######## serial_add_ctrl ########
### Wiring heat map, serial_add_ctrl

Bar = 20 um. 12 x 12 tiles, from dark blue (low) to red (high), scaled to the fullest tile. Values are wire area over tile area, all layers added.
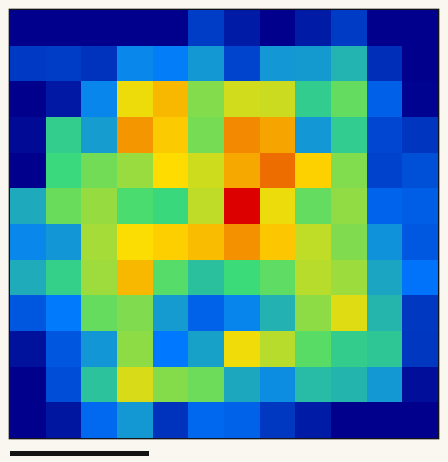

[config.mk]
export PLATFORM = sky130hd
export DESIGN_NAME = serial_add_ctrl
export DESIGN_NICKNAME = d
export VERILOG_FILES = /design/src/rtl/serial_add_ctrl.sv
export SDC_FILE = /design/constraint.sdc
export NUM_CORES = 1
export LEC_CHECK = 0
export ABC_CLOCK_PERIOD_IN_PS = 3100
export CORE_MARGIN = 2
export CORE_UTILIZATION = 55
export DETAILED_ROUTE_END_ITERATION = 10
export GPL_TIMING_DRIVEN = 0
export PLACE_DENSITY = 0.83
export SLEW_MARGIN = 0
export SYNTH_ARGS = -nofsm -noshare
export SYNTH_HDL_FRONTEND = slang
export SYNTH_SLANG_ARGS = --single-unit
[constraint.sdc]
create_clock -name clk -period 3.1 [get_ports clk]
set_input_delay 0.31 -clock clk [delete_from_list [all_inputs] [get_ports clk]]
set_output_delay 0.31 -clock clk [all_outputs]
set_load 0.01 [all_outputs]
[src/rtl/serial_add_ctrl.sv]
// rtl/serial_add_ctrl.sv - bit-serial adder sequencer with operand/result valid-ready handshakes
module serial_add_ctrl #(
    parameter int WIDTH = 8
) (
    input  logic             clk,
    input  logic             rst_n,
    input  logic             in_valid,
    output logic             in_ready,
    input  logic [WIDTH-1:0] a,
    input  logic [WIDTH-1:0] b,
    input  logic             cin,
    input  logic             abort,
    output logic             out_valid,
    input  logic             out_ready,
    output logic [WIDTH-1:0] sum,
    output logic             cout,
    output logic             busy
);

    localparam int CNT_W = $clog2(WIDTH);
    localparam logic [CNT_W-1:0] LAST_BIT = CNT_W'(WIDTH - 1);

    typedef enum logic [1:0] {IDLE, RUN, DONE} state_t;

    state_t           state;
    logic [WIDTH-1:0] a_sh;
    logic [WIDTH-1:0] b_sh;
    logic [WIDTH-1:0] sum_sh;
    logic             carry;
    logic [CNT_W-1:0] bit_cnt;

    // Single shared 1-bit stage: two cascaded half adders plus the carry flop.
    logic             ha1_s, ha1_c, ha2_s, ha2_c, carry_next;
    logic [WIDTH-1:0] sum_sh_next;

    assign ha1_s       = a_sh[0] ^ b_sh[0];
    assign ha1_c       = a_sh[0] & b_sh[0];
    assign ha2_s       = ha1_s ^ carry;
    assign ha2_c       = ha1_s & carry;
    assign carry_next  = ha1_c | ha2_c;
    assign sum_sh_next = {ha2_s, sum_sh[WIDTH-1:1]};

    always_ff @(posedge clk) begin
        if (!rst_n) begin
            state     <= IDLE;
            a_sh      <= '0;
            b_sh      <= '0;
            sum_sh    <= '0;
            carry     <= 1'b0;
            bit_cnt   <= '0;
            sum       <= '0;
            cout      <= 1'b0;
            in_ready  <= 1'b1;
            out_valid <= 1'b0;
            busy      <= 1'b0;
        end else begin
            case (state)
                IDLE: begin
                    if (in_valid && !abort) begin
                        a_sh     <= a;
                        b_sh     <= b;
                        carry    <= cin;
                        sum_sh   <= '0;
                        bit_cnt  <= '0;
                        state    <= RUN;
                        in_ready <= 1'b0;
                        busy     <= 1'b1;
                    end
                end
                RUN: begin
                    if (abort) begin
                        state    <= IDLE;
                        in_ready <= 1'b1;
                        busy     <= 1'b0;
                    end else begin
                        sum_sh  <= sum_sh_next;
                        a_sh    <= {1'b0, a_sh[WIDTH-1:1]};
                        b_sh    <= {1'b0, b_sh[WIDTH-1:1]};
                        carry   <= carry_next;
                        bit_cnt <= bit_cnt + 1'b1;
                        // Result registers only change here, so a partial sum is never visible.
                        if (bit_cnt == LAST_BIT) begin
                            sum       <= sum_sh_next;
                            cout      <= carry_next;
                            state     <= DONE;
                            out_valid <= 1'b1;
                        end
                    end
                end
                DONE: begin
                    if (abort || out_ready) begin
                        state     <= IDLE;
                        out_valid <= 1'b0;
                        in_ready  <= 1'b1;
                        busy      <= 1'b0;
                    end
                end
                default: begin
                    state     <= IDLE;
                    out_valid <= 1'b0;
                    in_ready  <= 1'b1;
                    busy      <= 1'b0;
                end
            endcase
        end
    end

endmodule

######## sort_engine_arbiter ########
[config.mk]
export PLATFORM = sky130hd
export DESIGN_NAME = sort_engine_arbiter
export DESIGN_NICKNAME = d
export VERILOG_FILES = /design/src/rtl/sort_engine_arbiter.sv
export SDC_FILE = /design/constraint.sdc
export NUM_CORES = 1
export LEC_CHECK = 0
export ABC_AREA = 0
export CELL_PAD_IN_SITES_DETAIL_PLACEMENT = 0
export CELL_PAD_IN_SITES_GLOBAL_PLACEMENT = 1
export CORE_ASPECT_RATIO = 1.75
export CORE_MARGIN = 1.5
export CORE_UTILIZATION = 26
export DETAILED_ROUTE_END_ITERATION = 16
export PLACE_DENSITY = 0.95
export SKIP_LAST_GASP = 1
export SLEW_MARGIN = 30
export SYNTH_ARGS = -nofsm -noshare
export SYNTH_HDL_FRONTEND = slang
export SYNTH_SLANG_ARGS = --single-unit
[constraint.sdc]
create_clock -name clk_i -period 2.85 [get_ports clk_i]
set_clock_uncertainty 0.05 [all_clocks]
set_input_delay 0.57 -clock clk_i [delete_from_list [all_inputs] [get_ports clk_i]]
set_output_delay 0.57 -clock clk_i [all_outputs]
set_load 0.005 [all_outputs]
[src/rtl/sort_engine_arbiter.sv]
// Shares one sort engine between N_PORTS packet sources: packet-granular arbitration in front,
// tag-FIFO routing of results behind. Define SORT_ENGINE_ARB_FIXED_PRIO_EN for fixed priority.
module sort_engine_arbiter #(
  parameter int N_PORTS   = 4,
  parameter int DWIDTH    = 8,
  parameter int TAG_DEPTH = 2
) (
  input  logic                      clk_i,
  input  logic                      rst_i,
  input  logic [N_PORTS-1:0]        req_val_i,
  input  logic [N_PORTS*DWIDTH-1:0] req_data_i,
  input  logic [N_PORTS-1:0]        req_sop_i,
  input  logic [N_PORTS-1:0]        req_eop_i,
  output logic [N_PORTS-1:0]        req_ready_o,
  output logic                      eng_val_o,
  output logic [DWIDTH-1:0]         eng_data_o,
  output logic                      eng_sop_o,
  output logic                      eng_eop_o,
  input  logic                      eng_ready_i,
  input  logic                      eng_res_val_i,
  input  logic [DWIDTH-1:0]         eng_res_data_i,
  input  logic                      eng_res_sop_i,
  input  logic                      eng_res_eop_i,
  output logic                      eng_res_ready_o,
  output logic [N_PORTS-1:0]        rsp_val_o,
  output logic [DWIDTH-1:0]         rsp_data_o,
  output logic                      rsp_sop_o,
  output logic                      rsp_eop_o,
  input  logic [N_PORTS-1:0]        rsp_ready_i,
  output logic [N_PORTS-1:0]        gnt_o
);

  // state | meaning
  // IDLE  | no grant; arbitrate when a request is pending and the tag FIFO has room
  // XFER  | forwarding the granted port's packet to the engine until its eop beat

  localparam int IW = (N_PORTS > 1) ? $clog2(N_PORTS) : 1;
  localparam int PW = (TAG_DEPTH > 1) ? $clog2(TAG_DEPTH) : 1;
  localparam logic [PW:0] DEPTH_CNT = (PW+1)'(TAG_DEPTH);

  typedef enum logic {IDLE, XFER} state_t;

  state_t        state;
  logic [IW-1:0] gidx;
  logic [IW-1:0] sel_idx;
  logic          sel_found;
`ifndef SORT_ENGINE_ARB_FIXED_PRIO_EN
  logic [IW-1:0] last_grant;
  logic [IW-1:0] cand;
`endif

  logic [IW-1:0] tag_mem [TAG_DEPTH];
  logic [PW-1:0] wr_ptr;
  logic [PW-1:0] rd_ptr;
  logic [PW:0]   count;
  logic          tag_full;
  logic          tag_empty;
  logic          push;
  logic          pop;
  logic [IW-1:0] head;

  // Search downward so the candidate closest to the search start overwrites the others.
  always_comb begin
    sel_found = 1'b0;
    sel_idx   = '0;
`ifdef SORT_ENGINE_ARB_FIXED_PRIO_EN
    for (int k = N_PORTS-1; k >= 0; k--) begin
      if (req_val_i[k]) begin
        sel_found = 1'b1;
        sel_idx   = IW'(k);
      end
    end
`else
    cand = '0;
    for (int k = N_PORTS; k >= 1; k--) begin
      cand = IW'((int'(last_grant) + k) % N_PORTS);
      if (req_val_i[cand]) begin
        sel_found = 1'b1;
        sel_idx   = cand;
      end
    end
`endif
  end

  assign tag_full  = (count == DEPTH_CNT);
  assign tag_empty = (count == '0);
  assign push = (state == XFER) & req_val_i[gidx] & eng_ready_i & req_eop_i[gidx];

  always_ff @(posedge clk_i or posedge rst_i) begin
    if (rst_i) begin
      state <= IDLE;
      gnt_o <= '0;
      gidx  <= '0;
`ifndef SORT_ENGINE_ARB_FIXED_PRIO_EN
      last_grant <= IW'(N_PORTS-1);
`endif
    end else begin
      case (state)
        IDLE: begin
          if (sel_found && !tag_full) begin
            state        <= XFER;
            gidx         <= sel_idx;
            gnt_o        <= '0;
            gnt_o[sel_idx] <= 1'b1;
          end
        end
        XFER: begin
          if (push) begin
            state <= IDLE;
            gnt_o <= '0;
`ifndef SORT_ENGINE_ARB_FIXED_PRIO_EN
            last_grant <= gidx;
`endif
          end
        end
        default: state <= IDLE;
      endcase
    end
  end

  always_comb begin
    eng_val_o   = 1'b0;
    eng_data_o  = '0;
    eng_sop_o   = 1'b0;
    eng_eop_o   = 1'b0;
    req_ready_o = '0;
    if (state == XFER) begin
      eng_val_o         = req_val_i[gidx];
      eng_data_o        = req_data_i[gidx*DWIDTH +: DWIDTH];
      eng_sop_o         = req_sop_i[gidx];
      eng_eop_o         = req_eop_i[gidx];
      req_ready_o[gidx] = eng_ready_i;
    end
  end

  // Tag FIFO: one entry per packet handed to the engine, popped on the result's eop.
  always_ff @(posedge clk_i) begin
    if (push) tag_mem[wr_ptr] <= gidx;
  end

  always_ff @(posedge clk_i or posedge rst_i) begin
    if (rst_i) begin
      wr_ptr <= '0;
      rd_ptr <= '0;
      count  <= '0;
    end else begin
      if (push) wr_ptr <= wr_ptr + 1'b1;
      if (pop)  rd_ptr <= rd_ptr + 1'b1;
      case ({push, pop})
        2'b10:   count <= count + 1'b1;
        2'b01:   count <= count - 1'b1;
        default: count <= count;
      endcase
    end
  end

  assign head = tag_mem[rd_ptr];

  always_comb begin
    rsp_val_o       = '0;
    eng_res_ready_o = 1'b0;
    if (!tag_empty) begin
      rsp_val_o[head] = eng_res_val_i;
      eng_res_ready_o = rsp_ready_i[head];
    end
  end

  assign pop        = eng_res_val_i & eng_res_ready_o & eng_res_eop_i;
  assign rsp_data_o = eng_res_data_i;
  assign rsp_sop_o  = eng_res_sop_i;
  assign rsp_eop_o  = eng_res_eop_i;

endmodule
######## traffic_phase_scheduler ########
**config.mk**
```make
export PLATFORM = sky130hd
export DESIGN_NAME = traffic_phase_scheduler
export DESIGN_NICKNAME = d
export VERILOG_FILES = /design/src/rtl/traffic_phase_scheduler.sv
export SDC_FILE = /design/constraint.sdc
export NUM_CORES = 1
export LEC_CHECK = 0
export ABC_AREA = 1
export CAP_MARGIN = 20
export CORE_ASPECT_RATIO = 1.2
export CORE_MARGIN = 2
export CORE_UTILIZATION = 51
export DETAILED_ROUTE_END_ITERATION = 12
export GPL_TIMING_DRIVEN = 0
export PLACE_DENSITY = 0.83
export RECOVER_POWER = 50
export REMOVE_ABC_BUFFERS = 1
export SYNTH_ARGS = -nofsm -noshare
export SYNTH_HDL_FRONTEND = slang
export SYNTH_SLANG_ARGS = --single-unit
```
**constraint.sdc**
```tcl
create_clock -name clk -period 3.8 [get_ports clk]
set_clock_uncertainty 0.05 [all_clocks]
set_input_delay 0.76 -clock clk [delete_from_list [all_inputs] [get_ports clk]]
set_output_delay 0.76 -clock clk [all_outputs]
set_load 0.1 [all_outputs]
```
**src/rtl/traffic_phase_scheduler.sv**
```systemverilog
// rtl/traffic_phase_scheduler.sv - demand-actuated NS/EW phase scheduler with ped latches
module traffic_phase_scheduler #(
  parameter int GREEN_MIN = 4,
  parameter int GREEN_MAX = 10,
  parameter int YELLOW_T  = 2,
  parameter int ALLRED_T  = 2,
  parameter int WALK_T    = 3,
  parameter int CNT_W     = 4
) (
  input  logic             clk,
  input  logic             reset,
  input  logic             tick,
  input  logic             car_ns,
  input  logic             car_ew,
  input  logic             ped_ns_btn,
  input  logic             ped_ew_btn,
  output logic [2:0]       ns_light,
  output logic [2:0]       ew_light,
  output logic             walk_ns,
  output logic             walk_ew,
  output logic [2:0]       state_o,
  output logic [CNT_W-1:0] timer_o
);

  typedef enum logic [2:0] {
    NS_GREEN  = 3'd0,
    NS_YELLOW = 3'd1,
    ALLRED_A  = 3'd2,
    EW_GREEN  = 3'd3,
    EW_YELLOW = 3'd4,
    ALLRED_B  = 3'd5
  } state_t;

  localparam logic [2:0]       RED    = 3'b100;
  localparam logic [2:0]       YELLOW = 3'b010;
  localparam logic [2:0]       GREEN  = 3'b001;
  localparam logic [CNT_W-1:0] GMIN_M1 = CNT_W'(GREEN_MIN - 1);
  localparam logic [CNT_W-1:0] GMAX_M1 = CNT_W'(GREEN_MAX - 1);
  localparam logic [CNT_W-1:0] YEL_M1  = CNT_W'(YELLOW_T - 1);
  localparam logic [CNT_W-1:0] AR_M1   = CNT_W'(ALLRED_T - 1);
  localparam logic [CNT_W-1:0] WALK_L  = CNT_W'(WALK_T);

  logic [2:0]       state_r;
  logic [CNT_W-1:0] timer;
  logic             ped_ns_pend, ped_ew_pend;
  logic             walk_grant_ns, walk_grant_ew;
  state_t           next_state;
  logic             go;
  logic             dem_ns, dem_ew;
  logic             enter_ns, enter_ew, leave_ns, leave_ew;

  assign dem_ns = car_ns | ped_ns_pend;
  assign dem_ew = car_ew | ped_ew_pend;

  // go marks a transition this clk; illegal encodings recover without waiting for a tick
  always_comb begin
    go         = 1'b0;
    next_state = ALLRED_A;
    ns_light   = RED;
    ew_light   = RED;
    case (state_r)
      NS_GREEN: begin
        ns_light   = GREEN;
        next_state = NS_YELLOW;
        go = tick & (timer >= GMIN_M1) & dem_ew & (~car_ns | (timer >= GMAX_M1));
      end
      NS_YELLOW: begin
        ns_light   = YELLOW;
        next_state = ALLRED_A;
        go = tick & (timer == YEL_M1);
      end
      ALLRED_A: begin
        next_state = EW_GREEN;
        go = tick & (timer == AR_M1);
      end
      EW_GREEN: begin
        ew_light   = GREEN;
        next_state = EW_YELLOW;
        go = tick & (timer >= GMIN_M1) & dem_ns & (~car_ew | (timer >= GMAX_M1));
      end
      EW_YELLOW: begin
        ew_light   = YELLOW;
        next_state = ALLRED_B;
        go = tick & (timer == YEL_M1);
      end
      ALLRED_B: begin
        next_state = NS_GREEN;
        go = tick & (timer == AR_M1);
      end
      default: begin
        next_state = ALLRED_A;
        go         = 1'b1;
      end
    endcase
  end

  assign enter_ns = go & (next_state == NS_GREEN);
  assign enter_ew = go & (next_state == EW_GREEN);
  assign leave_ns = go & (state_r == NS_GREEN);
  assign leave_ew = go & (state_r == EW_GREEN);

  always_ff @(posedge clk) begin
    if (reset) begin
      state_r <= NS_GREEN;
      timer   <= '0;
    end else if (go) begin
      state_r <= next_state;
      timer   <= '0;
    end else if (tick && timer != '1) begin
      timer <= timer + 1'b1;
    end
  end

  // a press on the entry clk survives the clear so it is served next green
  always_ff @(posedge clk) begin
    if (reset) begin
      ped_ns_pend   <= 1'b0;
      ped_ew_pend   <= 1'b0;
      walk_grant_ns <= 1'b0;
      walk_grant_ew <= 1'b0;
    end else begin
      if (ped_ns_btn)    ped_ns_pend <= 1'b1;
      else if (enter_ns) ped_ns_pend <= 1'b0;
      if (ped_ew_btn)    ped_ew_pend <= 1'b1;
      else if (enter_ew) ped_ew_pend <= 1'b0;
      if (enter_ns)      walk_grant_ns <= ped_ns_pend;
      else if (leave_ns) walk_grant_ns <= 1'b0;
      if (enter_ew)      walk_grant_ew <= ped_ew_pend;
      else if (leave_ew) walk_grant_ew <= 1'b0;
    end
  end

  assign walk_ns = (state_r == NS_GREEN) & walk_grant_ns & (timer < WALK_L);
  assign walk_ew = (state_r == EW_GREEN) & walk_grant_ew & (timer < WALK_L);
  assign state_o = state_r;
  assign timer_o = timer;

endmodule

```
######## imem_fetch_arbiter ########
`src/rtl/imem_fetch_arbiter.sv`:
```
// Round-robin arbiter sharing one synchronous instruction memory between NUM_CORES fetch units.
// Optional macro IMEM_ARB_LOCK_EN adds a per-core lock input that pins the grant to one core.
module imem_fetch_arbiter #(
    parameter int NUM_CORES       = 4,
    parameter int INST_ADDR_WIDTH = 8,
    parameter int INST_WIDTH      = 32
) (
    input  logic                                 clk,
    input  logic                                 reset_n,
    input  logic [NUM_CORES-1:0]                 req,
    input  logic [NUM_CORES*INST_ADDR_WIDTH-1:0] req_addr,
`ifdef IMEM_ARB_LOCK_EN
    input  logic [NUM_CORES-1:0]                 lock,
`endif
    output logic [NUM_CORES-1:0]                 gnt,
    output logic                                 imem_en,
    output logic [INST_ADDR_WIDTH-1:0]           imem_addr,
    input  logic [INST_WIDTH-1:0]                imem_rdata,
    output logic [INST_WIDTH-1:0]                inst_out,
    output logic [NUM_CORES-1:0]                 inst_valid
);

    localparam int PTR_W = (NUM_CORES > 1) ? $clog2(NUM_CORES) : 1;
    localparam logic [NUM_CORES-1:0] ONE_HOT0 = NUM_CORES'(1);

    logic [INST_ADDR_WIDTH-1:0] core_addr [NUM_CORES];

    generate
        for (genvar gi = 0; gi < NUM_CORES; gi++) begin : g_addr
            assign core_addr[gi] = req_addr[gi*INST_ADDR_WIDTH +: INST_ADDR_WIDTH];
        end
    endgenerate

    logic [PTR_W-1:0]           rr_ptr_q, rr_ptr_d;
    logic                       imem_en_q;
    logic [INST_ADDR_WIDTH-1:0] imem_addr_q;
    logic [PTR_W-1:0]           owner_q;
    logic [NUM_CORES-1:0]       rd_valid_q;
    logic [INST_WIDTH-1:0]      inst_hold_q;

    logic [PTR_W-1:0]           cand;
    logic                       search_found;
    logic [PTR_W-1:0]           search_idx;
    logic                       sel_any;
    logic [PTR_W-1:0]           sel_idx;

    // Rotating priority search beginning at rr_ptr; index arithmetic wraps because NUM_CORES is a power of two.
    always_comb begin
        cand         = '0;
        search_found = 1'b0;
        search_idx   = '0;
        for (int i = 0; i < NUM_CORES; i++) begin
            cand = rr_ptr_q + PTR_W'(i);
            if (!search_found && req[cand]) begin
                search_found = 1'b1;
                search_idx   = cand;
            end
        end
    end

`ifdef IMEM_ARB_LOCK_EN
    logic             lock_active_q, lock_active_d;
    logic [PTR_W-1:0] lock_owner_q, lock_owner_d;
    logic             lock_hold;

    assign lock_hold = lock_active_q && req[lock_owner_q] && lock[lock_owner_q];

    always_comb begin
        sel_any       = search_found;
        sel_idx       = search_idx;
        rr_ptr_d      = rr_ptr_q;
        lock_active_d = lock_active_q;
        lock_owner_d  = lock_owner_q;
        if (lock_hold) begin
            sel_any = 1'b1;
            sel_idx = lock_owner_q;
        end else begin
            // A lapsed lock falls back to normal search from the pointer left at owner+1.
            lock_active_d = 1'b0;
            if (search_found) begin
                rr_ptr_d = search_idx + PTR_W'(1);
            end
        end
        if (sel_any && lock[sel_idx]) begin
            lock_active_d = 1'b1;
            lock_owner_d  = sel_idx;
        end
    end

    always_ff @(posedge clk or negedge reset_n) begin
        if (!reset_n) begin
            lock_active_q <= 1'b0;
            lock_owner_q  <= '0;
        end else begin
            lock_active_q <= lock_active_d;
            lock_owner_q  <= lock_owner_d;
        end
    end
`else
    always_comb begin
        sel_any  = search_found;
        sel_idx  = search_idx;
        rr_ptr_d = rr_ptr_q;
        if (search_found) begin
            rr_ptr_d = search_idx + PTR_W'(1);
        end
    end
`endif

    assign gnt = (reset_n && sel_any) ? (ONE_HOT0 << sel_idx) : '0;

    always_ff @(posedge clk or negedge reset_n) begin
        if (!reset_n) begin
            rr_ptr_q    <= '0;
            imem_en_q   <= 1'b0;
            imem_addr_q <= '0;
            owner_q     <= '0;
            rd_valid_q  <= '0;
            inst_hold_q <= '0;
        end else begin
            rr_ptr_q  <= rr_ptr_d;
            imem_en_q <= sel_any;
            if (sel_any) begin
                imem_addr_q <= core_addr[sel_idx];
                owner_q     <= sel_idx;
            end
            rd_valid_q  <= imem_en_q ? (ONE_HOT0 << owner_q) : '0;
            inst_hold_q <= inst_out;
        end
    end

    // Memory data arrives one cycle after imem_en, so it is forwarded directly and latched for idle cycles.
    assign inst_out   = (|rd_valid_q) ? imem_rdata : inst_hold_q;
    assign inst_valid = rd_valid_q;
    assign imem_en    = imem_en_q;
    assign imem_addr  = imem_addr_q;

endmodule

```
`config.mk`:
```
export PLATFORM = sky130hd
export DESIGN_NAME = imem_fetch_arbiter
export DESIGN_NICKNAME = d
export VERILOG_FILES = /design/src/rtl/imem_fetch_arbiter.sv
export SDC_FILE = /design/constraint.sdc
export NUM_CORES = 1
export LEC_CHECK = 0
export CORE_ASPECT_RATIO = 0.5
export CORE_UTILIZATION = 40
export CTS_CLUSTER_DIAMETER = 30
export CTS_CLUSTER_SIZE = 24
export DETAILED_ROUTE_END_ITERATION = 12
export DONT_BUFFER_PORTS = 1
export PLACE_DENSITY = 0.54
export SLEW_MARGIN = 5
export SYNTH_ARGS = -nofsm -noshare
export SYNTH_HDL_FRONTEND = slang
export SYNTH_SLANG_ARGS = --single-unit
export TNS_END_PERCENT = 1
```
`constraint.sdc`:
```
create_clock -name clk -period 4 [get_ports clk]
set_clock_uncertainty 0.15 [all_clocks]
set_input_delay 0.8 -clock clk [delete_from_list [all_inputs] [get_ports clk]]
set_output_delay 0.8 -clock clk [all_outputs]
set_load 0.05 [all_outputs]
```
######## raw_serial_rx ########
--- config.mk ---
export PLATFORM = sky130hd
export DESIGN_NAME = raw_serial_rx
export DESIGN_NICKNAME = d
export VERILOG_FILES = /design/src/rtl/raw_serial_pkg.sv /design/src/rtl/serial_sync2.sv /design/src/rtl/raw_serial_rx.sv
export SDC_FILE = /design/constraint.sdc
export NUM_CORES = 1
export LEC_CHECK = 0
export CAP_MARGIN = 25
export CORE_MARGIN = 2
export CORE_UTILIZATION = 28
export DETAILED_ROUTE_END_ITERATION = 6
export HOLD_SLACK_MARGIN = 0.12
export PLACE_DENSITY_LB_ADDON = 0.1
export SKIP_LAST_GASP = 1
export SYNTH_ARGS = -nofsm -noshare
export SYNTH_HDL_FRONTEND = slang
export SYNTH_HIERARCHICAL = 1
export SYNTH_SLANG_ARGS = --single-unit
--- constraint.sdc ---
create_clock -name clk -period 3.4 [get_ports clk]
set_input_delay 0.51 -clock clk [delete_from_list [all_inputs] [get_ports clk]]
set_output_delay 0.51 -clock clk [all_outputs]
set_load 0.1 [all_outputs]
--- src/rtl/raw_serial_pkg.sv ---
// raw_serial_pkg: link-wide defaults and receiver state encoding for the raw serial link.
package raw_serial_pkg;
  localparam int RS_CLKS_PER_BIT = 256;
  localparam int RS_DATA_BITS    = 8;
  typedef enum logic [2:0] {RX_IDLE, RX_START, RX_DATA, RX_STOP, RX_BREAK} rx_state_t;
endpackage

--- src/rtl/serial_sync2.sv ---
// serial_sync2: two-flop synchronizer for an asynchronous input, reset value selectable.
module serial_sync2 #(
  parameter logic RST_VAL = 1'b1
) (
  input  logic clk,
  input  logic rst_n,
  input  logic i_d,
  output logic o_q
);
  logic [1:0] r_sync;
  always_ff @(posedge clk or negedge rst_n) begin
    if (!rst_n) r_sync <= {2{RST_VAL}};
    else r_sync <= {r_sync[0], i_d};
  end
  assign o_q = r_sync[1];
endmodule

--- src/rtl/raw_serial_rx.sv ---
// raw_serial_rx: 8N1 serial receiver delivering bytes on valid/ready,
// with one-cycle frame_err and overrun pulses.
module raw_serial_rx
  import raw_serial_pkg::*;
#(
  parameter int CLKS_PER_BIT = RS_CLKS_PER_BIT,
  parameter int DATA_BITS    = RS_DATA_BITS
) (
  input  logic                 clk,
  input  logic                 rst_n,
  input  logic                 rxd,
  output logic [DATA_BITS-1:0] rx_data,
  output logic                 rx_valid,
  input  logic                 rx_ready,
  output logic                 frame_err,
  output logic                 overrun
);
  localparam int CW = $clog2(CLKS_PER_BIT);
  localparam int IW = $clog2(DATA_BITS);
  localparam logic [CW-1:0] C_LOAD = CW'(CLKS_PER_BIT - 1);
  localparam logic [CW-1:0] H_LOAD = CW'(CLKS_PER_BIT / 2 - 1);
  localparam logic [IW-1:0] I_LAST = IW'(DATA_BITS - 1);
  logic                 w_rxs, w_tick, w_fall;
  logic                 r_rxs_d;
  logic [1:0]           r_settle;
  rx_state_t            r_state;
  logic [CW-1:0]        r_cnt;
  logic [IW-1:0]        r_idx;
  logic [DATA_BITS-1:0] r_shift, r_data;
  logic                 r_valid, r_ferr, r_ovr;
  serial_sync2 #(.RST_VAL(1'b1)) u_sync (
    .clk  (clk),
    .rst_n(rst_n),
    .i_d  (rxd),
    .o_q  (w_rxs)
  );
  assign w_tick    = r_cnt == '0;
  assign w_fall    = ~w_rxs & r_rxs_d;
  assign rx_data   = r_data;
  assign rx_valid  = r_valid;
  assign frame_err = r_ferr;
  assign overrun   = r_ovr;
  // r_rxs_d only follows the line once the synchronizer has flushed its reset
  // value, so a line already low at reset release never looks like a start edge.
  always_ff @(posedge clk or negedge rst_n) begin
    if (!rst_n) begin
      r_settle <= '0;
      r_rxs_d  <= 1'b0;
      r_state  <= RX_IDLE;
      r_cnt    <= '0;
      r_idx    <= '0;
      r_shift  <= '0;
      r_data   <= '0;
      r_valid  <= 1'b0;
      r_ferr   <= 1'b0;
      r_ovr    <= 1'b0;
    end else begin
      r_settle <= {r_settle[0], 1'b1};
      r_rxs_d  <= r_settle[1] & w_rxs;
      r_ferr   <= 1'b0;
      r_ovr    <= 1'b0;
      if (r_valid && rx_ready) r_valid <= 1'b0;
      case (r_state)
        RX_IDLE: if (w_fall) begin
          r_state <= RX_START;
          r_cnt   <= H_LOAD;
        end
        RX_START: begin
          r_cnt <= w_tick ? C_LOAD : r_cnt - 1'b1;
          r_idx <= '0;
          if (w_tick) r_state <= w_rxs ? RX_IDLE : RX_DATA;
        end
        RX_DATA: begin
          r_cnt <= w_tick ? C_LOAD : r_cnt - 1'b1;
          if (w_tick) begin
            r_shift <= {w_rxs, r_shift[DATA_BITS-1:1]};
            r_idx   <= r_idx + 1'b1;
            if (r_idx == I_LAST) r_state <= RX_STOP;
          end
        end
        RX_STOP: begin
          r_cnt <= w_tick ? C_LOAD : r_cnt - 1'b1;
          if (w_tick) begin
            r_state <= w_rxs ? RX_IDLE : RX_BREAK;
            r_ferr  <= ~w_rxs;
            // a held, unaccepted byte wins over the new one
            if (w_rxs && r_valid && !rx_ready) r_ovr <= 1'b1;
            else if (w_rxs) begin
              r_data  <= r_shift;
              r_valid <= 1'b1;
            end
          end
        end
        RX_BREAK: if (w_rxs) r_state <= RX_IDLE;
        default: r_state <= RX_IDLE;
      endcase
    end
  end
endmodule

### Wiring heat map, raw_serial_rx

Bar = 20 um. 17 x 17 tiles, from dark blue (low) to red (high), scaled to the fullest tile. Values are wire area over tile area, all layers added.
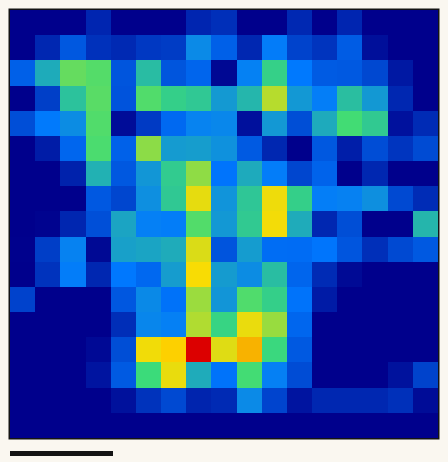
emptiest ninth of the die = south-east
tiles over half the peak = 9.7%
mean over tiles = 0.068
nearly empty tiles = 32%
Post-Route WL: 3050 um
WL/cell: 13.4 um
GRT Util Overall: 0.0944
via count: 1035

==> results.py, raw_serial_rx <==
# Generated from Yosys and OpenROAD reports
metrics = {
    "outcome": {
        "status": "complete, no violations",
    },
    "final_timing": {
        "rsz0062_at_grt": "no",
        "holdWs_ns": 0.333,
    },
    "synthesis": {
        "most_common_cell": "dfrtp_1",
        "floorplan.nets": 143,
        "syn_area_sq_um": 1740,
        "netlist_instances": 135,
        "common_cells": "dfrtp_1 (36), a21oi_1 (9), mux2_2 (8), mux2_4 (8), nand2_1 (8)",
    },
    "clock_tree": {
        "h-tree-depth": 2,
        "cts_num_sinks": 38,
    },
    "setup_path": {
        "crit_end": "rx_data[7]",
        "worst-path-max-fanout": 2,
    },
    "cells_and_area": {
        "largestClassByArea": "flip-flops and latches",
        "area_growth_syn_to_layout_pct": 17.0,
        "inverters": 5,
    },
    "floorplanning": {
        "fp_util": 0.292,
    },
    "global_route": {
        "grt_most_used_layer": "met2",
        "use_met1": 0.125,
    },
}
==> raw_serial_rx: logic make-up after synthesis <==
| group | Yosys count | share of synthesized area |
|---|---|---|
| xor+xnor | 4 | 0.0201 |
| buf+inv | 10 | 0.0273 |
| mux | 18 | 0.132 |
| compound gates | 25 | 0.107 |
| flops | 38 | 0.547 |
| simple gates | 35 | 0.135 |
| fa+ha+maj | 4 | 0.0287 |
| other cells | 1 | 0.00215 |
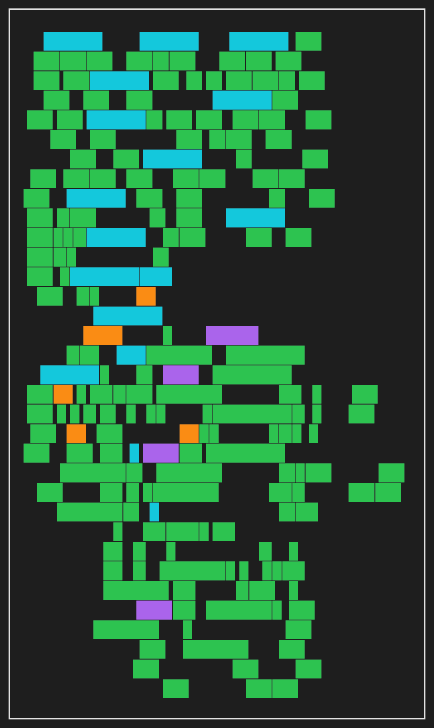
*Drive-strength map, sort_engine_arbiter*
purple -> x6 and larger  # cells 4, most used clkbuf_8
green -> x1 and smaller  # cells 178, most used clkdlybuf4s50_1
cyan -> x2  # cells 17, most used mux4_2
orange -> x3 and x4  # cells 5, most used buf_4
final instance area: 2160 sq um
setup ws final: 0.0696 ns
Area Overhead vs Synth: 60.5%
buffers outside the clock class: 82

==> results.py, sort_engine_arbiter <==
# Generated from Yosys and OpenROAD reports
metrics = {
    "setup_path": {
        "startpoint": "req_val_i[1]",
        "cp.depth": 4,
        "regToRegEndpoint": "count[1]",
        "worst-path-max-fanout": 5,
        "cp.arrival_ns": 2.16,
        "end_kind": "output port",
    },
    "synthesis": {
        "synth-edff-count": 4,
        "mux_area_frac": 0.226,
        "ys_sh_simple": 0.182,
        "ys_seq_frac": 0.333,
        "compound_area_frac": 0.0985,
        "synth_cell_types": 36,
        "avgSynthCellArea_sq_um": 9.97,
    },
    "outcome": {
        "status": "complete, no violations",
    },
    "cells_and_area": {
        "largestClassByArea": "non-clock buffers",
        "regArea_sq_um": 448,
        "nFillCells": 506,
        "lay_top_cells": "clkdlybuf4s50_1 (77), nor2_1 (16), mux4_2 (11), and2_1 (11), dfrtp_1 (11)",
        "inverters": 11,
    },
    "clock_tree": {
        "cts_num_sinks": 17,
        "h-tree-depth": 1,
        "cts_tree": "done",
        "hold_buffers": 0,
        "numCtsBuffers": 3,
    },
    "routing": {
        "wl_per_cell_um": 15.0,
        "wl_met1_um": 1390,
        "drt_iter0_drc": 22,
        "dr_wl_met3_um": 112,
    },
    "floorplanning": {
        "fp.dieArea_sq_um": 5640,
    },
    "place": {
        "post-dp-hpwl_um": 3180,
    },
    "global_route": {
        "antenna_found_initial": 0,
        "grt_overflow": 0,
    },
    "final_timing": {
        "setup_viol": 0,
    },
}
-- sort_engine_arbiter: sequential cells by signal (all words and copies together), names as in the netlist --
name / cells
state: 1
wr_ptr: 1
gidx: 2
rd_ptr: 1
count: 2
gnt_o: 4
tag_mem: 4
last_grant: 2
-- sort_engine_arbiter: Yosys cell counts (3+ instances only) --
master and count:
nor3_1 3, edfxtp_1 4, nand3_1 5, and2_1 11, nand2_1 8, xnor2_1 4
buf_4 10, inv_1 9, a21oi_1 3, mux2i_1 3, clkbuf_1 3, dfrtp_1 11
mux4_2 11, nor2_1 16
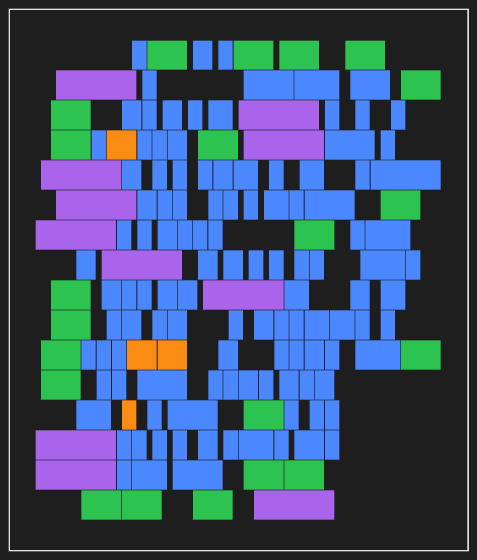
*Placement by cell class, traffic_phase_scheduler*
orange -> clock drivers and dummy loads  # cells 4
green -> remaining buffers and delay cells  # cells 21
blue -> remaining logic cells  # cells 115
purple -> registers  # cells 11
core area: 1600 sq um
fin util: 0.676
Core Rows: 16
sequential share of cell area: 0.203

### Wiring heat map, traffic_phase_scheduler

Bar = 10 um. 8 x 10 tiles, from dark blue (low) to red (high), scaled to the fullest tile. Values are wire area over tile area, all layers added.
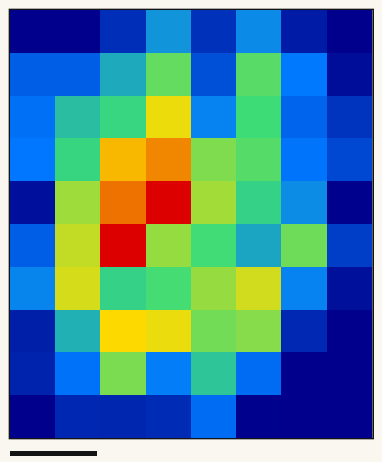
densest ninth of the die = centre
mean over tiles = 0.15
fullest tile = 0.44
emptiest ninth of the die = south-east
nearly empty tiles = 14%
WL/cell: 11.1 um
GRT Util Overall: 0.210
via count: 864
Post-Route WL: 1880 um

==> results.py, traffic_phase_scheduler <==
# Generated from Yosys and OpenROAD reports
metrics = {
    "clock_tree": {
        "cts_num_sinks": 11,
        "cts_tree": "done",
    },
    "min_path": {
        "hold_depth": 2,
    },
    "final_timing": {
        "tns_ns": 0,
        "slew_headroom": 0.340,
    },
    "setup_path": {
        "crit_slowest_cell": "clkdlybuf4s50_1",
        "rr_worst_depth": 11,
    },
    "outcome": {
        "status": "complete, no violations",
    },
    "synthesis": {
        "top_area_cell": "dfxtp_1",
        "avgSynthCellArea_sq_um": 6.82,
    },
    "floorplanning": {
        "die_w_um": 41.5,
    },
    "place": {
        "post-dp-hpwl_um": 1530,
    },
}
## traffic_phase_scheduler: per-layer routing
layer / track usage / vias up
li1: - / 441
met5: 0 / -
met3: 0.0333 / 4
met2: 0.339 / 32
met1: 0.270 / 387
met4: 0.0968 / 0
### Placement by cell class, serial_add_ctrl

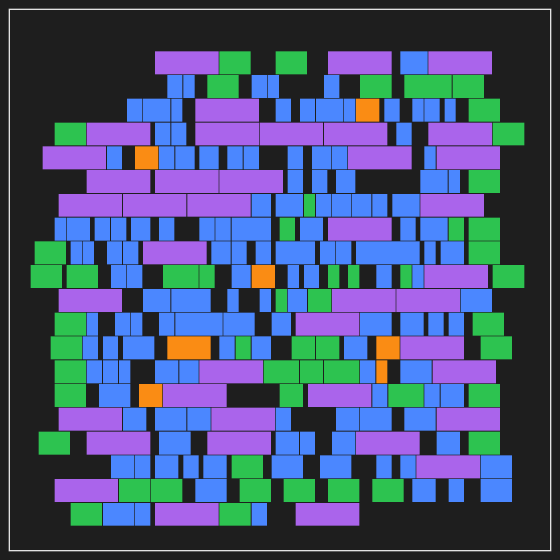
blue -> remaining logic cells  # cells 137
orange -> clock drivers and dummy loads  # cells 7
purple -> registers  # cells 41
green -> remaining buffers and delay cells  # cells 52
Core Rows: 20
final instance area: 2280 sq um
sequential share of cell area: 0.360

About 'Wiring heat map' of serial_add_ctrl:
mean over tiles = 0.17
tiles over half the peak = 36%
fullest tile = 0.46
densest ninth of the die = centre
nearly empty tiles = 12%
via count: 1601
Post-Route WL: 4180 um
WL/cell: 14.9 um

==> results.py, serial_add_ctrl <==
# Generated from Yosys and OpenROAD reports
metrics = {
    "cells_and_area": {
        "clkbuf_count": 7,
        "drive_gt1_frac": 0.127,
        "logic_area_sq_um": 865,
        "nFillCells": 269,
        "nonClockBufferCount": 52,
    },
    "setup_path": {
        "slowest_delay_ns": 0.56,
        "cp.arrival_ns": 1.29,
        "startpoint": "out_valid",
        "rr_worst_depth": 7,
        "r2r-start": "bit_cnt[0]",
    },
    "synthesis": {
        "ys_seq_frac": 0.447,
        "top_area_cell": "dfxtp_1",
        "common_cells": "dfxtp_1 (41), a21oi_1 (31), a211oi_1 (16), mux2i_1 (16), o21ai_0 (12)",
        "floorplan.nets": 222,
        "synthArstFlopShare": 0,
    },
    "min_path": {
        "min_path_type": "flip-flop to flip-flop",
    },
    "outcome": {
        "status": "complete, no violations",
    },
    "place": {
        "portBuffers": 33,
        "dp.cells": 274,
    },
    "clock_tree": {
        "cts_tree": "done",
        "clock_path_buffers": 2,
    },
    "final_timing": {
        "hold_viol_final": 0,
    },
    "global_route": {
        "antenna_found_initial": 0,
    },
    "run": {
        "maxCapViolCount": 0,
    },
    "routing": {
        "dr_wl_met3_um": 214,
        "ant_nets": 0,
    },
}
-- serial_add_ctrl: layout by cell type, fill, tap and decap left out, drive strengths merged, types with 2 or more instances in the layout --
cell / instances
dfxtp: 41
clkdlybuf4s50: 33
a21oi: 31
o21ai: 21
mux2i: 16
a211oi: 16
buf: 14
clkbuf: 12
nand2: 11
nand3: 9
nand4: 9
nor2: 6
inv: 4
nor3: 3
ha: 2
or2: 2
-- serial_add_ctrl: flip-flops by register name, summed over array words and instances (netlist names) --
register   cells
out_valid      1
b_sh           8
cout           1
busy           1
carry          1
sum            8
in_ready       1
sum_sh         7
bit_cnt        3
state          2
a_sh           8
### Track usage over the die, imem_fetch_arbiter

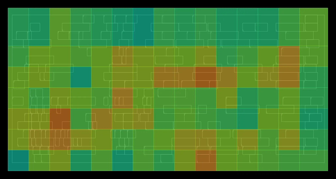
fin util: 0.474
busiest layer in global routing: met2
met1 GRT Util: 0.168
WL/cell: 16.6 um
GRT Util Overall: 0.140

==> results.py, imem_fetch_arbiter <==
# Generated from Yosys and OpenROAD reports
metrics = {
    "outcome": {
        "status": "complete, no violations",
    },
    "floorplanning": {
        "ioPinCount": 119,
        "rows": 18,
        "tap-cell-count": 70,
        "fp.dieArea_sq_um": 5720,
    },
    "cells_and_area": {
        "layout_top_cell": "dfrtp_1",
        "inverters": 2,
        "largestClassByArea": "flip-flops and latches",
    },
    "synthesis": {
        "floorplan.nets": 239,
        "netlist_instances": 169,
        "synth-main-ff-cell": "dfrtp_1",
        "ys_cells": 169,
        "compound_area_frac": 0.0689,
        "ys_seq_frac": 0.567,
    },
    "setup_path": {
        "cp_common_cell": "nor2b_1",
        "end_kind": "output port",
        "startpoint": "req[0]",
    },
    "clock_tree": {
        "cts_num_sinks": 49,
        "h-tree-depth": 2,
        "cts_setup_buffers": 0,
    },
    "run": {
        "warnings": 26,
    },
    "routing": {
        "ant_nets": 0,
        "detailroute.via_count": 1336,
    },
    "final_timing": {
        "rsz0062_at_grt": "no",
        "period_minus_slack_ns": 3.22,
    },
    "place": {
        "gp_congestion": 0.734,
    },
    "global_route": {
        "grt_pass1_wl_um": 5860,
    },
}
-- imem_fetch_arbiter: metrics by stage --
step / instances / cell area (sq um) / setup slack [ns] / hold slack [ns]
floorplan: 169 / 2160 / 0.317 / 0.299
global placement: 238 / 2260 / 0.803 / 0.332
detailed placement: 238 / 2260 / 0.783 / 0.340
CTS: 246 / 2400 / 0.786 / 0.0248
global route: 246 / 2400 / 0.712 / 0.00905
finish: 246 / 2400 / 0.776 / 0.0407
-- imem_fetch_arbiter: state kept, by name (all words and copies together) (netlist names) --
name and flops:
owner_q 2, rr_ptr_q 2, imem_addr 8, inst_valid 4, imem_en 1, inst_hold_q 32

==> layout pictures side by side <==
Cell density map.
image #1
Bar = 20 um. 8 x 8 tiles, from dark blue (low) to red (high), 0 to 100% covered.
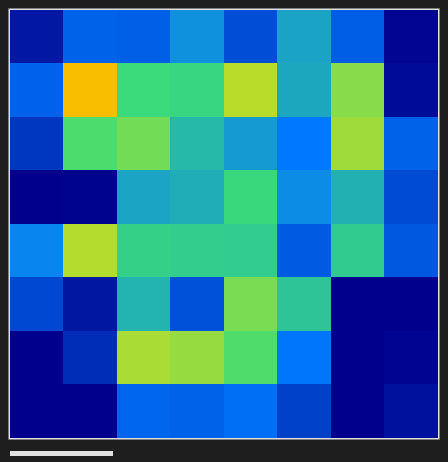
image #2
Bar = 20 um. 6 x 6 tiles, from dark blue (low) to red (high), 0 to 100% covered.
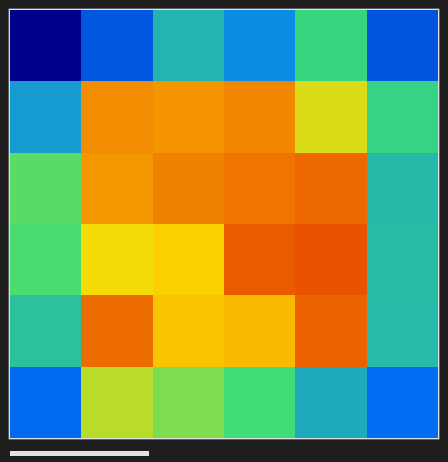
image #3
Bar = 10 um. 8 x 10 tiles, from dark blue (low) to red (high), 0 to 100% covered.
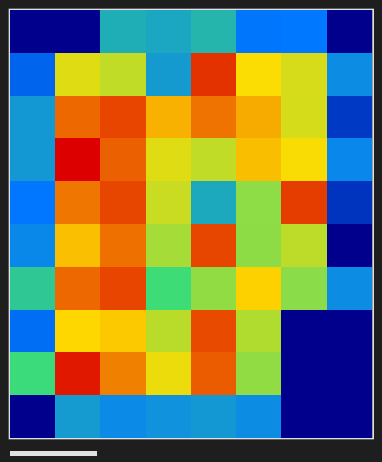
image #4
Bar = 20 um. 11 x 5 tiles, from dark blue (low) to red (high), 0 to 100% covered.
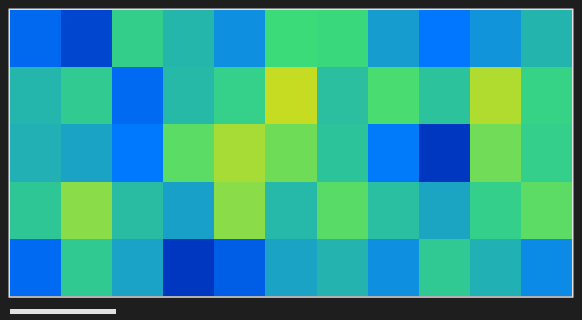
image #5
Bar = 20 um. 6 x 10 tiles, from dark blue (low) to red (high), 0 to 100% covered.
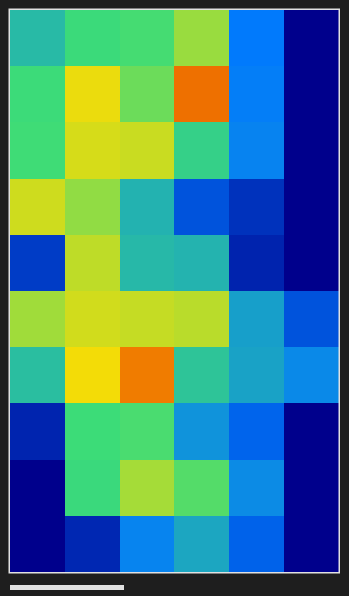
image #2 -> serial_add_ctrl
image #3 -> traffic_phase_scheduler
image #1 -> raw_serial_rx
image #4 -> imem_fetch_arbiter
image #5 -> sort_engine_arbiter
The one with the smallest die is image #3.


######## gouram_trace_drain ########
### Placement by cell class, gouram_trace_drain

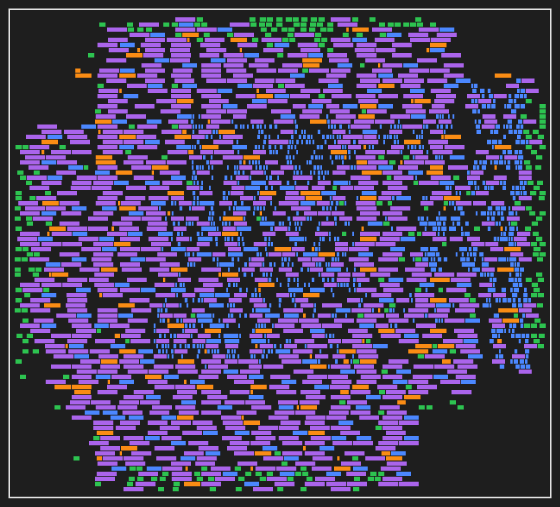

**src/rtl/gouram_trace_drain.sv**
```systemverilog
// Trace drain: buffers 160-bit gouram trace records in a small FIFO and
// serialises each one LSB-first into 32-bit beats on a valid/ready stream.
module gouram_trace_drain #(
  parameter int RECORD_WIDTH = 160,
  parameter int BEAT_WIDTH   = 32,
  parameter int BEATS        = 5,
  parameter int FIFO_DEPTH   = 4
) (
  input  logic                    clk,
  input  logic                    rst,
  input  logic                    enable_i,
  input  logic [RECORD_WIDTH-1:0] trace_data_i,
  input  logic                    trace_valid_i,
  output logic [BEAT_WIDTH-1:0]   beat_data_o,
  output logic                    beat_valid_o,
  input  logic                    beat_ready_i,
  output logic                    beat_last_o,
  output logic                    hold_o,
  output logic                    busy_o,
  output logic [31:0]             records_sent_o,
  output logic [15:0]             records_dropped_o,
  output logic                    fsm_state
);

  // Beat stream: a beat transfers on a cycle where beat_valid_o & beat_ready_i;
  // once raised, beat_valid_o, beat_data_o and beat_last_o hold until that transfer.

  localparam int PTR_W = $clog2(FIFO_DEPTH);
  localparam int CNT_W = PTR_W + 1;
  localparam int IDX_W = (BEATS > 1) ? $clog2(BEATS) : 1;
  localparam logic [CNT_W-1:0] FULL     = CNT_W'(FIFO_DEPTH);
  localparam logic [CNT_W-1:0] HOLD_LVL = CNT_W'(FIFO_DEPTH - 1);
  localparam logic [IDX_W-1:0] LAST_IDX = IDX_W'(BEATS - 1);

  typedef enum logic {IDLE = 1'b0, SEND = 1'b1} state_t;

  state_t                  state, state_d;
  logic [RECORD_WIDTH-1:0] mem [FIFO_DEPTH];
  logic [PTR_W-1:0]        wr_ptr, rd_ptr;
  logic [CNT_W-1:0]        count, count_d;
  logic [IDX_W-1:0]        beat_idx, idx_d;
  logic [RECORD_WIDTH-1:0] rec_q;
  logic                    push, drop, pop, fire, last;

  assign fsm_state    = state;
  assign last         = (beat_idx == LAST_IDX);
  assign fire         = (state == SEND) && beat_ready_i;
  assign beat_valid_o = (state == SEND);
  assign beat_last_o  = (state == SEND) && last;
  assign beat_data_o  = rec_q[beat_idx * BEAT_WIDTH +: BEAT_WIDTH];

  // Full is judged on the registered count, so a same-cycle pop never makes room.
  assign push = trace_valid_i && enable_i && (count < FULL);
  assign drop = trace_valid_i && enable_i && (count == FULL);

  always_comb begin
    state_d = state;
    idx_d   = beat_idx;
    pop     = 1'b0;
    case (state)
      IDLE: begin
        if (count != '0) begin
          pop     = 1'b1;
          state_d = SEND;
          idx_d   = '0;
        end
      end
      SEND: begin
        if (fire) begin
          if (last) begin
            idx_d = '0;
            if (count != '0) pop = 1'b1;
            else state_d = IDLE;
          end else begin
            idx_d = beat_idx + 1'b1;
          end
        end
      end
      default: state_d = IDLE;
    endcase
    count_d = count + CNT_W'(push) - CNT_W'(pop);
  end

  always_ff @(posedge clk) begin
    if (push) mem[wr_ptr] <= trace_data_i;
  end

  always_ff @(posedge clk) begin
    if (rst) begin
      state             <= IDLE;
      wr_ptr            <= '0;
      rd_ptr            <= '0;
      count             <= '0;
      beat_idx          <= '0;
      rec_q             <= '0;
      hold_o            <= 1'b0;
      busy_o            <= 1'b0;
      records_sent_o    <= '0;
      records_dropped_o <= '0;
    end else begin
      state    <= state_d;
      count    <= count_d;
      beat_idx <= idx_d;
      if (push) wr_ptr <= wr_ptr + 1'b1;
      if (pop) begin
        rec_q  <= mem[rd_ptr];
        rd_ptr <= rd_ptr + 1'b1;
      end
      hold_o <= (count_d >= HOLD_LVL);
      busy_o <= (count_d != '0) || (state_d != IDLE);
      if (fire && last) records_sent_o <= records_sent_o + 32'd1;
      if (drop && records_dropped_o != 16'hFFFF)
        records_dropped_o <= records_dropped_o + 16'd1;
    end
  end

endmodule

```
**config.mk**
```make
export PLATFORM = sky130hd
export DESIGN_NAME = gouram_trace_drain
export DESIGN_NICKNAME = d
export VERILOG_FILES = /design/src/rtl/gouram_trace_drain.sv
export SDC_FILE = /design/constraint.sdc
export NUM_CORES = 1
export LEC_CHECK = 0
export ABC_CLOCK_PERIOD_IN_PS = 10700
export CORE_ASPECT_RATIO = 0.9
export CORE_MARGIN = 2
export CORE_UTILIZATION = 45
export CTS_CLUSTER_DIAMETER = 150
export DETAILED_ROUTE_END_ITERATION = 7
export RECOVER_POWER = 50
export SYNTH_ARGS = -nofsm -noshare
export SYNTH_HDL_FRONTEND = slang
export SYNTH_SLANG_ARGS = --single-unit
```
**constraint.sdc**
```tcl
create_clock -name clk -period 10.7 [get_ports clk]
set_clock_uncertainty 0.15 [all_clocks]
set_input_delay 2.14 -clock clk [delete_from_list [all_inputs] [get_ports clk]]
set_output_delay 2.14 -clock clk [all_outputs]
set_load 0.01 [all_outputs]
```
######## btn_conditioner ########
**src/rtl/btn_conditioner.sv**
```systemverilog
// Purpose: synchronise, debounce and edge-strobe the cipher panel push-buttons (bit 0 left, 1 right, 2 set).
// Latency: a clean raw edge reaches btn_clean and its strobe DEBOUNCE_CYC + 2 cycles later.
// Backpressure: none; btn_raw is sampled every cycle and the strobes are fire-and-forget.
// Optional build macro AUTOREPEAT_EN adds held-button auto-repeat on bits 0 and 1.
module btn_conditioner #(
  parameter int N_BTN        = 3,
  parameter int DEBOUNCE_CYC = 500000,
  parameter int REPEAT_DLY   = 25000000,
  parameter int REPEAT_PER   = 10000000
) (
  input  logic             clk,
  input  logic             reset,
  input  logic [N_BTN-1:0] btn_raw,
  output logic [N_BTN-1:0] btn_clean,
  output logic [N_BTN-1:0] btn_press,
  output logic [N_BTN-1:0] btn_release,
  output logic             btn_busy
);

  // One shared counter width covers both the debounce and the repeat intervals.
  localparam int MAX_RPT = (REPEAT_DLY > REPEAT_PER) ? REPEAT_DLY : REPEAT_PER;
  localparam int MAX_CYC = (DEBOUNCE_CYC > MAX_RPT) ? DEBOUNCE_CYC : MAX_RPT;
  localparam int CNT_W   = $clog2(MAX_CYC + 1);

  localparam logic [CNT_W-1:0] DB_LAST = CNT_W'(DEBOUNCE_CYC - 1);
  localparam logic [CNT_W-1:0] CNT_ONE = CNT_W'(1);

  // A one-cycle filter would let single-sample glitches through.
  if (DEBOUNCE_CYC < 2) begin : g_bad_debounce
    $error("btn_conditioner: DEBOUNCE_CYC must be >= 2");
  end

  typedef enum logic [1:0] {
    IDLE_UP = 2'd0,
    CHK_DN  = 2'd1,
    HELD    = 2'd2,
    CHK_UP  = 2'd3
  } state_t;

  logic [N_BTN-1:0] sync1;
  logic [N_BTN-1:0] sync2;
  logic [N_BTN-1:0] chk_nxt;
  state_t           state [N_BTN];
  logic [CNT_W-1:0] cnt   [N_BTN];

`ifdef AUTOREPEAT_EN
  localparam logic [CNT_W-1:0] RPT_FIRST = CNT_W'(REPEAT_DLY - 1);
  localparam logic [CNT_W-1:0] RPT_NEXT  = CNT_W'(REPEAT_PER - 1);

  // rep_on marks that the first (long) repeat interval has already elapsed.
  logic [CNT_W-1:0] rep_cnt [N_BTN];
  logic [N_BTN-1:0] rep_on;
`endif

  // Two-flop synchroniser; idles high so an unpressed panel looks released out of reset.
  always_ff @(posedge clk or negedge reset) begin
    if (!reset) begin
      sync1 <= '1;
      sync2 <= '1;
    end else begin
      sync1 <= btn_raw;
      sync2 <= sync1;
    end
  end

  // Per-button debounce FSM with registered clean level and press/release strobes.
  always_ff @(posedge clk or negedge reset) begin
    if (!reset) begin
      for (int i = 0; i < N_BTN; i++) begin
        state[i] <= IDLE_UP;
        cnt[i]   <= '0;
`ifdef AUTOREPEAT_EN
        rep_cnt[i] <= '0;
`endif
      end
`ifdef AUTOREPEAT_EN
      rep_on      <= '0;
`endif
      btn_clean   <= '1;
      btn_press   <= '0;
      btn_release <= '0;
    end else begin
      for (int i = 0; i < N_BTN; i++) begin
        btn_press[i]   <= 1'b0;
        btn_release[i] <= 1'b0;
        case (state[i])
          IDLE_UP: begin
            if (!sync2[i]) begin
              state[i] <= CHK_DN;
              cnt[i]   <= CNT_ONE;
            end
          end
          CHK_DN: begin
            if (sync2[i]) begin
              // Bounced back before the window closed: drop it silently.
              state[i] <= IDLE_UP;
              cnt[i]   <= '0;
            end else if (cnt[i] == DB_LAST) begin
              state[i]     <= HELD;
              cnt[i]       <= '0;
              btn_clean[i] <= 1'b0;
              btn_press[i] <= 1'b1;
            end else begin
              cnt[i] <= cnt[i] + CNT_ONE;
            end
          end
          HELD: begin
            if (sync2[i]) begin
              state[i] <= CHK_UP;
              cnt[i]   <= CNT_ONE;
`ifdef AUTOREPEAT_EN
              rep_cnt[i] <= '0;
              rep_on[i]  <= 1'b0;
`endif
            end else begin
`ifdef AUTOREPEAT_EN
              // Only the cursor buttons repeat; a repeated "set" would relaunch encryption.
              if (i < 2) begin
                if (rep_cnt[i] == (rep_on[i] ? RPT_NEXT : RPT_FIRST)) begin
                  btn_press[i] <= 1'b1;
                  rep_cnt[i]   <= '0;
                  rep_on[i]    <= 1'b1;
                end else begin
                  rep_cnt[i] <= rep_cnt[i] + CNT_ONE;
                end
              end
`endif
            end
          end
          CHK_UP: begin
            if (!sync2[i]) begin
              state[i] <= HELD;
              cnt[i]   <= '0;
            end else if (cnt[i] == DB_LAST) begin
              state[i]       <= IDLE_UP;
              cnt[i]         <= '0;
              btn_clean[i]   <= 1'b1;
              btn_release[i] <= 1'b1;
            end else begin
              cnt[i] <= cnt[i] + CNT_ONE;
            end
          end
          default: begin
            state[i] <= IDLE_UP;
            cnt[i]   <= '0;
          end
        endcase
      end
    end
  end

  // Next-cycle "in a checking state" per button, so btn_busy lines up with the FSM state.
  always_comb begin
    chk_nxt = '0;
    for (int i = 0; i < N_BTN; i++) begin
      case (state[i])
        IDLE_UP: chk_nxt[i] = !sync2[i];
        CHK_DN:  chk_nxt[i] = !sync2[i] && (cnt[i] != DB_LAST);
        HELD:    chk_nxt[i] = sync2[i];
        CHK_UP:  chk_nxt[i] = sync2[i] && (cnt[i] != DB_LAST);
        default: chk_nxt[i] = 1'b0;
      endcase
    end
  end

  // Registered busy flag: any button currently inside a debounce window.
  always_ff @(posedge clk or negedge reset) begin
    if (!reset) begin
      btn_busy <= 1'b0;
    end else begin
      btn_busy <= |chk_nxt;
    end
  end

endmodule

```
**config.mk**
```make
export PLATFORM = sky130hd
export DESIGN_NAME = btn_conditioner
export DESIGN_NICKNAME = d
export VERILOG_FILES = /design/src/rtl/btn_conditioner.sv
export SDC_FILE = /design/constraint.sdc
export NUM_CORES = 1
export LEC_CHECK = 0
export CORE_MARGIN = 2
export CORE_UTILIZATION = 60
export DETAILED_ROUTE_END_ITERATION = 8
export GPL_ROUTABILITY_DRIVEN = 0
export HOLD_SLACK_MARGIN = 0.08
export PLACE_DENSITY = 0.88
export SYNTH_ARGS = -nofsm -noshare
export SYNTH_HDL_FRONTEND = slang
export SYNTH_SLANG_ARGS = --single-unit
```
**constraint.sdc**
```tcl
create_clock -name clk -period 4.5 [get_ports clk]
set_input_delay 0.9 -clock clk [delete_from_list [all_inputs] [get_ports clk]]
set_output_delay 0.9 -clock clk [all_outputs]
set_load 0.02 [all_outputs]
```
######## phase_osc_gen ########
==> src/rtl/phase_osc_gen.sv <==
// Phase-controlled oscillator: turns a phase word into a square wave offset from a free-running
// reference period. Phase loads are double-buffered and applied only at a period boundary.
module phase_osc_gen #(
    parameter int PW  = 4,
    parameter int DIV = 1
) (
    input  logic          sclk,
    input  logic          re_n,
    input  logic          en,
    input  logic          ld,
    input  logic [PW-1:0] phi_in,
    output logic [PW-1:0] phase,
    output logic          busy,
    output logic          nout,
    output logic          nout_rise,
    output logic          ref_sync
);

    localparam int            PCW    = (DIV > 1) ? $clog2(DIV) : 1;
    localparam logic [PCW-1:0] PC_MAX = PCW'(DIV - 1);

    logic [PCW-1:0] pcnt;
    logic [PW-1:0]  cnt;
    logic [PW-1:0]  pend;
    logic [PW-1:0]  c;
    logic [PW-1:0]  phase_nx;
    logic [PW-1:0]  d;
    logic           tick;
    logic           wrap;
    logic           nout_nx;

    // The output is evaluated against the phase that is in effect after this tick,
    // so a wrap tick already uses the freshly applied phase.
    always_comb begin
        tick     = en && (pcnt == PC_MAX);
        c        = cnt + PW'(1);
        wrap     = tick && (c == '0);
        phase_nx = wrap ? pend : phase;
        d        = c - phase_nx;
        nout_nx  = ~d[PW-1];
    end

    // Load handshake: ld is a one-cycle strobe with no back-pressure. Every edge with ld=1
    // overwrites pend and raises busy; busy falls at the wrap that applies pend, unless a
    // load lands on that same edge, in which case the new value waits for the following wrap.
    always_ff @(posedge sclk or negedge re_n) begin
        if (!re_n) begin
            pcnt      <= '0;
            cnt       <= '1;
            phase     <= '0;
            pend      <= '0;
            busy      <= 1'b0;
            nout      <= 1'b0;
            nout_rise <= 1'b0;
            ref_sync  <= 1'b0;
        end else begin
            if (tick) begin
                pcnt <= '0;
            end else if (en) begin
                pcnt <= pcnt + PCW'(1);
            end

            if (tick) begin
                cnt  <= c;
                nout <= nout_nx;
            end

            phase <= phase_nx;

            if (ld) begin
                pend <= phi_in;
                busy <= 1'b1;
            end else if (wrap) begin
                busy <= 1'b0;
            end

            nout_rise <= tick && nout_nx && !nout;
            ref_sync  <= wrap;
        end
    end

endmodule

==> config.mk <==
export PLATFORM = sky130hd
export DESIGN_NAME = phase_osc_gen
export DESIGN_NICKNAME = d
export VERILOG_FILES = /design/src/rtl/phase_osc_gen.sv
export SDC_FILE = /design/constraint.sdc
export NUM_CORES = 1
export LEC_CHECK = 0
export CORE_UTILIZATION = 50
export DETAILED_ROUTE_END_ITERATION = 16
export PLACE_DENSITY = 0.74
export SKIP_LAST_GASP = 1
export SLEW_MARGIN = 30
export SYNTH_ARGS = -nofsm -noshare
export SYNTH_HDL_FRONTEND = slang
export SYNTH_SLANG_ARGS = --single-unit
==> constraint.sdc <==
create_clock -name sclk -period 3.16 [get_ports sclk]
set_clock_uncertainty 0.15 [all_clocks]
set_input_delay 0.79 -clock sclk [delete_from_list [all_inputs] [get_ports sclk]]
set_output_delay 0.79 -clock sclk [all_outputs]
set_load 0.02 [all_outputs]
### Wiring heat map, gouram_trace_drain

Bar = 100 um. 29 x 26 tiles, from dark blue (low) to red (high), scaled to the fullest tile. Values are wire area over tile area, all layers added.
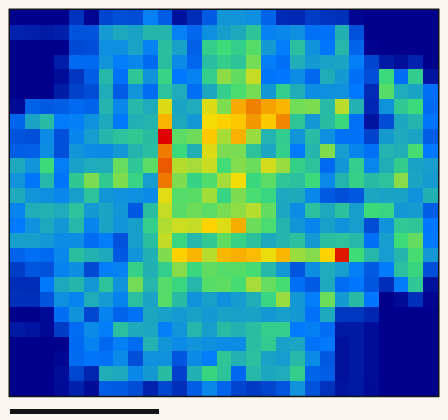
densest ninth of the die = centre
tiles over half the peak = 15%
fullest tile = 0.53
mean over tiles = 0.17
Post-Route WL: 78200 um
WL/cell: 23.7 um

### Cell density map, gouram_trace_drain

Bar = 100 um. 29 x 26 tiles, from dark blue (low) to red (high), 0 to 100% covered.
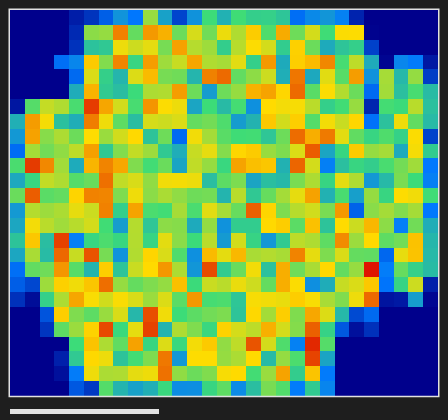
fullest tile = 98%
tiles over 75% full = 16%
nearly empty tiles = 12%
mean over tiles = 50%
Core Util at FP: 0.455
core area: 71700 sq um
fin util: 0.541

Notes on 'Placement by cell class' of gouram_trace_drain above:
orange -> clock drivers and dummy loads  # cells 160
blue -> remaining logic cells  # cells 1043
green -> remaining buffers and delay cells  # cells 272
purple -> registers  # cells 861
sequential share of cell area: 0.610
final instance area: 38800 sq um
Core Rows: 93

==> results.py, gouram_trace_drain <==
# Generated from Yosys and OpenROAD reports
metrics = {
    "outcome": {
        "status": "finished, violations left",
        "violations": "capacitance limit, slew limit",
    },
    "synthesis": {
        "synth-seq-cells": 861,
        "netlist_instances": 2027,
        "yosys.area_share.adder": 0.00445,
        "ys_cells": 2027,
        "synthXorXnorAreaFrac": 0.00269,
        "yosys_warnings": 0,
        "ys_seq_frac": 0.725,
    },
    "cells_and_area": {
        "logic_gates": 994,
        "buf_share": 0.0687,
        "largest_reg_flops": 640,
        "drive_gt1_frac": 0.152,
        "inverters": 49,
    },
    "run": {
        "maxCapViolCount": 3,
    },
    "final_timing": {
        "slew_headroom": -2.22,
        "fin_crit_sh": 0.730,
        "period_minus_slack_ns": 7.81,
        "slew_viol_final": 171,
    },
    "clock_tree": {
        "cts_num_sinks": 861,
        "cts_setup_buffers": 0,
        "hold_buffers": 0,
    },
    "setup_path": {
        "critPathTopFamily": "simple AND/OR/NAND/NOR gates",
        "crit_chain": "dlygate4sd3_1 > nand2_1 > nor2_1 > and2_0 > buf_4",
        "critical_path_required_ns": 10.80,
        "worst-path-max-fanout": 61,
        "regToRegSetupSlack_ns": 4.59,
        "regToRegEndpoint": "mem[1][27]",
    },
    "power": {
        "p_leak_nw": 12.4,
        "p_switching_mw": 2.62,
        "maxPowerGroup": "sequential cells",
        "clkPwrFrac": 0.328,
    },
    "global_route": {
        "grt_util_met3": 0.0409,
        "use_met1": 0.291,
        "grt_pass1_wl_um": 116000,
        "grt_most_used_layer": "met2",
    },
    "floorplanning": {
        "die_y_um": 259,
        "die_w_um": 288,
    },
}
==> gouram_trace_drain: synthesized netlist by cell type (3+ instances only) <==
library cell  number
nor3_1             7
edfxtp_1         640
mux4_2           192
nand3_1           13
nand2_1          378
or3_1              9
ha_1              10
a21oi_1          198
nand4_1           15
or4_1             26
inv_1             48
clkbuf_1          81
buf_2             26
o31ai_1           25
nor2_1            21
buf_1             13
nor4_1             3
o21ai_0           42
and3_1             6
nor2b_1            3
dfxtp_1          221
and2_1             5
and4_1             8
xnor2_1            8
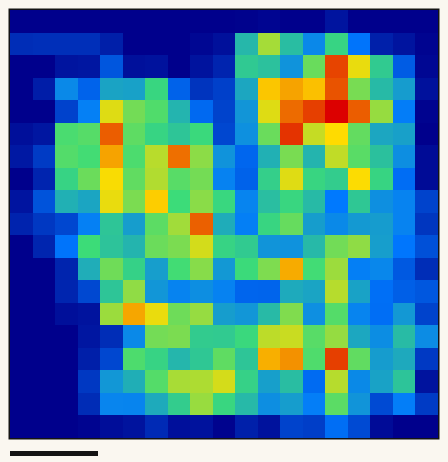
*Wiring heat map, btn_conditioner*
Bar = 20 um. 19 x 19 tiles, from dark blue (low) to red (high), scaled to the fullest tile. Values are wire area over tile area, all layers added.
densest ninth of the die = centre
nearly empty tiles = 16%
fullest tile = 0.60
via count: 4366
WL/cell: 17.0 um

==> results.py, btn_conditioner <==
# Generated from Yosys and OpenROAD reports
metrics = {
    "setup_path": {
        "cp.arrival_ns": 3.12,
        "cp-start-kind": "flip-flop",
        "timing.critical_path.buf_inv": 0,
    },
    "cells_and_area": {
        "logic_gates": 405,
        "buf_share": 0.0288,
        "clkbuf_count": 9,
        "nFillCells": 605,
    },
    "floorplanning": {
        "tap-cell-count": 105,
    },
    "outcome": {
        "status": "complete, no violations",
    },
    "clock_tree": {
        "numCtsBuffers": 9,
    },
    "synthesis": {
        "yosysChipArea_sq_um": 5160,
        "topCellsByArea": "dfrtp_1 (43%), dfstp_2 (4.6%), nand3_1 (4.6%)",
        "synth_cell_types": 62,
        "synth.logic.top_family": "simple AND/OR/NAND/NOR gates",
    },
    "power": {
        "pg_comb_mw": 0.120,
        "p_clk_mw": 0.620,
    },
    "global_route": {
        "grt_pass1_vias": 4155,
        "antenna_found_initial": 0,
        "grt_usage": 0.246,
    },
    "place": {
        "portBuffers": 14,
    },
    "final_timing": {
        "holdWs_ns": 0.365,
        "period_minus_slack_ns": 2.83,
    },
    "run": {
        "warnings": 26,
    },
}
-- btn_conditioner: routing by layer --
metal	up-vias	share of wire	routed length [um]	track usage
met4	0	0.025	277	0.103
met5	-	0	0	0
met1	2110	0.44	4950	0.342
met2	169	0.47	5320	0.388
li1	2054	-	-	-
met3	33	0.058	655	0.0368
-- btn_conditioner: cells by family after synthesis --
| kind of cell | Yosys count |
|---|---|
| simple gates | 237 |
| compound gates | 140 |
| flops | 97 |
| buf+inv | 42 |
| xor+xnor | 20 |
| fa+ha+maj | 6 |
| mux | 2 |
### Placement by cell class, phase_osc_gen

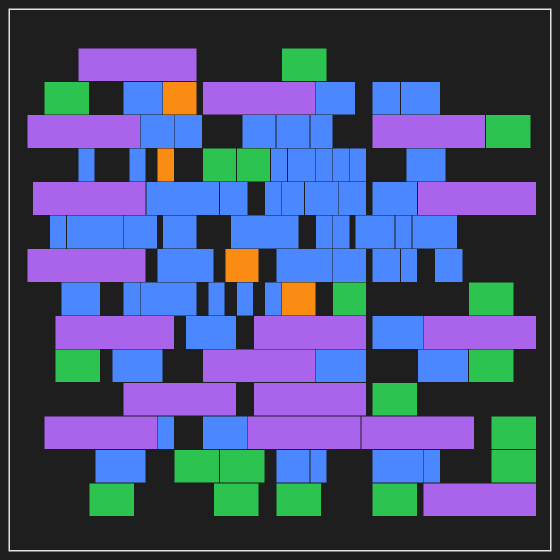
orange -> clock drivers and dummy loads  # cells 4
purple -> registers  # cells 17
green -> remaining buffers and delay cells  # cells 18
blue -> remaining logic cells  # cells 58
fin util: 0.683
final instance area: 1080 sq um

==> results.py, phase_osc_gen <==
# Generated from Yosys and OpenROAD reports
metrics = {
    "outcome": {
        "status": "complete, no violations",
    },
    "global_route": {
        "grt_pass1_wl_um": 2730,
        "grt_util_met3": 0.0625,
        "antenna_found_initial": 0,
        "grt_most_used_layer": "met2",
        "met2_usage": 0.322,
    },
    "floorplanning": {
        "tap-cell-count": 16,
        "die_w_um": 43.9,
        "die_y_um": 43.9,
    },
    "final_timing": {
        "holdWs_ns": 0.341,
        "tns_ns": 0,
        "tightest_slew_ns": 0.729,
        "slew_viol_final": 0,
    },
    "synthesis": {
        "avgSynthCellArea_sq_um": 11.4,
        "top_area_frac": 0.371,
        "syn_area_sq_um": 877,
        "synth.logic.top_family": "simple AND/OR/NAND/NOR gates",
        "floorplan.nets": 89,
        "ys_cells": 77,
        "synthXorXnorAreaFrac": 0.0585,
    },
    "setup_path": {
        "worst-path-max-fanout": 3,
        "rr_worst_depth": 9,
        "critical_path_required_ns": 3.22,
        "critPathTopFamily": "buffers and inverters",
    },
    "run": {
        "warnings": 27,
    },
    "power": {
        "p_switching_mw": 0.429,
        "netSwitchingFraction": 0.399,
    },
    "clock_tree": {
        "hold_buffers": 0,
        "numCtsBuffers": 3,
    },
    "cells_and_area": {
        "lay_top_cells": "clkdlybuf4s50_1 (15), dfrtp_1 (13), nand2_1 (11)",
        "top_regs": "cnt (4), pend (4), phase (4)",
        "inverters": 5,
        "nonClockBufferCount": 18,
    },
    "routing": {
        "routed_wl_um": 1540,
        "dr_wl_met3_um": 76,
        "drc": 0,
    },
    "place": {
        "dp.cells": 109,
    },
}
[phase_osc_gen: cell usage after synthesis, drive strengths merged]
library cell / number
mux2i: 3
or3: 1
o31ai: 1
a21boi: 1
dfstp: 4
nor2: 3
a21o: 1
or4: 1
dfrtp: 13
and3: 1
a211o: 1
a31o: 1
ha: 4
or2b: 1
mux2: 8
buf: 2
nand2: 11
xnor2: 5
and2b: 1
a22oi: 1
nand3: 1
a31oi: 1
nand2b: 1
inv: 5
a21oi: 1
nor2b: 1
nand4: 3

######## rv_test_monitor ########
### Wiring heat map, rv_test_monitor

Bar = 50 um. 28 x 28 tiles, from dark blue (low) to red (high), scaled to the fullest tile. Values are wire area over tile area, all layers added.
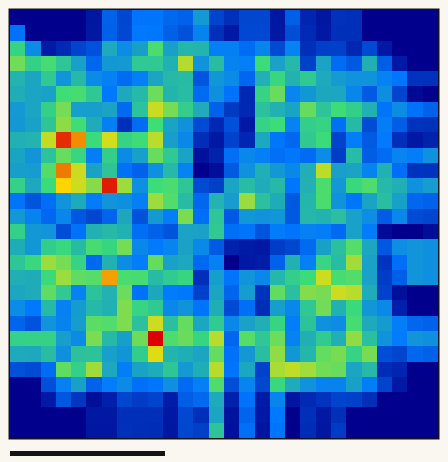

<file path="src/rtl/rv_test_monitor.sv">
// rtl/rv_test_monitor.sv - core reset sequencer and pass/fail/timeout/hang result monitor
// Holds the core in reset, then watches tohost stores and PC progress until a verdict is reached.
module rv_test_monitor #(
  parameter int               WIDTH        = 32,
  parameter logic [WIDTH-1:0] TOHOST_ADDR  = 32'h0000_00FC,
  parameter int               RESET_CYCLES = 4,
  parameter int               TIMEOUT      = 100000,
  parameter int               STALL_LIMIT  = 16,
  parameter int               CNT_W        = 32
) (
  input  logic             clk,
  input  logic             reset,
  input  logic [WIDTH-1:0] PC,
  input  logic [WIDTH-1:0] Address,
  input  logic [WIDTH-1:0] WriteData,
  input  logic             MemWrite,
  output logic             core_reset,
  output logic             done,
  output logic             pass,
  output logic [2:0]       status,
  output logic [WIDTH-1:0] fail_code,
  output logic [CNT_W-1:0] cycle_count,
  output logic [CNT_W-1:0] store_count
);

  localparam int HOLD_W  = (RESET_CYCLES > 1) ? $clog2(RESET_CYCLES) : 1;
  localparam int STALL_W = $clog2(STALL_LIMIT + 1);
  localparam logic [HOLD_W-1:0]  HOLD_LAST    = HOLD_W'(RESET_CYCLES - 1);
  localparam logic [STALL_W-1:0] STALL_MAX    = STALL_W'(STALL_LIMIT);
  // 64-bit compare lets a counter narrower than TIMEOUT simply never match.
  localparam logic [63:0]        TIMEOUT_LAST = 64'(TIMEOUT - 1);

  typedef enum logic [2:0] {
    S_HOLD    = 3'd0,
    S_RUN     = 3'd1,
    S_PASS    = 3'd2,
    S_FAIL    = 3'd3,
    S_TIMEOUT = 3'd4,
    S_HANG    = 3'd5
  } state_t;

  state_t             state_q, state_d;
  logic [HOLD_W-1:0]  hold_q, hold_d;
  logic [STALL_W-1:0] stall_q, stall_d;
  logic [CNT_W-1:0]   cycle_q, cycle_d;
  logic [CNT_W-1:0]   store_q, store_d;
  logic [WIDTH-1:0]   prev_pc_q, prev_pc_d;
  logic [WIDTH-1:0]   fail_code_q, fail_code_d;
  logic               first_q, first_d;
  logic               core_reset_q, core_reset_d;
  logic               done_q, done_d;
  logic               pass_q, pass_d;
  logic               tohost;

  assign tohost = MemWrite && (Address == TOHOST_ADDR);

  always_comb begin
    state_d     = state_q;
    hold_d      = hold_q;
    stall_d     = stall_q;
    cycle_d     = cycle_q;
    store_d     = store_q;
    prev_pc_d   = prev_pc_q;
    fail_code_d = fail_code_q;
    first_d     = first_q;
    case (state_q)
      S_HOLD: begin
        if (hold_q == HOLD_LAST) begin
          state_d = S_RUN;
          hold_d  = '0;
          first_d = 1'b1;
        end else begin
          hold_d = hold_q + HOLD_W'(1);
        end
      end
      S_RUN: begin
        cycle_d   = (cycle_q == '1) ? cycle_q : cycle_q + CNT_W'(1);
        if (MemWrite && store_q != '1) store_d = store_q + CNT_W'(1);
        prev_pc_d = PC;
        first_d   = 1'b0;
        // prev_pc is meaningless on the first RUN cycle, so no stall is counted there.
        if (!first_q && PC == prev_pc_q && !MemWrite) stall_d = stall_q + STALL_W'(1);
        else stall_d = '0;
        if (tohost && WriteData == WIDTH'(1)) begin
          state_d = S_PASS;
        end else if (tohost && WriteData != '0) begin
          state_d     = S_FAIL;
          fail_code_d = WriteData;
        end else if (64'(cycle_q) == TIMEOUT_LAST) begin
          state_d = S_TIMEOUT;
        end else if (stall_d == STALL_MAX) begin
          state_d = S_HANG;
        end
      end
      default: ;
    endcase
    core_reset_d = (state_d != S_RUN);
    done_d       = (state_d != S_HOLD) && (state_d != S_RUN);
    pass_d       = (state_d == S_PASS);
  end

  always_ff @(posedge clk) begin
    if (reset) begin
      state_q      <= S_HOLD;
      hold_q       <= '0;
      stall_q      <= '0;
      cycle_q      <= '0;
      store_q      <= '0;
      prev_pc_q    <= '0;
      fail_code_q  <= '0;
      first_q      <= 1'b0;
      core_reset_q <= 1'b1;
      done_q       <= 1'b0;
      pass_q       <= 1'b0;
    end else begin
      state_q      <= state_d;
      hold_q       <= hold_d;
      stall_q      <= stall_d;
      cycle_q      <= cycle_d;
      store_q      <= store_d;
      prev_pc_q    <= prev_pc_d;
      fail_code_q  <= fail_code_d;
      first_q      <= first_d;
      core_reset_q <= core_reset_d;
      done_q       <= done_d;
      pass_q       <= pass_d;
    end
  end

  assign status      = state_q;
  assign core_reset  = core_reset_q;
  assign done        = done_q;
  assign pass        = pass_q;
  assign fail_code   = fail_code_q;
  assign cycle_count = cycle_q;
  assign store_count = store_q;

endmodule

</file>
<file path="config.mk">
export PLATFORM = sky130hd
export DESIGN_NAME = rv_test_monitor
export DESIGN_NICKNAME = d
export VERILOG_FILES = /design/src/rtl/rv_test_monitor.sv
export SDC_FILE = /design/constraint.sdc
export NUM_CORES = 1
export LEC_CHECK = 0
export CAP_MARGIN = 20
export CORE_MARGIN = 10
export CORE_UTILIZATION = 47
export DETAILED_ROUTE_END_ITERATION = 10
export GPL_ROUTABILITY_DRIVEN = 0
export PLACE_DENSITY_LB_ADDON = 0.05
export SETUP_SLACK_MARGIN = 0.1
export SLEW_MARGIN = 20
export SYNTH_ARGS = -nofsm -noshare
export SYNTH_HDL_FRONTEND = slang
export SYNTH_SLANG_ARGS = --single-unit
</file>
<file path="constraint.sdc">
create_clock -name clk -period 3.1 [get_ports clk]
set_input_delay 0.62 -clock clk [delete_from_list [all_inputs] [get_ports clk]]
set_output_delay 0.62 -clock clk [all_outputs]
set_load 0.01 [all_outputs]
</file>
######## dmem_ctrl_flat ########
## src/rtl/dmem_ctrl_if.sv

```systemverilog
// rtl/dmem_ctrl_if.sv - load/store request, response and RAM bus bundle for dmem_ctrl
//
// Purpose: groups the request/response handshakes and the word-RAM port.
// Modports:
//   slave  - controller side: takes requests, returns responses, drives the RAM.
//   master - CPU/RAM side: issues requests, consumes responses, returns RAM read data.
// Signals:
//   req_valid/req_ready/req_we/req_addr/req_funct3/req_wdata  request channel
//   rsp_valid/rsp_ready/rsp_rdata/rsp_err                     response channel
//   mem_en/mem_we/mem_addr/mem_wdata/mem_rdata                single-port word RAM

interface dmem_ctrl_if #(
    parameter int XLEN = 32,
    parameter int AW   = 30
);
    logic            req_valid;
    logic            req_ready;
    logic            req_we;
    logic [31:0]     req_addr;
    logic [2:0]      req_funct3;
    logic [XLEN-1:0] req_wdata;

    logic            rsp_valid;
    logic            rsp_ready;
    logic [XLEN-1:0] rsp_rdata;
    logic            rsp_err;

    logic            mem_en;
    logic            mem_we;
    logic [AW-1:0]   mem_addr;
    logic [31:0]     mem_wdata;
    logic [31:0]     mem_rdata;

    modport slave (
        input  req_valid, req_we, req_addr, req_funct3, req_wdata,
        output req_ready,
        output rsp_valid, rsp_rdata, rsp_err,
        input  rsp_ready,
        output mem_en, mem_we, mem_addr, mem_wdata,
        input  mem_rdata
    );

    modport master (
        output req_valid, req_we, req_addr, req_funct3, req_wdata,
        input  req_ready,
        input  rsp_valid, rsp_rdata, rsp_err,
        output rsp_ready,
        input  mem_en, mem_we, mem_addr, mem_wdata,
        output mem_rdata
    );
endinterface

```

## src/rtl/dmem_ctrl.sv

```systemverilog
// rtl/dmem_ctrl.sv - byte-addressed RISC-V load/store responder over a word RAM
//
// Purpose: serves one load or store at a time. Loads extract and extend the
// addressed byte/halfword/word; sub-word stores read-modify-write the RAM word
// because the RAM has no byte enables. Misaligned or illegal accesses return an
// error response without touching the RAM.
// Ports:
//   clk  - rising-edge clock
//   rst  - asynchronous active-high reset
//   bus  - dmem_ctrl_if.slave: request, response and RAM channels

module dmem_ctrl #(
    parameter int XLEN = 32,
    parameter int AW   = 30
) (
    input logic        clk,
    input logic        rst,
    dmem_ctrl_if.slave bus
);

    typedef enum logic [2:0] {
        S_IDLE,
        S_RD,
        S_RDW,
        S_WR,
        S_RSP
    } state_t;

    state_t          r_state;
    logic            r_req_ready;
    logic            r_rsp_valid;
    logic            r_rsp_err;
    logic [XLEN-1:0] r_rsp_rdata;
    logic            r_mem_en;
    logic            r_mem_we;
    logic [AW-1:0]   r_mem_addr;
    logic [31:0]     r_mem_wdata;

    // Latched request fields
    logic            r_we;
    logic [2:0]      r_funct3;
    logic [1:0]      r_lane;
    logic [15:0]     r_wdata;

    logic            w_req_err;
    logic            w_req_sw;
    logic [7:0]      w_byte;
    logic [15:0]     w_half;
    logic [XLEN-1:0] w_load;
    logic [31:0]     w_merged;

    assign bus.req_ready = r_req_ready;
    assign bus.rsp_valid = r_rsp_valid;
    assign bus.rsp_err   = r_rsp_err;
    assign bus.rsp_rdata = r_rsp_rdata;
    assign bus.mem_en    = r_mem_en;
    assign bus.mem_we    = r_mem_we;
    assign bus.mem_addr  = r_mem_addr;
    assign bus.mem_wdata = r_mem_wdata;

    // Classification of the incoming request; only consulted in IDLE.
    always_comb begin
        w_req_err = 1'b0;
        if (bus.req_we) begin
            w_req_err = (bus.req_funct3 >= 3'b011);
        end else begin
            w_req_err = (bus.req_funct3 == 3'b011) || (bus.req_funct3[2:1] == 2'b11);
        end
        case (bus.req_funct3[1:0])
            2'b01:   if (bus.req_addr[0])          w_req_err = 1'b1;
            2'b10:   if (bus.req_addr[1:0] != 2'b00) w_req_err = 1'b1;
            default: ;
        endcase
    end

    assign w_req_sw = bus.req_we && (bus.req_funct3 == 3'b010);

    // Lane selection and extension of the RAM word read during RDW.
    always_comb begin
        w_byte = bus.mem_rdata[{r_lane, 3'b000} +: 8];
        w_half = bus.mem_rdata[{r_lane[1], 4'b0000} +: 16];
        w_load = '0;
        case (r_funct3[1:0])
            2'b00: begin
                if (r_funct3[2]) w_load = XLEN'(w_byte);
                else             w_load = XLEN'($signed(w_byte));
            end
            2'b01: begin
                if (r_funct3[2]) w_load = XLEN'(w_half);
                else             w_load = XLEN'($signed(w_half));
            end
            default: w_load = XLEN'($signed(bus.mem_rdata));
        endcase
    end

    // Read-modify-write merge: only the addressed byte/halfword is replaced.
    always_comb begin
        w_merged = bus.mem_rdata;
        if (r_funct3[1:0] == 2'b00) begin
            w_merged[{r_lane, 3'b000} +: 8] = r_wdata[7:0];
        end else begin
            w_merged[{r_lane[1], 4'b0000} +: 16] = r_wdata[15:0];
        end
    end

    always_ff @(posedge clk or posedge rst) begin
        if (rst) begin
            r_state     <= S_IDLE;
            r_req_ready <= 1'b1;
            r_rsp_valid <= 1'b0;
            r_rsp_err   <= 1'b0;
            r_rsp_rdata <= '0;
            r_mem_en    <= 1'b0;
            r_mem_we    <= 1'b0;
            r_mem_addr  <= '0;
            r_mem_wdata <= '0;
            r_we        <= 1'b0;
            r_funct3    <= 3'b000;
            r_lane      <= 2'b00;
            r_wdata     <= '0;
        end else begin
            case (r_state)
                S_IDLE: begin
                    if (bus.req_valid) begin
                        r_we        <= bus.req_we;
                        r_funct3    <= bus.req_funct3;
                        r_lane      <= bus.req_addr[1:0];
                        r_wdata     <= bus.req_wdata[15:0];
                        r_req_ready <= 1'b0;
                        r_rsp_rdata <= '0;
                        r_rsp_err   <= w_req_err;
                        if (w_req_err) begin
                            // Errors skip the RAM entirely; mem_addr/mem_wdata keep old values.
                            r_rsp_valid <= 1'b1;
                            r_state     <= S_RSP;
                        end else begin
                            r_mem_addr <= bus.req_addr[AW+1:2];
                            r_mem_en   <= 1'b1;
                            if (w_req_sw) begin
                                r_mem_we    <= 1'b1;
                                r_mem_wdata <= bus.req_wdata[31:0];
                                r_state     <= S_WR;
                            end else begin
                                r_state <= S_RD;
                            end
                        end
                    end
                end
                S_RD: begin
                    r_mem_en <= 1'b0;
                    r_state  <= S_RDW;
                end
                S_RDW: begin
                    if (r_we) begin
                        r_mem_wdata <= w_merged;
                        r_mem_en    <= 1'b1;
                        r_mem_we    <= 1'b1;
                        r_state     <= S_WR;
                    end else begin
                        r_rsp_rdata <= w_load;
                        r_rsp_valid <= 1'b1;
                        r_state     <= S_RSP;
                    end
                end
                S_WR: begin
                    r_mem_en    <= 1'b0;
                    r_mem_we    <= 1'b0;
                    r_rsp_valid <= 1'b1;
                    r_state     <= S_RSP;
                end
                S_RSP: begin
                    // Returning to IDLE first keeps request acceptance out of the handshake cycle.
                    if (bus.rsp_ready) begin
                        r_rsp_valid <= 1'b0;
                        r_req_ready <= 1'b1;
                        r_state     <= S_IDLE;
                    end
                end
                default: begin
                    r_mem_en    <= 1'b0;
                    r_mem_we    <= 1'b0;
                    r_rsp_valid <= 1'b0;
                    r_req_ready <= 1'b1;
                    r_state     <= S_IDLE;
                end
            endcase
        end
    end

endmodule

```

## src/flat_wrapper.sv

```systemverilog
// flat-port wrapper written by rule: the top's interface ports become plain ports
module dmem_ctrl_flat 
#(
    parameter int XLEN = 32,
    parameter int AW   = 30
)
  (clk, rst, bus_req_valid, bus_req_we, bus_req_addr, bus_req_funct3, bus_req_wdata, bus_req_ready, bus_rsp_valid, bus_rsp_rdata, bus_rsp_err, bus_rsp_ready, bus_mem_en, bus_mem_we, bus_mem_addr, bus_mem_wdata, bus_mem_rdata);
  dmem_ctrl_if #(.XLEN(XLEN), .AW(AW)) bus_i ();
  input logic clk;
  input logic rst;
  input wire logic [$bits(bus_i.req_valid)-1:0] bus_req_valid;
  input wire logic [$bits(bus_i.req_we)-1:0] bus_req_we;
  input wire logic [$bits(bus_i.req_addr)-1:0] bus_req_addr;
  input wire logic [$bits(bus_i.req_funct3)-1:0] bus_req_funct3;
  input wire logic [$bits(bus_i.req_wdata)-1:0] bus_req_wdata;
  output wire logic [$bits(bus_i.req_ready)-1:0] bus_req_ready;
  output wire logic [$bits(bus_i.rsp_valid)-1:0] bus_rsp_valid;
  output wire logic [$bits(bus_i.rsp_rdata)-1:0] bus_rsp_rdata;
  output wire logic [$bits(bus_i.rsp_err)-1:0] bus_rsp_err;
  input wire logic [$bits(bus_i.rsp_ready)-1:0] bus_rsp_ready;
  output wire logic [$bits(bus_i.mem_en)-1:0] bus_mem_en;
  output wire logic [$bits(bus_i.mem_we)-1:0] bus_mem_we;
  output wire logic [$bits(bus_i.mem_addr)-1:0] bus_mem_addr;
  output wire logic [$bits(bus_i.mem_wdata)-1:0] bus_mem_wdata;
  input wire logic [$bits(bus_i.mem_rdata)-1:0] bus_mem_rdata;
  assign bus_i.req_valid = bus_req_valid;
  assign bus_i.req_we = bus_req_we;
  assign bus_i.req_addr = bus_req_addr;
  assign bus_i.req_funct3 = bus_req_funct3;
  assign bus_i.req_wdata = bus_req_wdata;
  assign bus_req_ready = bus_i.req_ready;
  assign bus_rsp_valid = bus_i.rsp_valid;
  assign bus_rsp_rdata = bus_i.rsp_rdata;
  assign bus_rsp_err = bus_i.rsp_err;
  assign bus_i.rsp_ready = bus_rsp_ready;
  assign bus_mem_en = bus_i.mem_en;
  assign bus_mem_we = bus_i.mem_we;
  assign bus_mem_addr = bus_i.mem_addr;
  assign bus_mem_wdata = bus_i.mem_wdata;
  assign bus_i.mem_rdata = bus_mem_rdata;
  dmem_ctrl #(.XLEN(XLEN), .AW(AW)) u_core (.clk(clk), .rst(rst), .bus(bus_i));
endmodule
```

## config.mk

```make
export PLATFORM = sky130hd
export DESIGN_NAME = dmem_ctrl_flat
export DESIGN_NICKNAME = d
export VERILOG_FILES = /design/src/rtl/dmem_ctrl_if.sv /design/src/rtl/dmem_ctrl.sv /design/src/flat_wrapper.sv
export SDC_FILE = /design/constraint.sdc
export NUM_CORES = 1
export LEC_CHECK = 0
export ABC_AREA = 0
export CORE_AREA = 2 2 152 154
export CTS_BUF_LIST = sky130_fd_sc_hd__clkbuf_16
export CTS_CLUSTER_SIZE = 30
export DETAILED_ROUTE_END_ITERATION = 12
export DIE_AREA = 0 0 154 156
export PLACE_DENSITY_LB_ADDON = 0.25
export SLEW_MARGIN = 30
export SYNTH_ARGS = -nofsm -noshare
export SYNTH_HDL_FRONTEND = slang
export SYNTH_SLANG_ARGS = --single-unit
```

## constraint.sdc

```tcl
create_clock -name clk -period 13.1 [get_ports clk]
set_clock_uncertainty 0.2 [all_clocks]
set_input_delay 3.275 -clock clk [delete_from_list [all_inputs] [get_ports clk]]
set_output_delay 3.275 -clock clk [all_outputs]
set_load 0.02 [all_outputs]
```

######## axis_image_receiver ########
--- src/rtl/axis_image_receiver.sv ---
// ---------------------------------------------------------------------------
// axis_image_receiver
//
// AXI-Stream image sink. Accepts one pixel per beat (tuser = start of frame,
// tlast = end of line), tracks row/column, checks framing and writes each
// accepted pixel to a linear frame-buffer write port. Completed frames are
// counted; beats seen while waiting for a start of frame are discarded and
// counted.
//
// Optional feature (macro AXIS_RX_THROTTLE_EN):
//   When defined, a 16-bit Fibonacci LFSR (taps 16,14,13,11, seed 16'hACE1)
//   forces s_axis_tready low whenever lfsr[1:0] == 2'b00, giving roughly 25%
//   pseudo-random backpressure. When undefined, tready depends on state only.
//
// Ports:
//   clk, reset        clock (rising edge), asynchronous active-high reset
//   enable            arms reception; looked at only in IDLE and DONE
//   cfg_cols/rows     frame geometry, sampled on the SOF beat (0 means 1)
//   s_axis_*          AXI-Stream slave (tvalid/tready/tdata/tlast/tuser)
//   wr_en/addr/data   registered frame-buffer write port (addr = row*cols+col)
//   frame_done        one-cycle pulse while the FSM sits in DONE
//   frame_count       completed frames, wraps
//   drop_count        beats discarded before SOF, saturates
//   err_*             sticky framing error flags, cleared by err_clear
// ---------------------------------------------------------------------------
module axis_image_receiver #(
  parameter int C_S_AXIS_TDATA_WIDTH = 32,
  parameter int ADDR_W               = 16,
  parameter int DIM_W                = 12
) (
  input  logic                            clk,
  input  logic                            reset,
  input  logic                            enable,
  input  logic [DIM_W-1:0]                cfg_cols,
  input  logic [DIM_W-1:0]                cfg_rows,
  input  logic                            s_axis_tvalid,
  input  logic [C_S_AXIS_TDATA_WIDTH-1:0] s_axis_tdata,
  input  logic                            s_axis_tlast,
  input  logic                            s_axis_tuser,
  output logic                            s_axis_tready,
  output logic                            wr_en,
  output logic [ADDR_W-1:0]               wr_addr,
  output logic [C_S_AXIS_TDATA_WIDTH-1:0] wr_data,
  output logic                            frame_done,
  output logic [15:0]                     frame_count,
  output logic [15:0]                     drop_count,
  output logic                            err_sof_unexp,
  output logic                            err_eol_early,
  output logic                            err_eol_missing,
  input  logic                            err_clear
);

  localparam logic [DIM_W-1:0]  DIM_ZERO  = {DIM_W{1'b0}};
  localparam logic [DIM_W-1:0]  DIM_ONE   = {{(DIM_W-1){1'b0}}, 1'b1};
  localparam logic [ADDR_W-1:0] ADDR_ZERO = {ADDR_W{1'b0}};
  localparam logic [ADDR_W-1:0] ADDR_ONE  = {{(ADDR_W-1){1'b0}}, 1'b1};

  typedef enum logic [1:0] {
    ST_IDLE     = 2'd0,
    ST_WAIT_SOF = 2'd1,
    ST_RECV     = 2'd2,
    ST_DONE     = 2'd3
  } state_t;

  state_t                            state_r;
  logic                              ready_r;
  logic [DIM_W-1:0]                  cols_r;
  logic [DIM_W-1:0]                  rows_r;
  logic [DIM_W-1:0]                  col_r;
  logic [DIM_W-1:0]                  row_r;
  logic [ADDR_W-1:0]                 addr_r;       // address of the next pixel
  logic [ADDR_W-1:0]                 line_base_r;  // address of column 0 of the current row
  logic                              wr_en_r;
  logic [ADDR_W-1:0]                 wr_addr_r;
  logic [C_S_AXIS_TDATA_WIDTH-1:0]   wr_data_r;
  logic                              frame_done_r;
  logic [15:0]                       frame_count_r;
  logic [15:0]                       drop_count_r;
  logic                              err_sof_unexp_r;
  logic                              err_eol_early_r;
  logic                              err_eol_missing_r;

  logic                              xfer_s;
  logic                              in_frame_s;
  logic                              sof_beat_s;
  logic                              accept_s;
  logic [DIM_W-1:0]                  cols_s;
  logic [DIM_W-1:0]                  rows_s;
  logic [DIM_W-1:0]                  pos_col_s;
  logic [DIM_W-1:0]                  pos_row_s;
  logic [ADDR_W-1:0]                 pos_addr_s;
  logic [ADDR_W-1:0]                 pos_base_s;
  logic                              last_col_s;
  logic                              last_row_s;
  logic                              eol_s;
  logic                              frame_end_s;
  logic [DIM_W-1:0]                  next_col_s;
  logic [DIM_W-1:0]                  next_row_s;
  logic [ADDR_W-1:0]                 next_addr_s;
  logic [ADDR_W-1:0]                 next_base_s;
  logic                              new_sof_unexp_s;
  logic                              new_eol_early_s;
  logic                              new_eol_missing_s;

`ifdef AXIS_RX_THROTTLE_EN
  logic [15:0] lfsr_r;
  logic        lfsr_fb_s;

  assign lfsr_fb_s = lfsr_r[15] ^ lfsr_r[13] ^ lfsr_r[12] ^ lfsr_r[10];

  // Free-running backpressure LFSR.
  always_ff @(posedge clk or posedge reset) begin
    if (reset) begin
      lfsr_r <= 16'hACE1;
    end else begin
      lfsr_r <= {lfsr_r[14:0], lfsr_fb_s};
    end
  end

  // Both terms are registers, so tready stays glitch-free.
  assign s_axis_tready = ready_r & (lfsr_r[1:0] != 2'b00);
`else
  assign s_axis_tready = ready_r;
`endif

  assign xfer_s     = s_axis_tvalid & s_axis_tready;
  assign in_frame_s = (state_r == ST_RECV);
  // tuser only starts a frame in the two receiving states; in RECV it aborts
  // the running frame and restarts at pixel 0.
  assign sof_beat_s = s_axis_tuser & ((state_r == ST_WAIT_SOF) | in_frame_s);
  assign accept_s   = xfer_s & (sof_beat_s | in_frame_s);

  // Position of the current beat and where the following beat will land.
  always_comb begin
    cols_s     = cols_r;
    rows_s     = rows_r;
    pos_col_s  = col_r;
    pos_row_s  = row_r;
    pos_addr_s = addr_r;
    pos_base_s = line_base_r;
    if (sof_beat_s) begin
      cols_s     = (cfg_cols == DIM_ZERO) ? DIM_ONE : cfg_cols;
      rows_s     = (cfg_rows == DIM_ZERO) ? DIM_ONE : cfg_rows;
      pos_col_s  = DIM_ZERO;
      pos_row_s  = DIM_ZERO;
      pos_addr_s = ADDR_ZERO;
      pos_base_s = ADDR_ZERO;
    end else begin
      cols_s     = cols_r;
      rows_s     = rows_r;
    end

    last_col_s  = (pos_col_s == (cols_s - DIM_ONE));
    last_row_s  = (pos_row_s == (rows_s - DIM_ONE));
    // An early tlast and a missing tlast both still close the line.
    eol_s       = last_col_s | s_axis_tlast;
    frame_end_s = eol_s & last_row_s;

    // Incremental addressing: a new line starts at the old line base plus cols.
    if (eol_s) begin
      next_col_s  = DIM_ZERO;
      next_row_s  = pos_row_s + DIM_ONE;
      next_base_s = pos_base_s + ADDR_W'(cols_s);
      next_addr_s = pos_base_s + ADDR_W'(cols_s);
    end else begin
      next_col_s  = pos_col_s + DIM_ONE;
      next_row_s  = pos_row_s;
      next_base_s = pos_base_s;
      next_addr_s = pos_addr_s + ADDR_ONE;
    end

    new_sof_unexp_s   = xfer_s & in_frame_s & s_axis_tuser;
    new_eol_early_s   = accept_s & s_axis_tlast & ~last_col_s;
    new_eol_missing_s = accept_s & last_col_s & ~s_axis_tlast;
  end

  // Receive FSM with its counters and registered write port.
  always_ff @(posedge clk or posedge reset) begin
    if (reset) begin
      state_r       <= ST_IDLE;
      ready_r       <= 1'b0;
      cols_r        <= DIM_ONE;
      rows_r        <= DIM_ONE;
      col_r         <= DIM_ZERO;
      row_r         <= DIM_ZERO;
      addr_r        <= ADDR_ZERO;
      line_base_r   <= ADDR_ZERO;
      wr_en_r       <= 1'b0;
      wr_addr_r     <= ADDR_ZERO;
      wr_data_r     <= {C_S_AXIS_TDATA_WIDTH{1'b0}};
      frame_done_r  <= 1'b0;
      frame_count_r <= 16'd0;
      drop_count_r  <= 16'd0;
    end else begin
      wr_en_r      <= 1'b0;
      frame_done_r <= 1'b0;

      case (state_r)
        ST_IDLE: begin
          if (enable) begin
            state_r <= ST_WAIT_SOF;
            ready_r <= 1'b1;
          end else begin
            ready_r <= 1'b0;
          end
        end
        ST_WAIT_SOF: begin
          if (xfer_s && !s_axis_tuser) begin
            if (drop_count_r != 16'hFFFF) begin
              drop_count_r <= drop_count_r + 16'd1;
            end else begin
              drop_count_r <= drop_count_r;
            end
          end else begin
            drop_count_r <= drop_count_r;
          end
        end
        ST_RECV: begin
          // Accepted beats are handled below, shared with the SOF beat.
          ready_r <= 1'b1;
        end
        ST_DONE: begin
          if (enable) begin
            state_r <= ST_WAIT_SOF;
            ready_r <= 1'b1;
          end else begin
            state_r <= ST_IDLE;
            ready_r <= 1'b0;
          end
        end
        default: begin
          state_r <= ST_IDLE;
          ready_r <= 1'b0;
        end
      endcase

      // Every accepted pixel (SOF or mid-frame) is written and advances position.
      if (accept_s) begin
        wr_en_r     <= 1'b1;
        wr_addr_r   <= pos_addr_s;
        wr_data_r   <= s_axis_tdata;
        cols_r      <= cols_s;
        rows_r      <= rows_s;
        col_r       <= next_col_s;
        row_r       <= next_row_s;
        addr_r      <= next_addr_s;
        line_base_r <= next_base_s;
        if (frame_end_s) begin
          state_r       <= ST_DONE;
          ready_r       <= 1'b0;
          frame_done_r  <= 1'b1;
          frame_count_r <= frame_count_r + 16'd1;
        end else begin
          state_r <= ST_RECV;
          ready_r <= 1'b1;
        end
      end
    end
  end

  // Sticky error flags; a new error wins over a simultaneous clear.
  always_ff @(posedge clk or posedge reset) begin
    if (reset) begin
      err_sof_unexp_r   <= 1'b0;
      err_eol_early_r   <= 1'b0;
      err_eol_missing_r <= 1'b0;
    end else begin
      err_sof_unexp_r   <= (err_sof_unexp_r & ~err_clear) | new_sof_unexp_s;
      err_eol_early_r   <= (err_eol_early_r & ~err_clear) | new_eol_early_s;
      err_eol_missing_r <= (err_eol_missing_r & ~err_clear) | new_eol_missing_s;
    end
  end

  assign wr_en           = wr_en_r;
  assign wr_addr         = wr_addr_r;
  assign wr_data         = wr_data_r;
  assign frame_done      = frame_done_r;
  assign frame_count     = frame_count_r;
  assign drop_count      = drop_count_r;
  assign err_sof_unexp   = err_sof_unexp_r;
  assign err_eol_early   = err_eol_early_r;
  assign err_eol_missing = err_eol_missing_r;

endmodule
--- config.mk ---
export PLATFORM = sky130hd
export DESIGN_NAME = axis_image_receiver
export DESIGN_NICKNAME = d
export VERILOG_FILES = /design/src/rtl/axis_image_receiver.sv
export SDC_FILE = /design/constraint.sdc
export NUM_CORES = 1
export LEC_CHECK = 0
export CAP_MARGIN = 20
export CORE_MARGIN = 2
export CORE_UTILIZATION = 45
export DETAILED_ROUTE_END_ITERATION = 8
export PLACE_DENSITY_LB_ADDON = 0.12
export SYNTH_ARGS = -nofsm -noshare
export SYNTH_HDL_FRONTEND = slang
export SYNTH_SLANG_ARGS = --single-unit
--- constraint.sdc ---
create_clock -name clk -period 14.8 [get_ports clk]
set_input_delay 2.22 -clock clk [delete_from_list [all_inputs] [get_ports clk]]
set_output_delay 2.22 -clock clk [all_outputs]
set_load 0.01 [all_outputs]
######## pixel_centroid_accum ########
--- src/rtl/pixel_centroid_accum_pkg.sv ---
// Shared types and defaults for the pixel centroid accumulator.
package pixel_centroid_accum_pkg;

    localparam int H_ACTIVE_DEF = 640;
    localparam int V_ACTIVE_DEF = 480;

    typedef enum logic {
        WAIT_SOF = 1'b0,
        ACCUM    = 1'b1
    } state_t;

    // Index width for a counter spanning 0..n-1, never narrower than one bit.
    function automatic int idx_w(input int n);
        return (n > 1) ? $clog2(n) : 1;
    endfunction

endpackage

--- src/rtl/pixel_xy_counter.sv ---
// Raster x/y position of the current pixel plus a last-pixel-of-frame flag.
// clear_i zeroes the position combinationally so a pixel on the same cycle is (0,0).
module pixel_xy_counter
    import pixel_centroid_accum_pkg::*;
#(
    parameter int H_ACTIVE = H_ACTIVE_DEF,
    parameter int V_ACTIVE = V_ACTIVE_DEF,
    parameter int XW       = idx_w(H_ACTIVE),
    parameter int YW       = idx_w(V_ACTIVE)
) (
    input  logic          clk,
    input  logic          rst,
    input  logic          clear_i,
    input  logic          advance_i,
    output logic [XW-1:0] x_o,
    output logic [YW-1:0] y_o,
    output logic          last_o
);

    localparam logic [XW-1:0] X_MAX = XW'(H_ACTIVE - 1);
    localparam logic [YW-1:0] Y_MAX = YW'(V_ACTIVE - 1);

    logic [XW-1:0] x_q, x_d;
    logic [YW-1:0] y_q, y_d;

    always_comb begin
        x_o    = clear_i ? '0 : x_q;
        y_o    = clear_i ? '0 : y_q;
        last_o = (x_o == X_MAX) && (y_o == Y_MAX);
        x_d    = x_o;
        y_d    = y_o;
        if (advance_i) begin
            if (x_o == X_MAX) begin
                x_d = '0;
                y_d = (y_o == Y_MAX) ? '0 : y_o + 1'b1;
            end else begin
                x_d = x_o + 1'b1;
            end
        end
    end

    always_ff @(posedge clk) begin
        if (rst) begin
            x_q <= '0;
            y_q <= '0;
        end else begin
            x_q <= x_d;
            y_q <= y_d;
        end
    end

endmodule

--- src/rtl/pixel_centroid_accum.sv ---
// Per-frame sums of x, y and count of pixels at or above a threshold, for centroid division.
// Result is valid 2 edges after the last pixel and held until res_valid && res_ready.
module pixel_centroid_accum
    import pixel_centroid_accum_pkg::*;
#(
    parameter int H_ACTIVE = H_ACTIVE_DEF,
    parameter int V_ACTIVE = V_ACTIVE_DEF,
    parameter int SUM_W    = 32,
    parameter int CNT_W    = 19
) (
    input  logic             clk,
    input  logic             rst,
    input  logic             sof,
    input  logic             pix_valid,
    input  logic [7:0]       pix_data,
    input  logic [7:0]       threshold,
    output logic [SUM_W-1:0] sum_x,
    output logic [SUM_W-1:0] sum_y,
    output logic [CNT_W-1:0] hit_count,
    output logic             res_valid,
    input  logic             res_ready,
    output logic             res_empty,
    output logic             overrun
);

    localparam int XW = idx_w(H_ACTIVE);
    localparam int YW = idx_w(V_ACTIVE);

    state_t           state_q, state_d;
    logic [7:0]       thr_q;
    logic [SUM_W-1:0] acc_x_q, acc_x_d, acc_y_q, acc_y_d;
    logic [CNT_W-1:0] acc_n_q, acc_n_d;
    logic             done_q;
    logic [SUM_W-1:0] sum_x_q, sum_y_q;
    logic [CNT_W-1:0] hit_count_q;
    logic             res_valid_q, res_empty_q, overrun_q;

    logic             accept, hit, frame_done, last_pix;
    logic [7:0]       thr_eff;
    logic [XW-1:0]    x_cur;
    logic [YW-1:0]    y_cur;

    pixel_xy_counter #(
        .H_ACTIVE (H_ACTIVE),
        .V_ACTIVE (V_ACTIVE),
        .XW       (XW),
        .YW       (YW)
    ) u_xy (
        .clk       (clk),
        .rst       (rst),
        .clear_i   (sof),
        .advance_i (accept),
        .x_o       (x_cur),
        .y_o       (y_cur),
        .last_o    (last_pix)
    );

    always_ff @(posedge clk) begin
        if (rst) state_q <= WAIT_SOF;
        else     state_q <= state_d;
    end

    // A sof always (re)starts a frame; a pixel on the sof cycle belongs to it.
    always_comb begin
        state_d = state_q;
        unique case (state_q)
            WAIT_SOF: if (sof && !frame_done) state_d = ACCUM;
            ACCUM:    if (frame_done)         state_d = WAIT_SOF;
        endcase
    end

    always_comb begin
        accept     = pix_valid && ((state_q == ACCUM) || sof);
        thr_eff    = sof ? threshold : thr_q;
        hit        = accept && (pix_data >= thr_eff);
        frame_done = accept && last_pix;
    end

    always_comb begin
        acc_x_d = (sof ? '0 : acc_x_q) + (hit ? SUM_W'(x_cur) : '0);
        acc_y_d = (sof ? '0 : acc_y_q) + (hit ? SUM_W'(y_cur) : '0);
        acc_n_d = (sof ? '0 : acc_n_q) + CNT_W'(hit);
    end

    always_ff @(posedge clk) begin
        if (rst) begin
            thr_q   <= '0;
            acc_x_q <= '0;
            acc_y_q <= '0;
            acc_n_q <= '0;
            done_q  <= 1'b0;
        end else begin
            if (sof) thr_q <= threshold;
            acc_x_q <= acc_x_d;
            acc_y_q <= acc_y_d;
            acc_n_q <= acc_n_d;
            done_q  <= frame_done;
        end
    end

    // A fresh result beats a same-cycle consume; overrun only if the old one was never taken.
    always_ff @(posedge clk) begin
        if (rst) begin
            sum_x_q     <= '0;
            sum_y_q     <= '0;
            hit_count_q <= '0;
            res_valid_q <= 1'b0;
            res_empty_q <= 1'b1;
            overrun_q   <= 1'b0;
        end else if (done_q) begin
            sum_x_q     <= acc_x_q;
            sum_y_q     <= acc_y_q;
            hit_count_q <= acc_n_q;
            res_empty_q <= (acc_n_q == '0);
            res_valid_q <= 1'b1;
            if (res_valid_q && !res_ready) overrun_q <= 1'b1;
        end else if (res_valid_q && res_ready) begin
            res_valid_q <= 1'b0;
        end
    end

    assign sum_x     = sum_x_q;
    assign sum_y     = sum_y_q;
    assign hit_count = hit_count_q;
    assign res_valid = res_valid_q;
    assign res_empty = res_empty_q;
    assign overrun   = overrun_q;

endmodule
--- config.mk ---
export PLATFORM = sky130hd
export DESIGN_NAME = pixel_centroid_accum
export DESIGN_NICKNAME = d
export VERILOG_FILES = /design/src/rtl/pixel_centroid_accum_pkg.sv /design/src/rtl/pixel_xy_counter.sv /design/src/rtl/pixel_centroid_accum.sv
export SDC_FILE = /design/constraint.sdc
export NUM_CORES = 1
export LEC_CHECK = 0
export ABC_AREA = 1
export CAP_MARGIN = 30
export CORE_MARGIN = 2
export CORE_UTILIZATION = 35
export CTS_CLUSTER_SIZE = 28
export DETAILED_ROUTE_END_ITERATION = 8
export GPL_TIMING_DRIVEN = 0
export PLACE_DENSITY_LB_ADDON = 0.12
export SLEW_MARGIN = 20
export SYNTH_ARGS = -nofsm -noshare
export SYNTH_HDL_FRONTEND = slang
export SYNTH_SLANG_ARGS = --single-unit
--- constraint.sdc ---
create_clock -name clk -period 4.6 [get_ports clk]
set_input_delay 0.92 -clock clk [delete_from_list [all_inputs] [get_ports clk]]
set_output_delay 0.92 -clock clk [all_outputs]
set_load 0.01 [all_outputs]

==> notes/layouts.md <==
Pictures saved along the way, in no particular order.

Track usage over the die.
shot_01.png
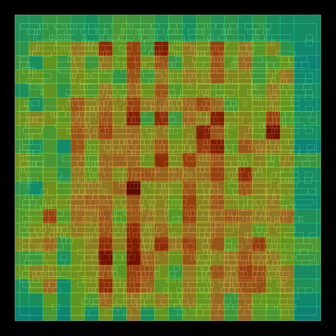
shot_02.png
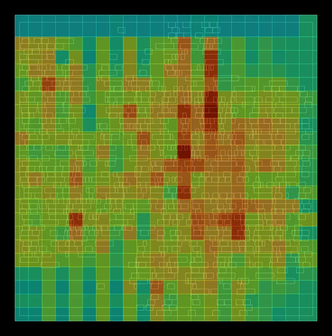
shot_03.png
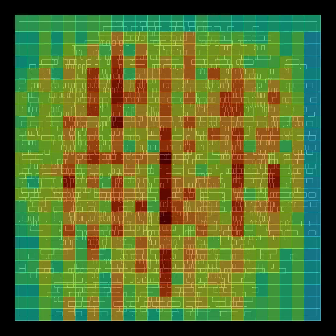
shot_04.png
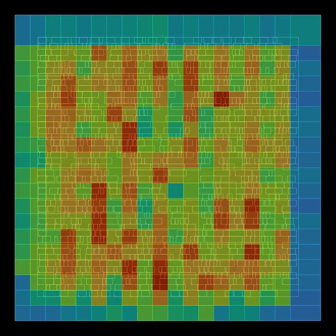
shot_03.png comes from pixel_centroid_accum.
shot_01.png comes from axis_image_receiver.
shot_04.png comes from rv_test_monitor.
shot_02.png comes from dmem_ctrl_flat.
- most wire per cell: shot_02.png
- highest utilization: shot_04.png

### Wiring heat map, axis_image_receiver

Bar = 50 um. 30 x 30 tiles, from dark blue (low) to red (high), scaled to the fullest tile. Values are wire area over tile area, all layers added.
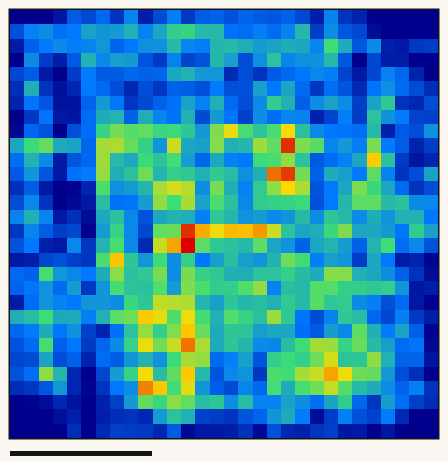
tiles over half the peak = 15%
densest ninth of the die = centre
fullest tile = 0.56
nearly empty tiles = 5.8%
mean over tiles = 0.17
emptiest ninth of the die = north-east
WL/cell: 16.8 um
GRT Util Overall: 0.231

==> results.py, axis_image_receiver <==
# Generated from Yosys and OpenROAD reports
metrics = {
    "synthesis": {
        "avgSynthCellArea_sq_um": 9.00,
        "top_area_frac": 0.426,
        "synthXorXnorAreaFrac": 0.0764,
        "ys_sh_simple": 0.241,
        "top_area_cell": "dfrtp_1",
        "synthArstFlopShare": 1.00,
        "yosys.area_share.adder": 0.0329,
        "syn_area_sq_um": 9740,
    },
    "routing": {
        "dr_wl_met3_um": 1000,
        "drc": 0,
        "highest_layer": "met4",
    },
    "floorplanning": {
        "die_y_um": 151,
        "core_sq_um": 21200,
    },
    "clock_tree": {
        "cts_num_sinks": 168,
        "h-tree-depth": 4,
    },
    "setup_path": {
        "regToRegSetupSlack_ns": 8.95,
        "cp.depth": 16,
        "critPathTopFamily": "simple AND/OR/NAND/NOR gates",
        "regToRegEndpoint": "frame_count[14]",
        "slowest_delay_ns": 0.63,
        "crit_chain": "clkdlybuf4s50_1 > or4_4 > or4_1 > nand2_1 > inv_1 > ha_1 > nor2b_1 > mux2i_1 > nor3_1 > xor2_1 > or4_4 > o21ai_4 > buf_4 > or4b_1 > nor4_4 > xor2_1",
        "r2r-start": "state_r[0]",
        "rr_worst_depth": 15,
    },
    "cells_and_area": {
        "stdcell_count": 1492,
        "nFillCells": 1987,
        "lay_top_cells": "nand2_1 (222), dfrtp_1 (166), clkdlybuf4s50_1 (148)",
        "buf_share": 0.132,
        "antenna_cells": 0,
        "logic_area_sq_um": 5190,
        "largest_reg_flops": 32,
    },
    "global_route": {
        "met2_usage": 0.389,
        "grt_overflow": 0,
        "grt_pass1_vias": 8236,
    },
    "power": {
        "powerDensity_nw_per_um2": 186,
        "total_power_mw": 2.24,
    },
    "outcome": {
        "status": "complete, no violations",
    },
    "final_timing": {
        "setup_slack_ns": 7.69,
        "holdWs_ns": 0.466,
        "setup_viol": 0,
        "hold_viol_final": 0,
        "period_minus_slack_ns": 7.11,
        "fin_crit_sh": 0.480,
    },
    "min_path": {
        "hold_depth": 2,
    },
}
## axis_image_receiver: power breakdown
| part | switching (mW) | total [mW] | internal [mW] | leakage, nW |
|---|---|---|---|---|
| sequential | 0.124 | 0.725 | 0.601 | 2.17 |
| clock | 0.199 | 0.432 | 0.232 | 0.249 |
| combinational | 0.596 | 1.08 | 0.484 | 2.82 |
| total | 0.919 | 2.24 | 1.32 | 5.24 |
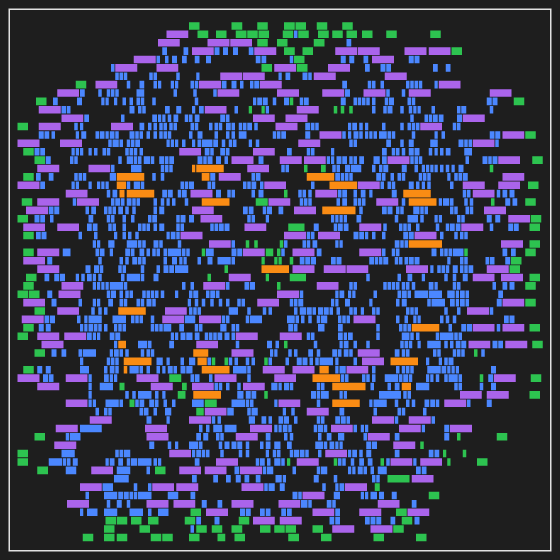
*Placement by cell class, pixel_centroid_accum*
purple -> registers  # cells 198
orange -> clock drivers and dummy loads  # cells 30
green -> remaining buffers and delay cells  # cells 158
blue -> remaining logic cells  # cells 1326
Core Rows: 62
sequential share of cell area: 0.319
final instance area: 12400 sq um

### Cell density map, pixel_centroid_accum

Bar = 50 um. 18 x 18 tiles, from dark blue (low) to red (high), 0 to 100% covered.
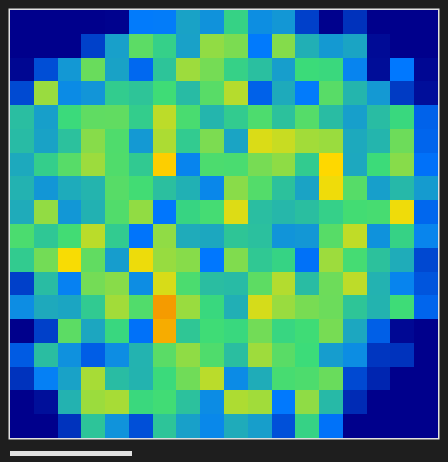
tiles over 75% full = 1.2%
mean over tiles = 39%
fullest tile = 82%
nearly empty tiles = 9.9%
fin util: 0.431
core area: 28800 sq um

==> results.py, pixel_centroid_accum <==
# Generated from Yosys and OpenROAD reports
metrics = {
    "global_route": {
        "grt_pass1_vias": 9743,
        "grt_usage": 0.212,
        "use_met1": 0.285,
    },
    "routing": {
        "detailroute.via_count": 10100,
        "met2_length_um": 14700,
        "wl_met1_um": 15200,
        "via_per_inst": 4.82,
        "dr_wl_met3_um": 1400,
        "ant_nets": 0,
    },
    "synthesis": {
        "ys_sh_simple": 0.312,
        "synthArstFlopShare": 0,
        "synth-edff-count": 0,
        "yosys_warnings": 0,
        "synth-seq-cells": 198,
    },
    "power": {
        "p_clk_mw": 1.57,
        "pwr-share-seq": 0.499,
        "p_comb_frac": 0.046,
        "netSwitchingFraction": 0.234,
        "total_power_mw": 3.45,
    },
    "clock_tree": {
        "cts_setup_buffers": 0,
        "cts.repair.resized": 11,
        "clk_pin_slew_ns": 0.08,
        "h-tree-depth": 4,
        "hold_buffers": 0,
    },
    "floorplanning": {
        "die_w_um": 175,
        "ioPinCount": 107,
        "fp_util": 0.356,
    },
    "place": {
        "place_area_sq_um": 11800,
        "portBuffers": 105,
        "dp_slack_ns": -1.84,
    },
    "setup_path": {
        "startpoint": "sof",
        "slowest_delay_ns": 0.40,
        "crit_end": "acc_y_q[26]",
        "cp-start-kind": "input port",
        "regToRegSetupSlack_ns": 1.31,
        "rr_worst_depth": 20,
        "crit_slowest_cell": "fa_1",
    },
    "final_timing": {
        "fin_skew_ns": 0.0128,
        "period_minus_slack_ns": 4.20,
        "setup_viol": 0,
    },
    "min_path": {
        "min_path_type": "flip-flop to flip-flop",
    },
    "cells_and_area": {
        "nFillCells": 3078,
        "lay_top_cells": "nand2_1 (332), nor2_1 (273), inv_1 (230)",
    },
    "outcome": {
        "status": "complete, no violations",
    },
}
pixel_centroid_accum: layout make-up:
cell class / instances / area, sq um / share of cell area
plain buffers: 53 / 278 / 0.0224
clock buffers: 20 / 447 / 0.0360
clock inverters: 10 / 145 / 0.0117
inverters: 235 / 882 / 0.0711
multi-input cells: 1091 / 5170 / 0.416
flip-flops and latches: 198 / 3960 / 0.319
well taps: 384 / 480 / 0.0387
repair buffers: 105 / 1050 / 0.0845
### Cell density map, rv_test_monitor

Bar = 50 um. 14 x 14 tiles, from dark blue (low) to red (high), 0 to 100% covered.
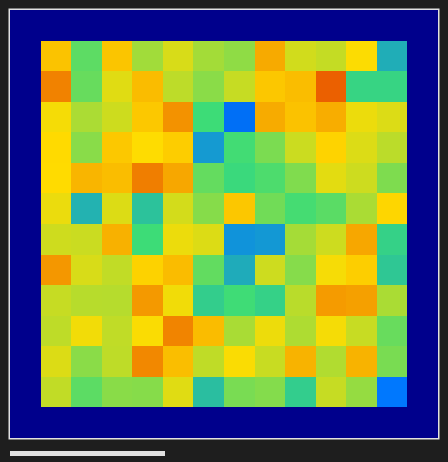
mean over tiles = 48%
nearly empty tiles = 27%
densest ninth of the die = centre
tiles over 75% full = 20%
fullest tile = 89%
Core Util at FP: 0.474
fin util: 0.683

### Placement by cell class, rv_test_monitor

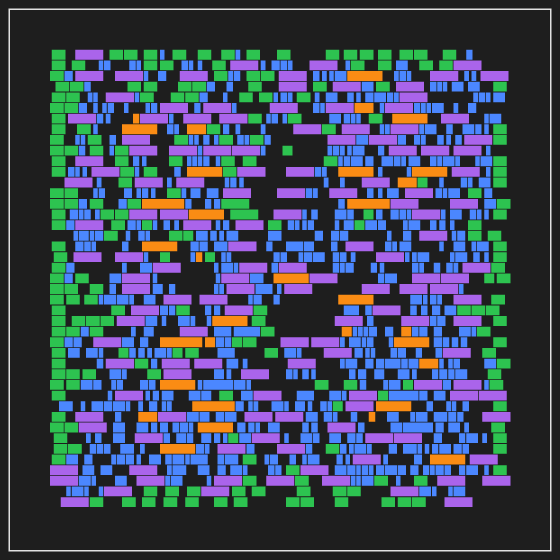
green -> remaining buffers and delay cells  # cells 217
blue -> remaining logic cells  # cells 626
orange -> clock drivers and dummy loads  # cells 32
purple -> registers  # cells 142
core area: 13800 sq um
final instance area: 9410 sq um
Core Rows: 43
sequential share of cell area: 0.302

Notes on 'Wiring heat map' of rv_test_monitor above:
tiles over half the peak = 12%
emptiest ninth of the die = north-east
densest ninth of the die = west
mean over tiles = 0.17
nearly empty tiles = 8.9%
GRT Util Overall: 0.201
Post-Route WL: 19200 um

==> results.py, rv_test_monitor <==
# Generated from Yosys and OpenROAD reports
metrics = {
    "final_timing": {
        "holdWs_ns": 0.449,
        "tns_ns": 0,
        "slew_viol_final": 0,
        "fin_crit_sh": 0.825,
    },
    "power": {
        "pg_seq_mw": 1.90,
        "clkPwrFrac": 0.493,
        "powerDensity_nw_per_um2": 479,
        "total_power_mw": 4.50,
    },
    "synthesis": {
        "synth-seq-cells": 142,
        "compound_area_frac": 0.0835,
        "ys_sh_simple": 0.327,
        "top_area_frac": 0.435,
        "mux_area_frac": 0.00326,
        "synth.logic.top_family": "simple AND/OR/NAND/NOR gates",
        "yosys_warnings": 0,
    },
    "outcome": {
        "status": "complete, no violations",
    },
    "place": {
        "dp.cells": 1165,
    },
    "global_route": {
        "grt_pass1_wl_um": 30900,
        "grt_pass1_vias": 6127,
    },
    "routing": {
        "ant_nets": 0,
    },
    "clock_tree": {
        "cts.repair.resized": 0,
    },
    "setup_path": {
        "crit_end": "core_reset",
    },
    "min_path": {
        "min_path_type": "flip-flop to flip-flop",
        "holdPathEnd": "fail_code[23]",
    },
    "floorplanning": {
        "ioPinCount": 201,
    },
}
rv_test_monitor: cell type report:
type / count / area, sq um
fillers: 1176 / 4370
multi-input cells: 620 / 3510
flip-flops and latches: 142 / 2840
repair buffers: 217 / 2150
clock buffers: 22 / 494
well taps: 180 / 225
clock inverters: 10 / 158
inverters: 6 / 22.5
rv_test_monitor: layer usage:
| layer | track usage | wire [um] |
|---|---|---|
| met4 | 0.0713 | 344 |
| met2 | 0.319 | 9020 |
| met3 | 0.0884 | 1830 |
| met1 | 0.237 | 8060 |
| met5 | 0 | 0 |
### Wiring heat map, dmem_ctrl_flat

Bar = 50 um. 31 x 31 tiles, from dark blue (low) to red (high), scaled to the fullest tile. Values are wire area over tile area, all layers added.
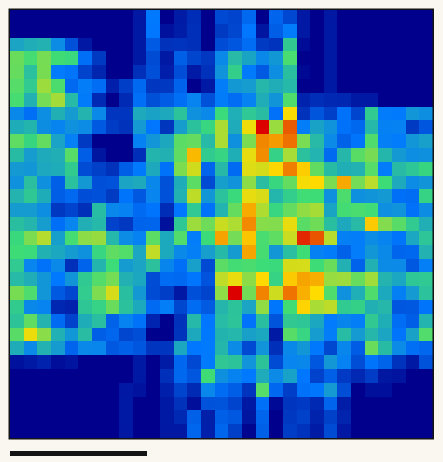
emptiest ninth of the die = north-east
mean over tiles = 0.15
fullest tile = 0.54
GRT Util Overall: 0.185
Post-Route WL: 21800 um
via count: 5646
WL/cell: 20.0 um

### Cell density map, dmem_ctrl_flat

Bar = 50 um. 15 x 16 tiles, from dark blue (low) to red (high), 0 to 100% covered.
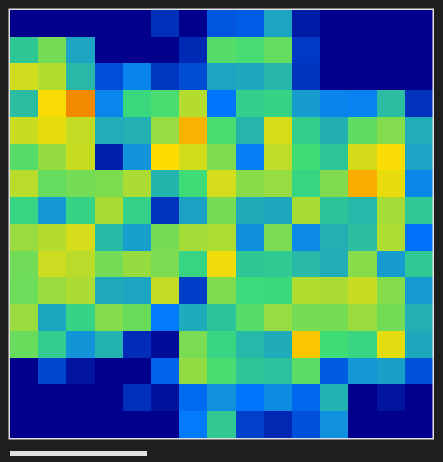
nearly empty tiles = 16%
emptiest ninth of the die = north-east
fullest tile = 84%
mean over tiles = 38%
tiles over 75% full = 1.7%
Core Util at FP: 0.297
fin util: 0.422
core area: 22400 sq um

==> results.py, dmem_ctrl_flat <==
# Generated from Yosys and OpenROAD reports
metrics = {
    "outcome": {
        "status": "complete, no violations",
    },
    "clock_tree": {
        "cts_setup_buffers": 0,
        "cts.repair.resized": 0,
    },
    "power": {
        "total_power_mw": 2.10,
    },
    "synthesis": {
        "ys_sh_simple": 0.0725,
        "floorplan.nets": 725,
        "common_cells": "dfrtp_1 (123), mux2i_1 (73), a21oi_1 (49), mux2_2 (49), inv_1 (45)",
        "yosys_warnings": 0,
        "synthArstFlopShare": 1.00,
        "compound_area_frac": 0.189,
    },
    "routing": {
        "drt_first_pass_iters": 5,
        "drc": 0,
        "dr_wl_met3_um": 2020,
    },
    "place": {
        "place_area_sq_um": 8830,
        "dp_slack_ns": 7.13,
    },
    "cells_and_area": {
        "buf_share": 0.219,
        "fin_area_sq_um": 9430,
        "stdcell_count": 1093,
        "largestClassByArea": "logic gates",
    },
    "global_route": {
        "grt_util_met3": 0.0750,
    },
    "final_timing": {
        "setup_viol": 0,
        "hold_viol_final": 0,
    },
}
[dmem_ctrl_flat: critical path, stage by stage]
cell and delay [ns]:
clkdlybuf4s50_1 0.52, inv_1 0.07, ha_1 0.21, a21oi_1 0.18, o221ai_2 0.23, nor2_4 0.70
mux2_2 0.41
[dmem_ctrl_flat: sequential cells by signal (all words and copies together), names as in the netlist, 2 cells and up]
register and flops:
u_core.bus.mem_addr 30, u_core.bus.mem_wdata 32, u_core.bus.rsp_rdata 32, u_core.r_funct3 3, u_core.r_lane 2, u_core.r_state 3, u_core.r_wdata 16


==> layout pictures side by side <==
Placement by cell class.
(a)
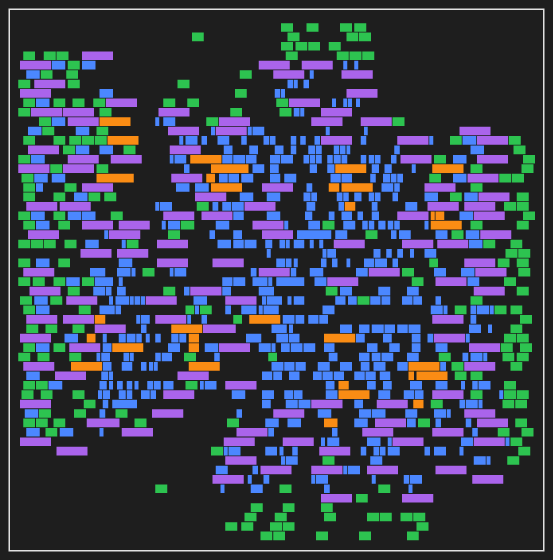
(b)
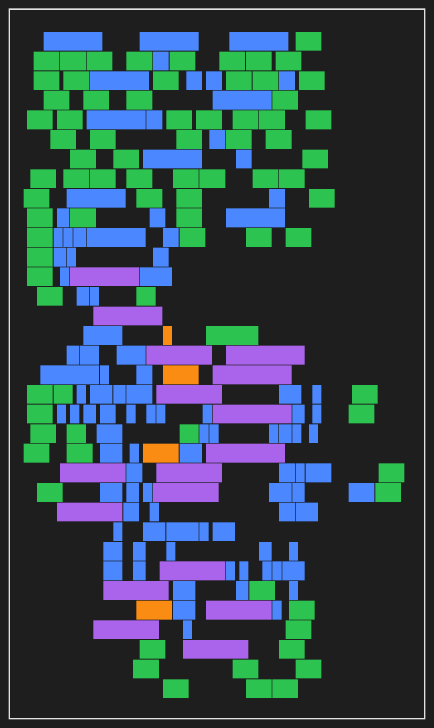
(c)
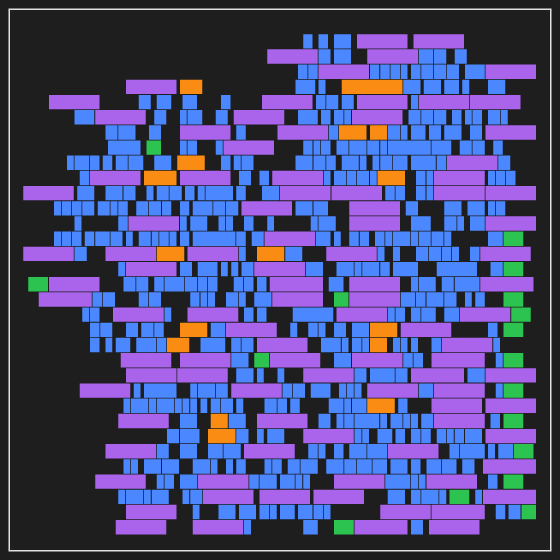
(d)
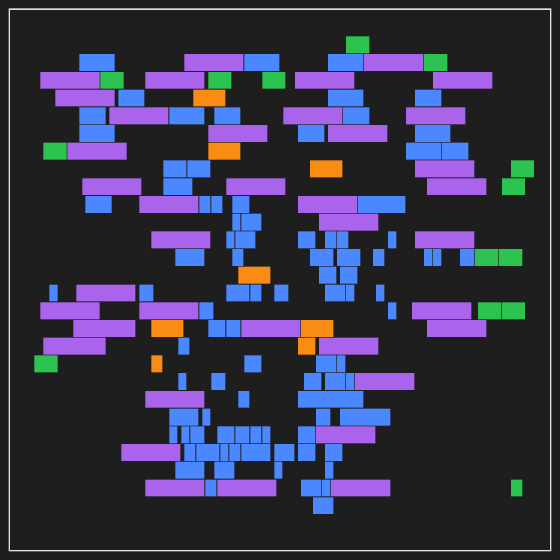
(e)
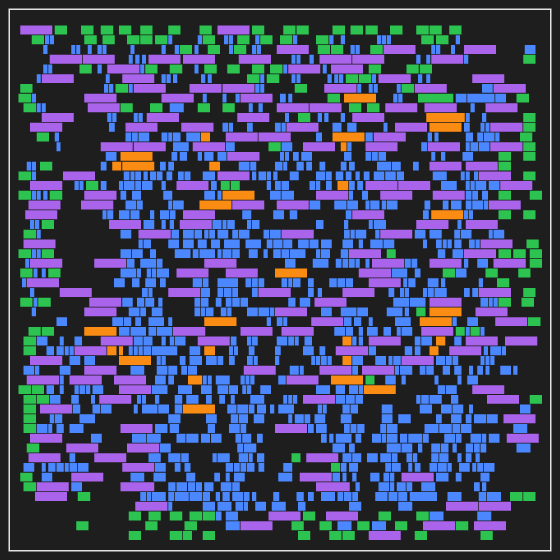
(f)
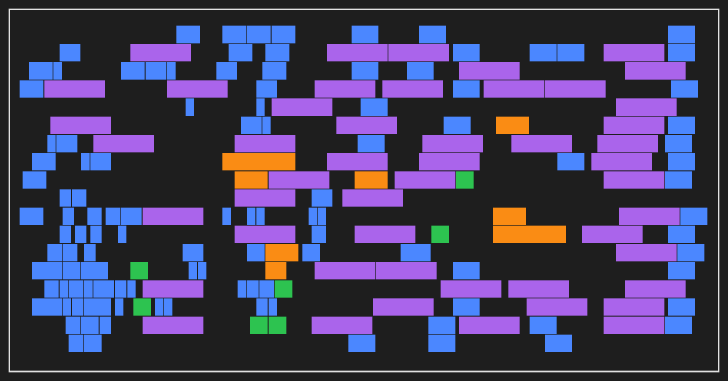
btn_conditioner: (c)
raw_serial_rx: (d)
sort_engine_arbiter: (b)
imem_fetch_arbiter: (f)
dmem_ctrl_flat: (a)
axis_image_receiver: (e)


==> gallery <==
Track usage over the die.
panel A
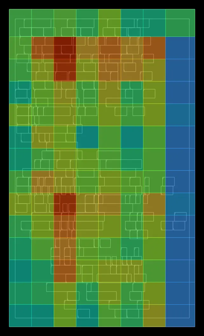
panel B
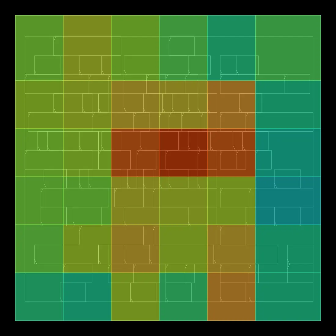
panel C
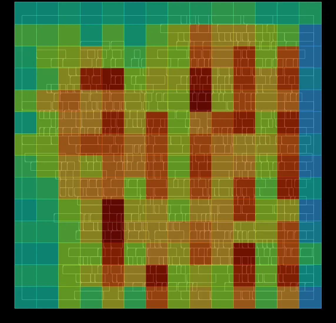
panel D
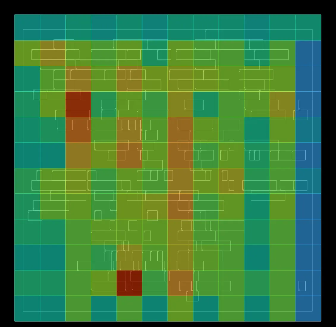
panel E
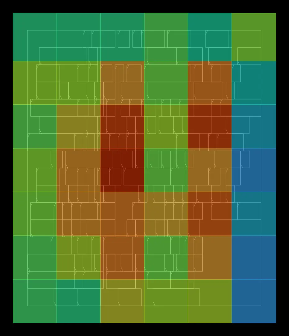
panel F
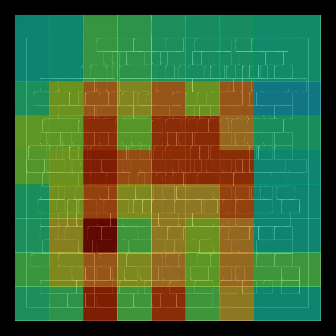
The one with the lowest track usage is panel D.
phase_osc_gen -> panel B
traffic_phase_scheduler -> panel E
sort_engine_arbiter -> panel A
serial_add_ctrl -> panel F
btn_conditioner -> panel C
raw_serial_rx -> panel D

Power is estimated from default activity; no workload was simulated.
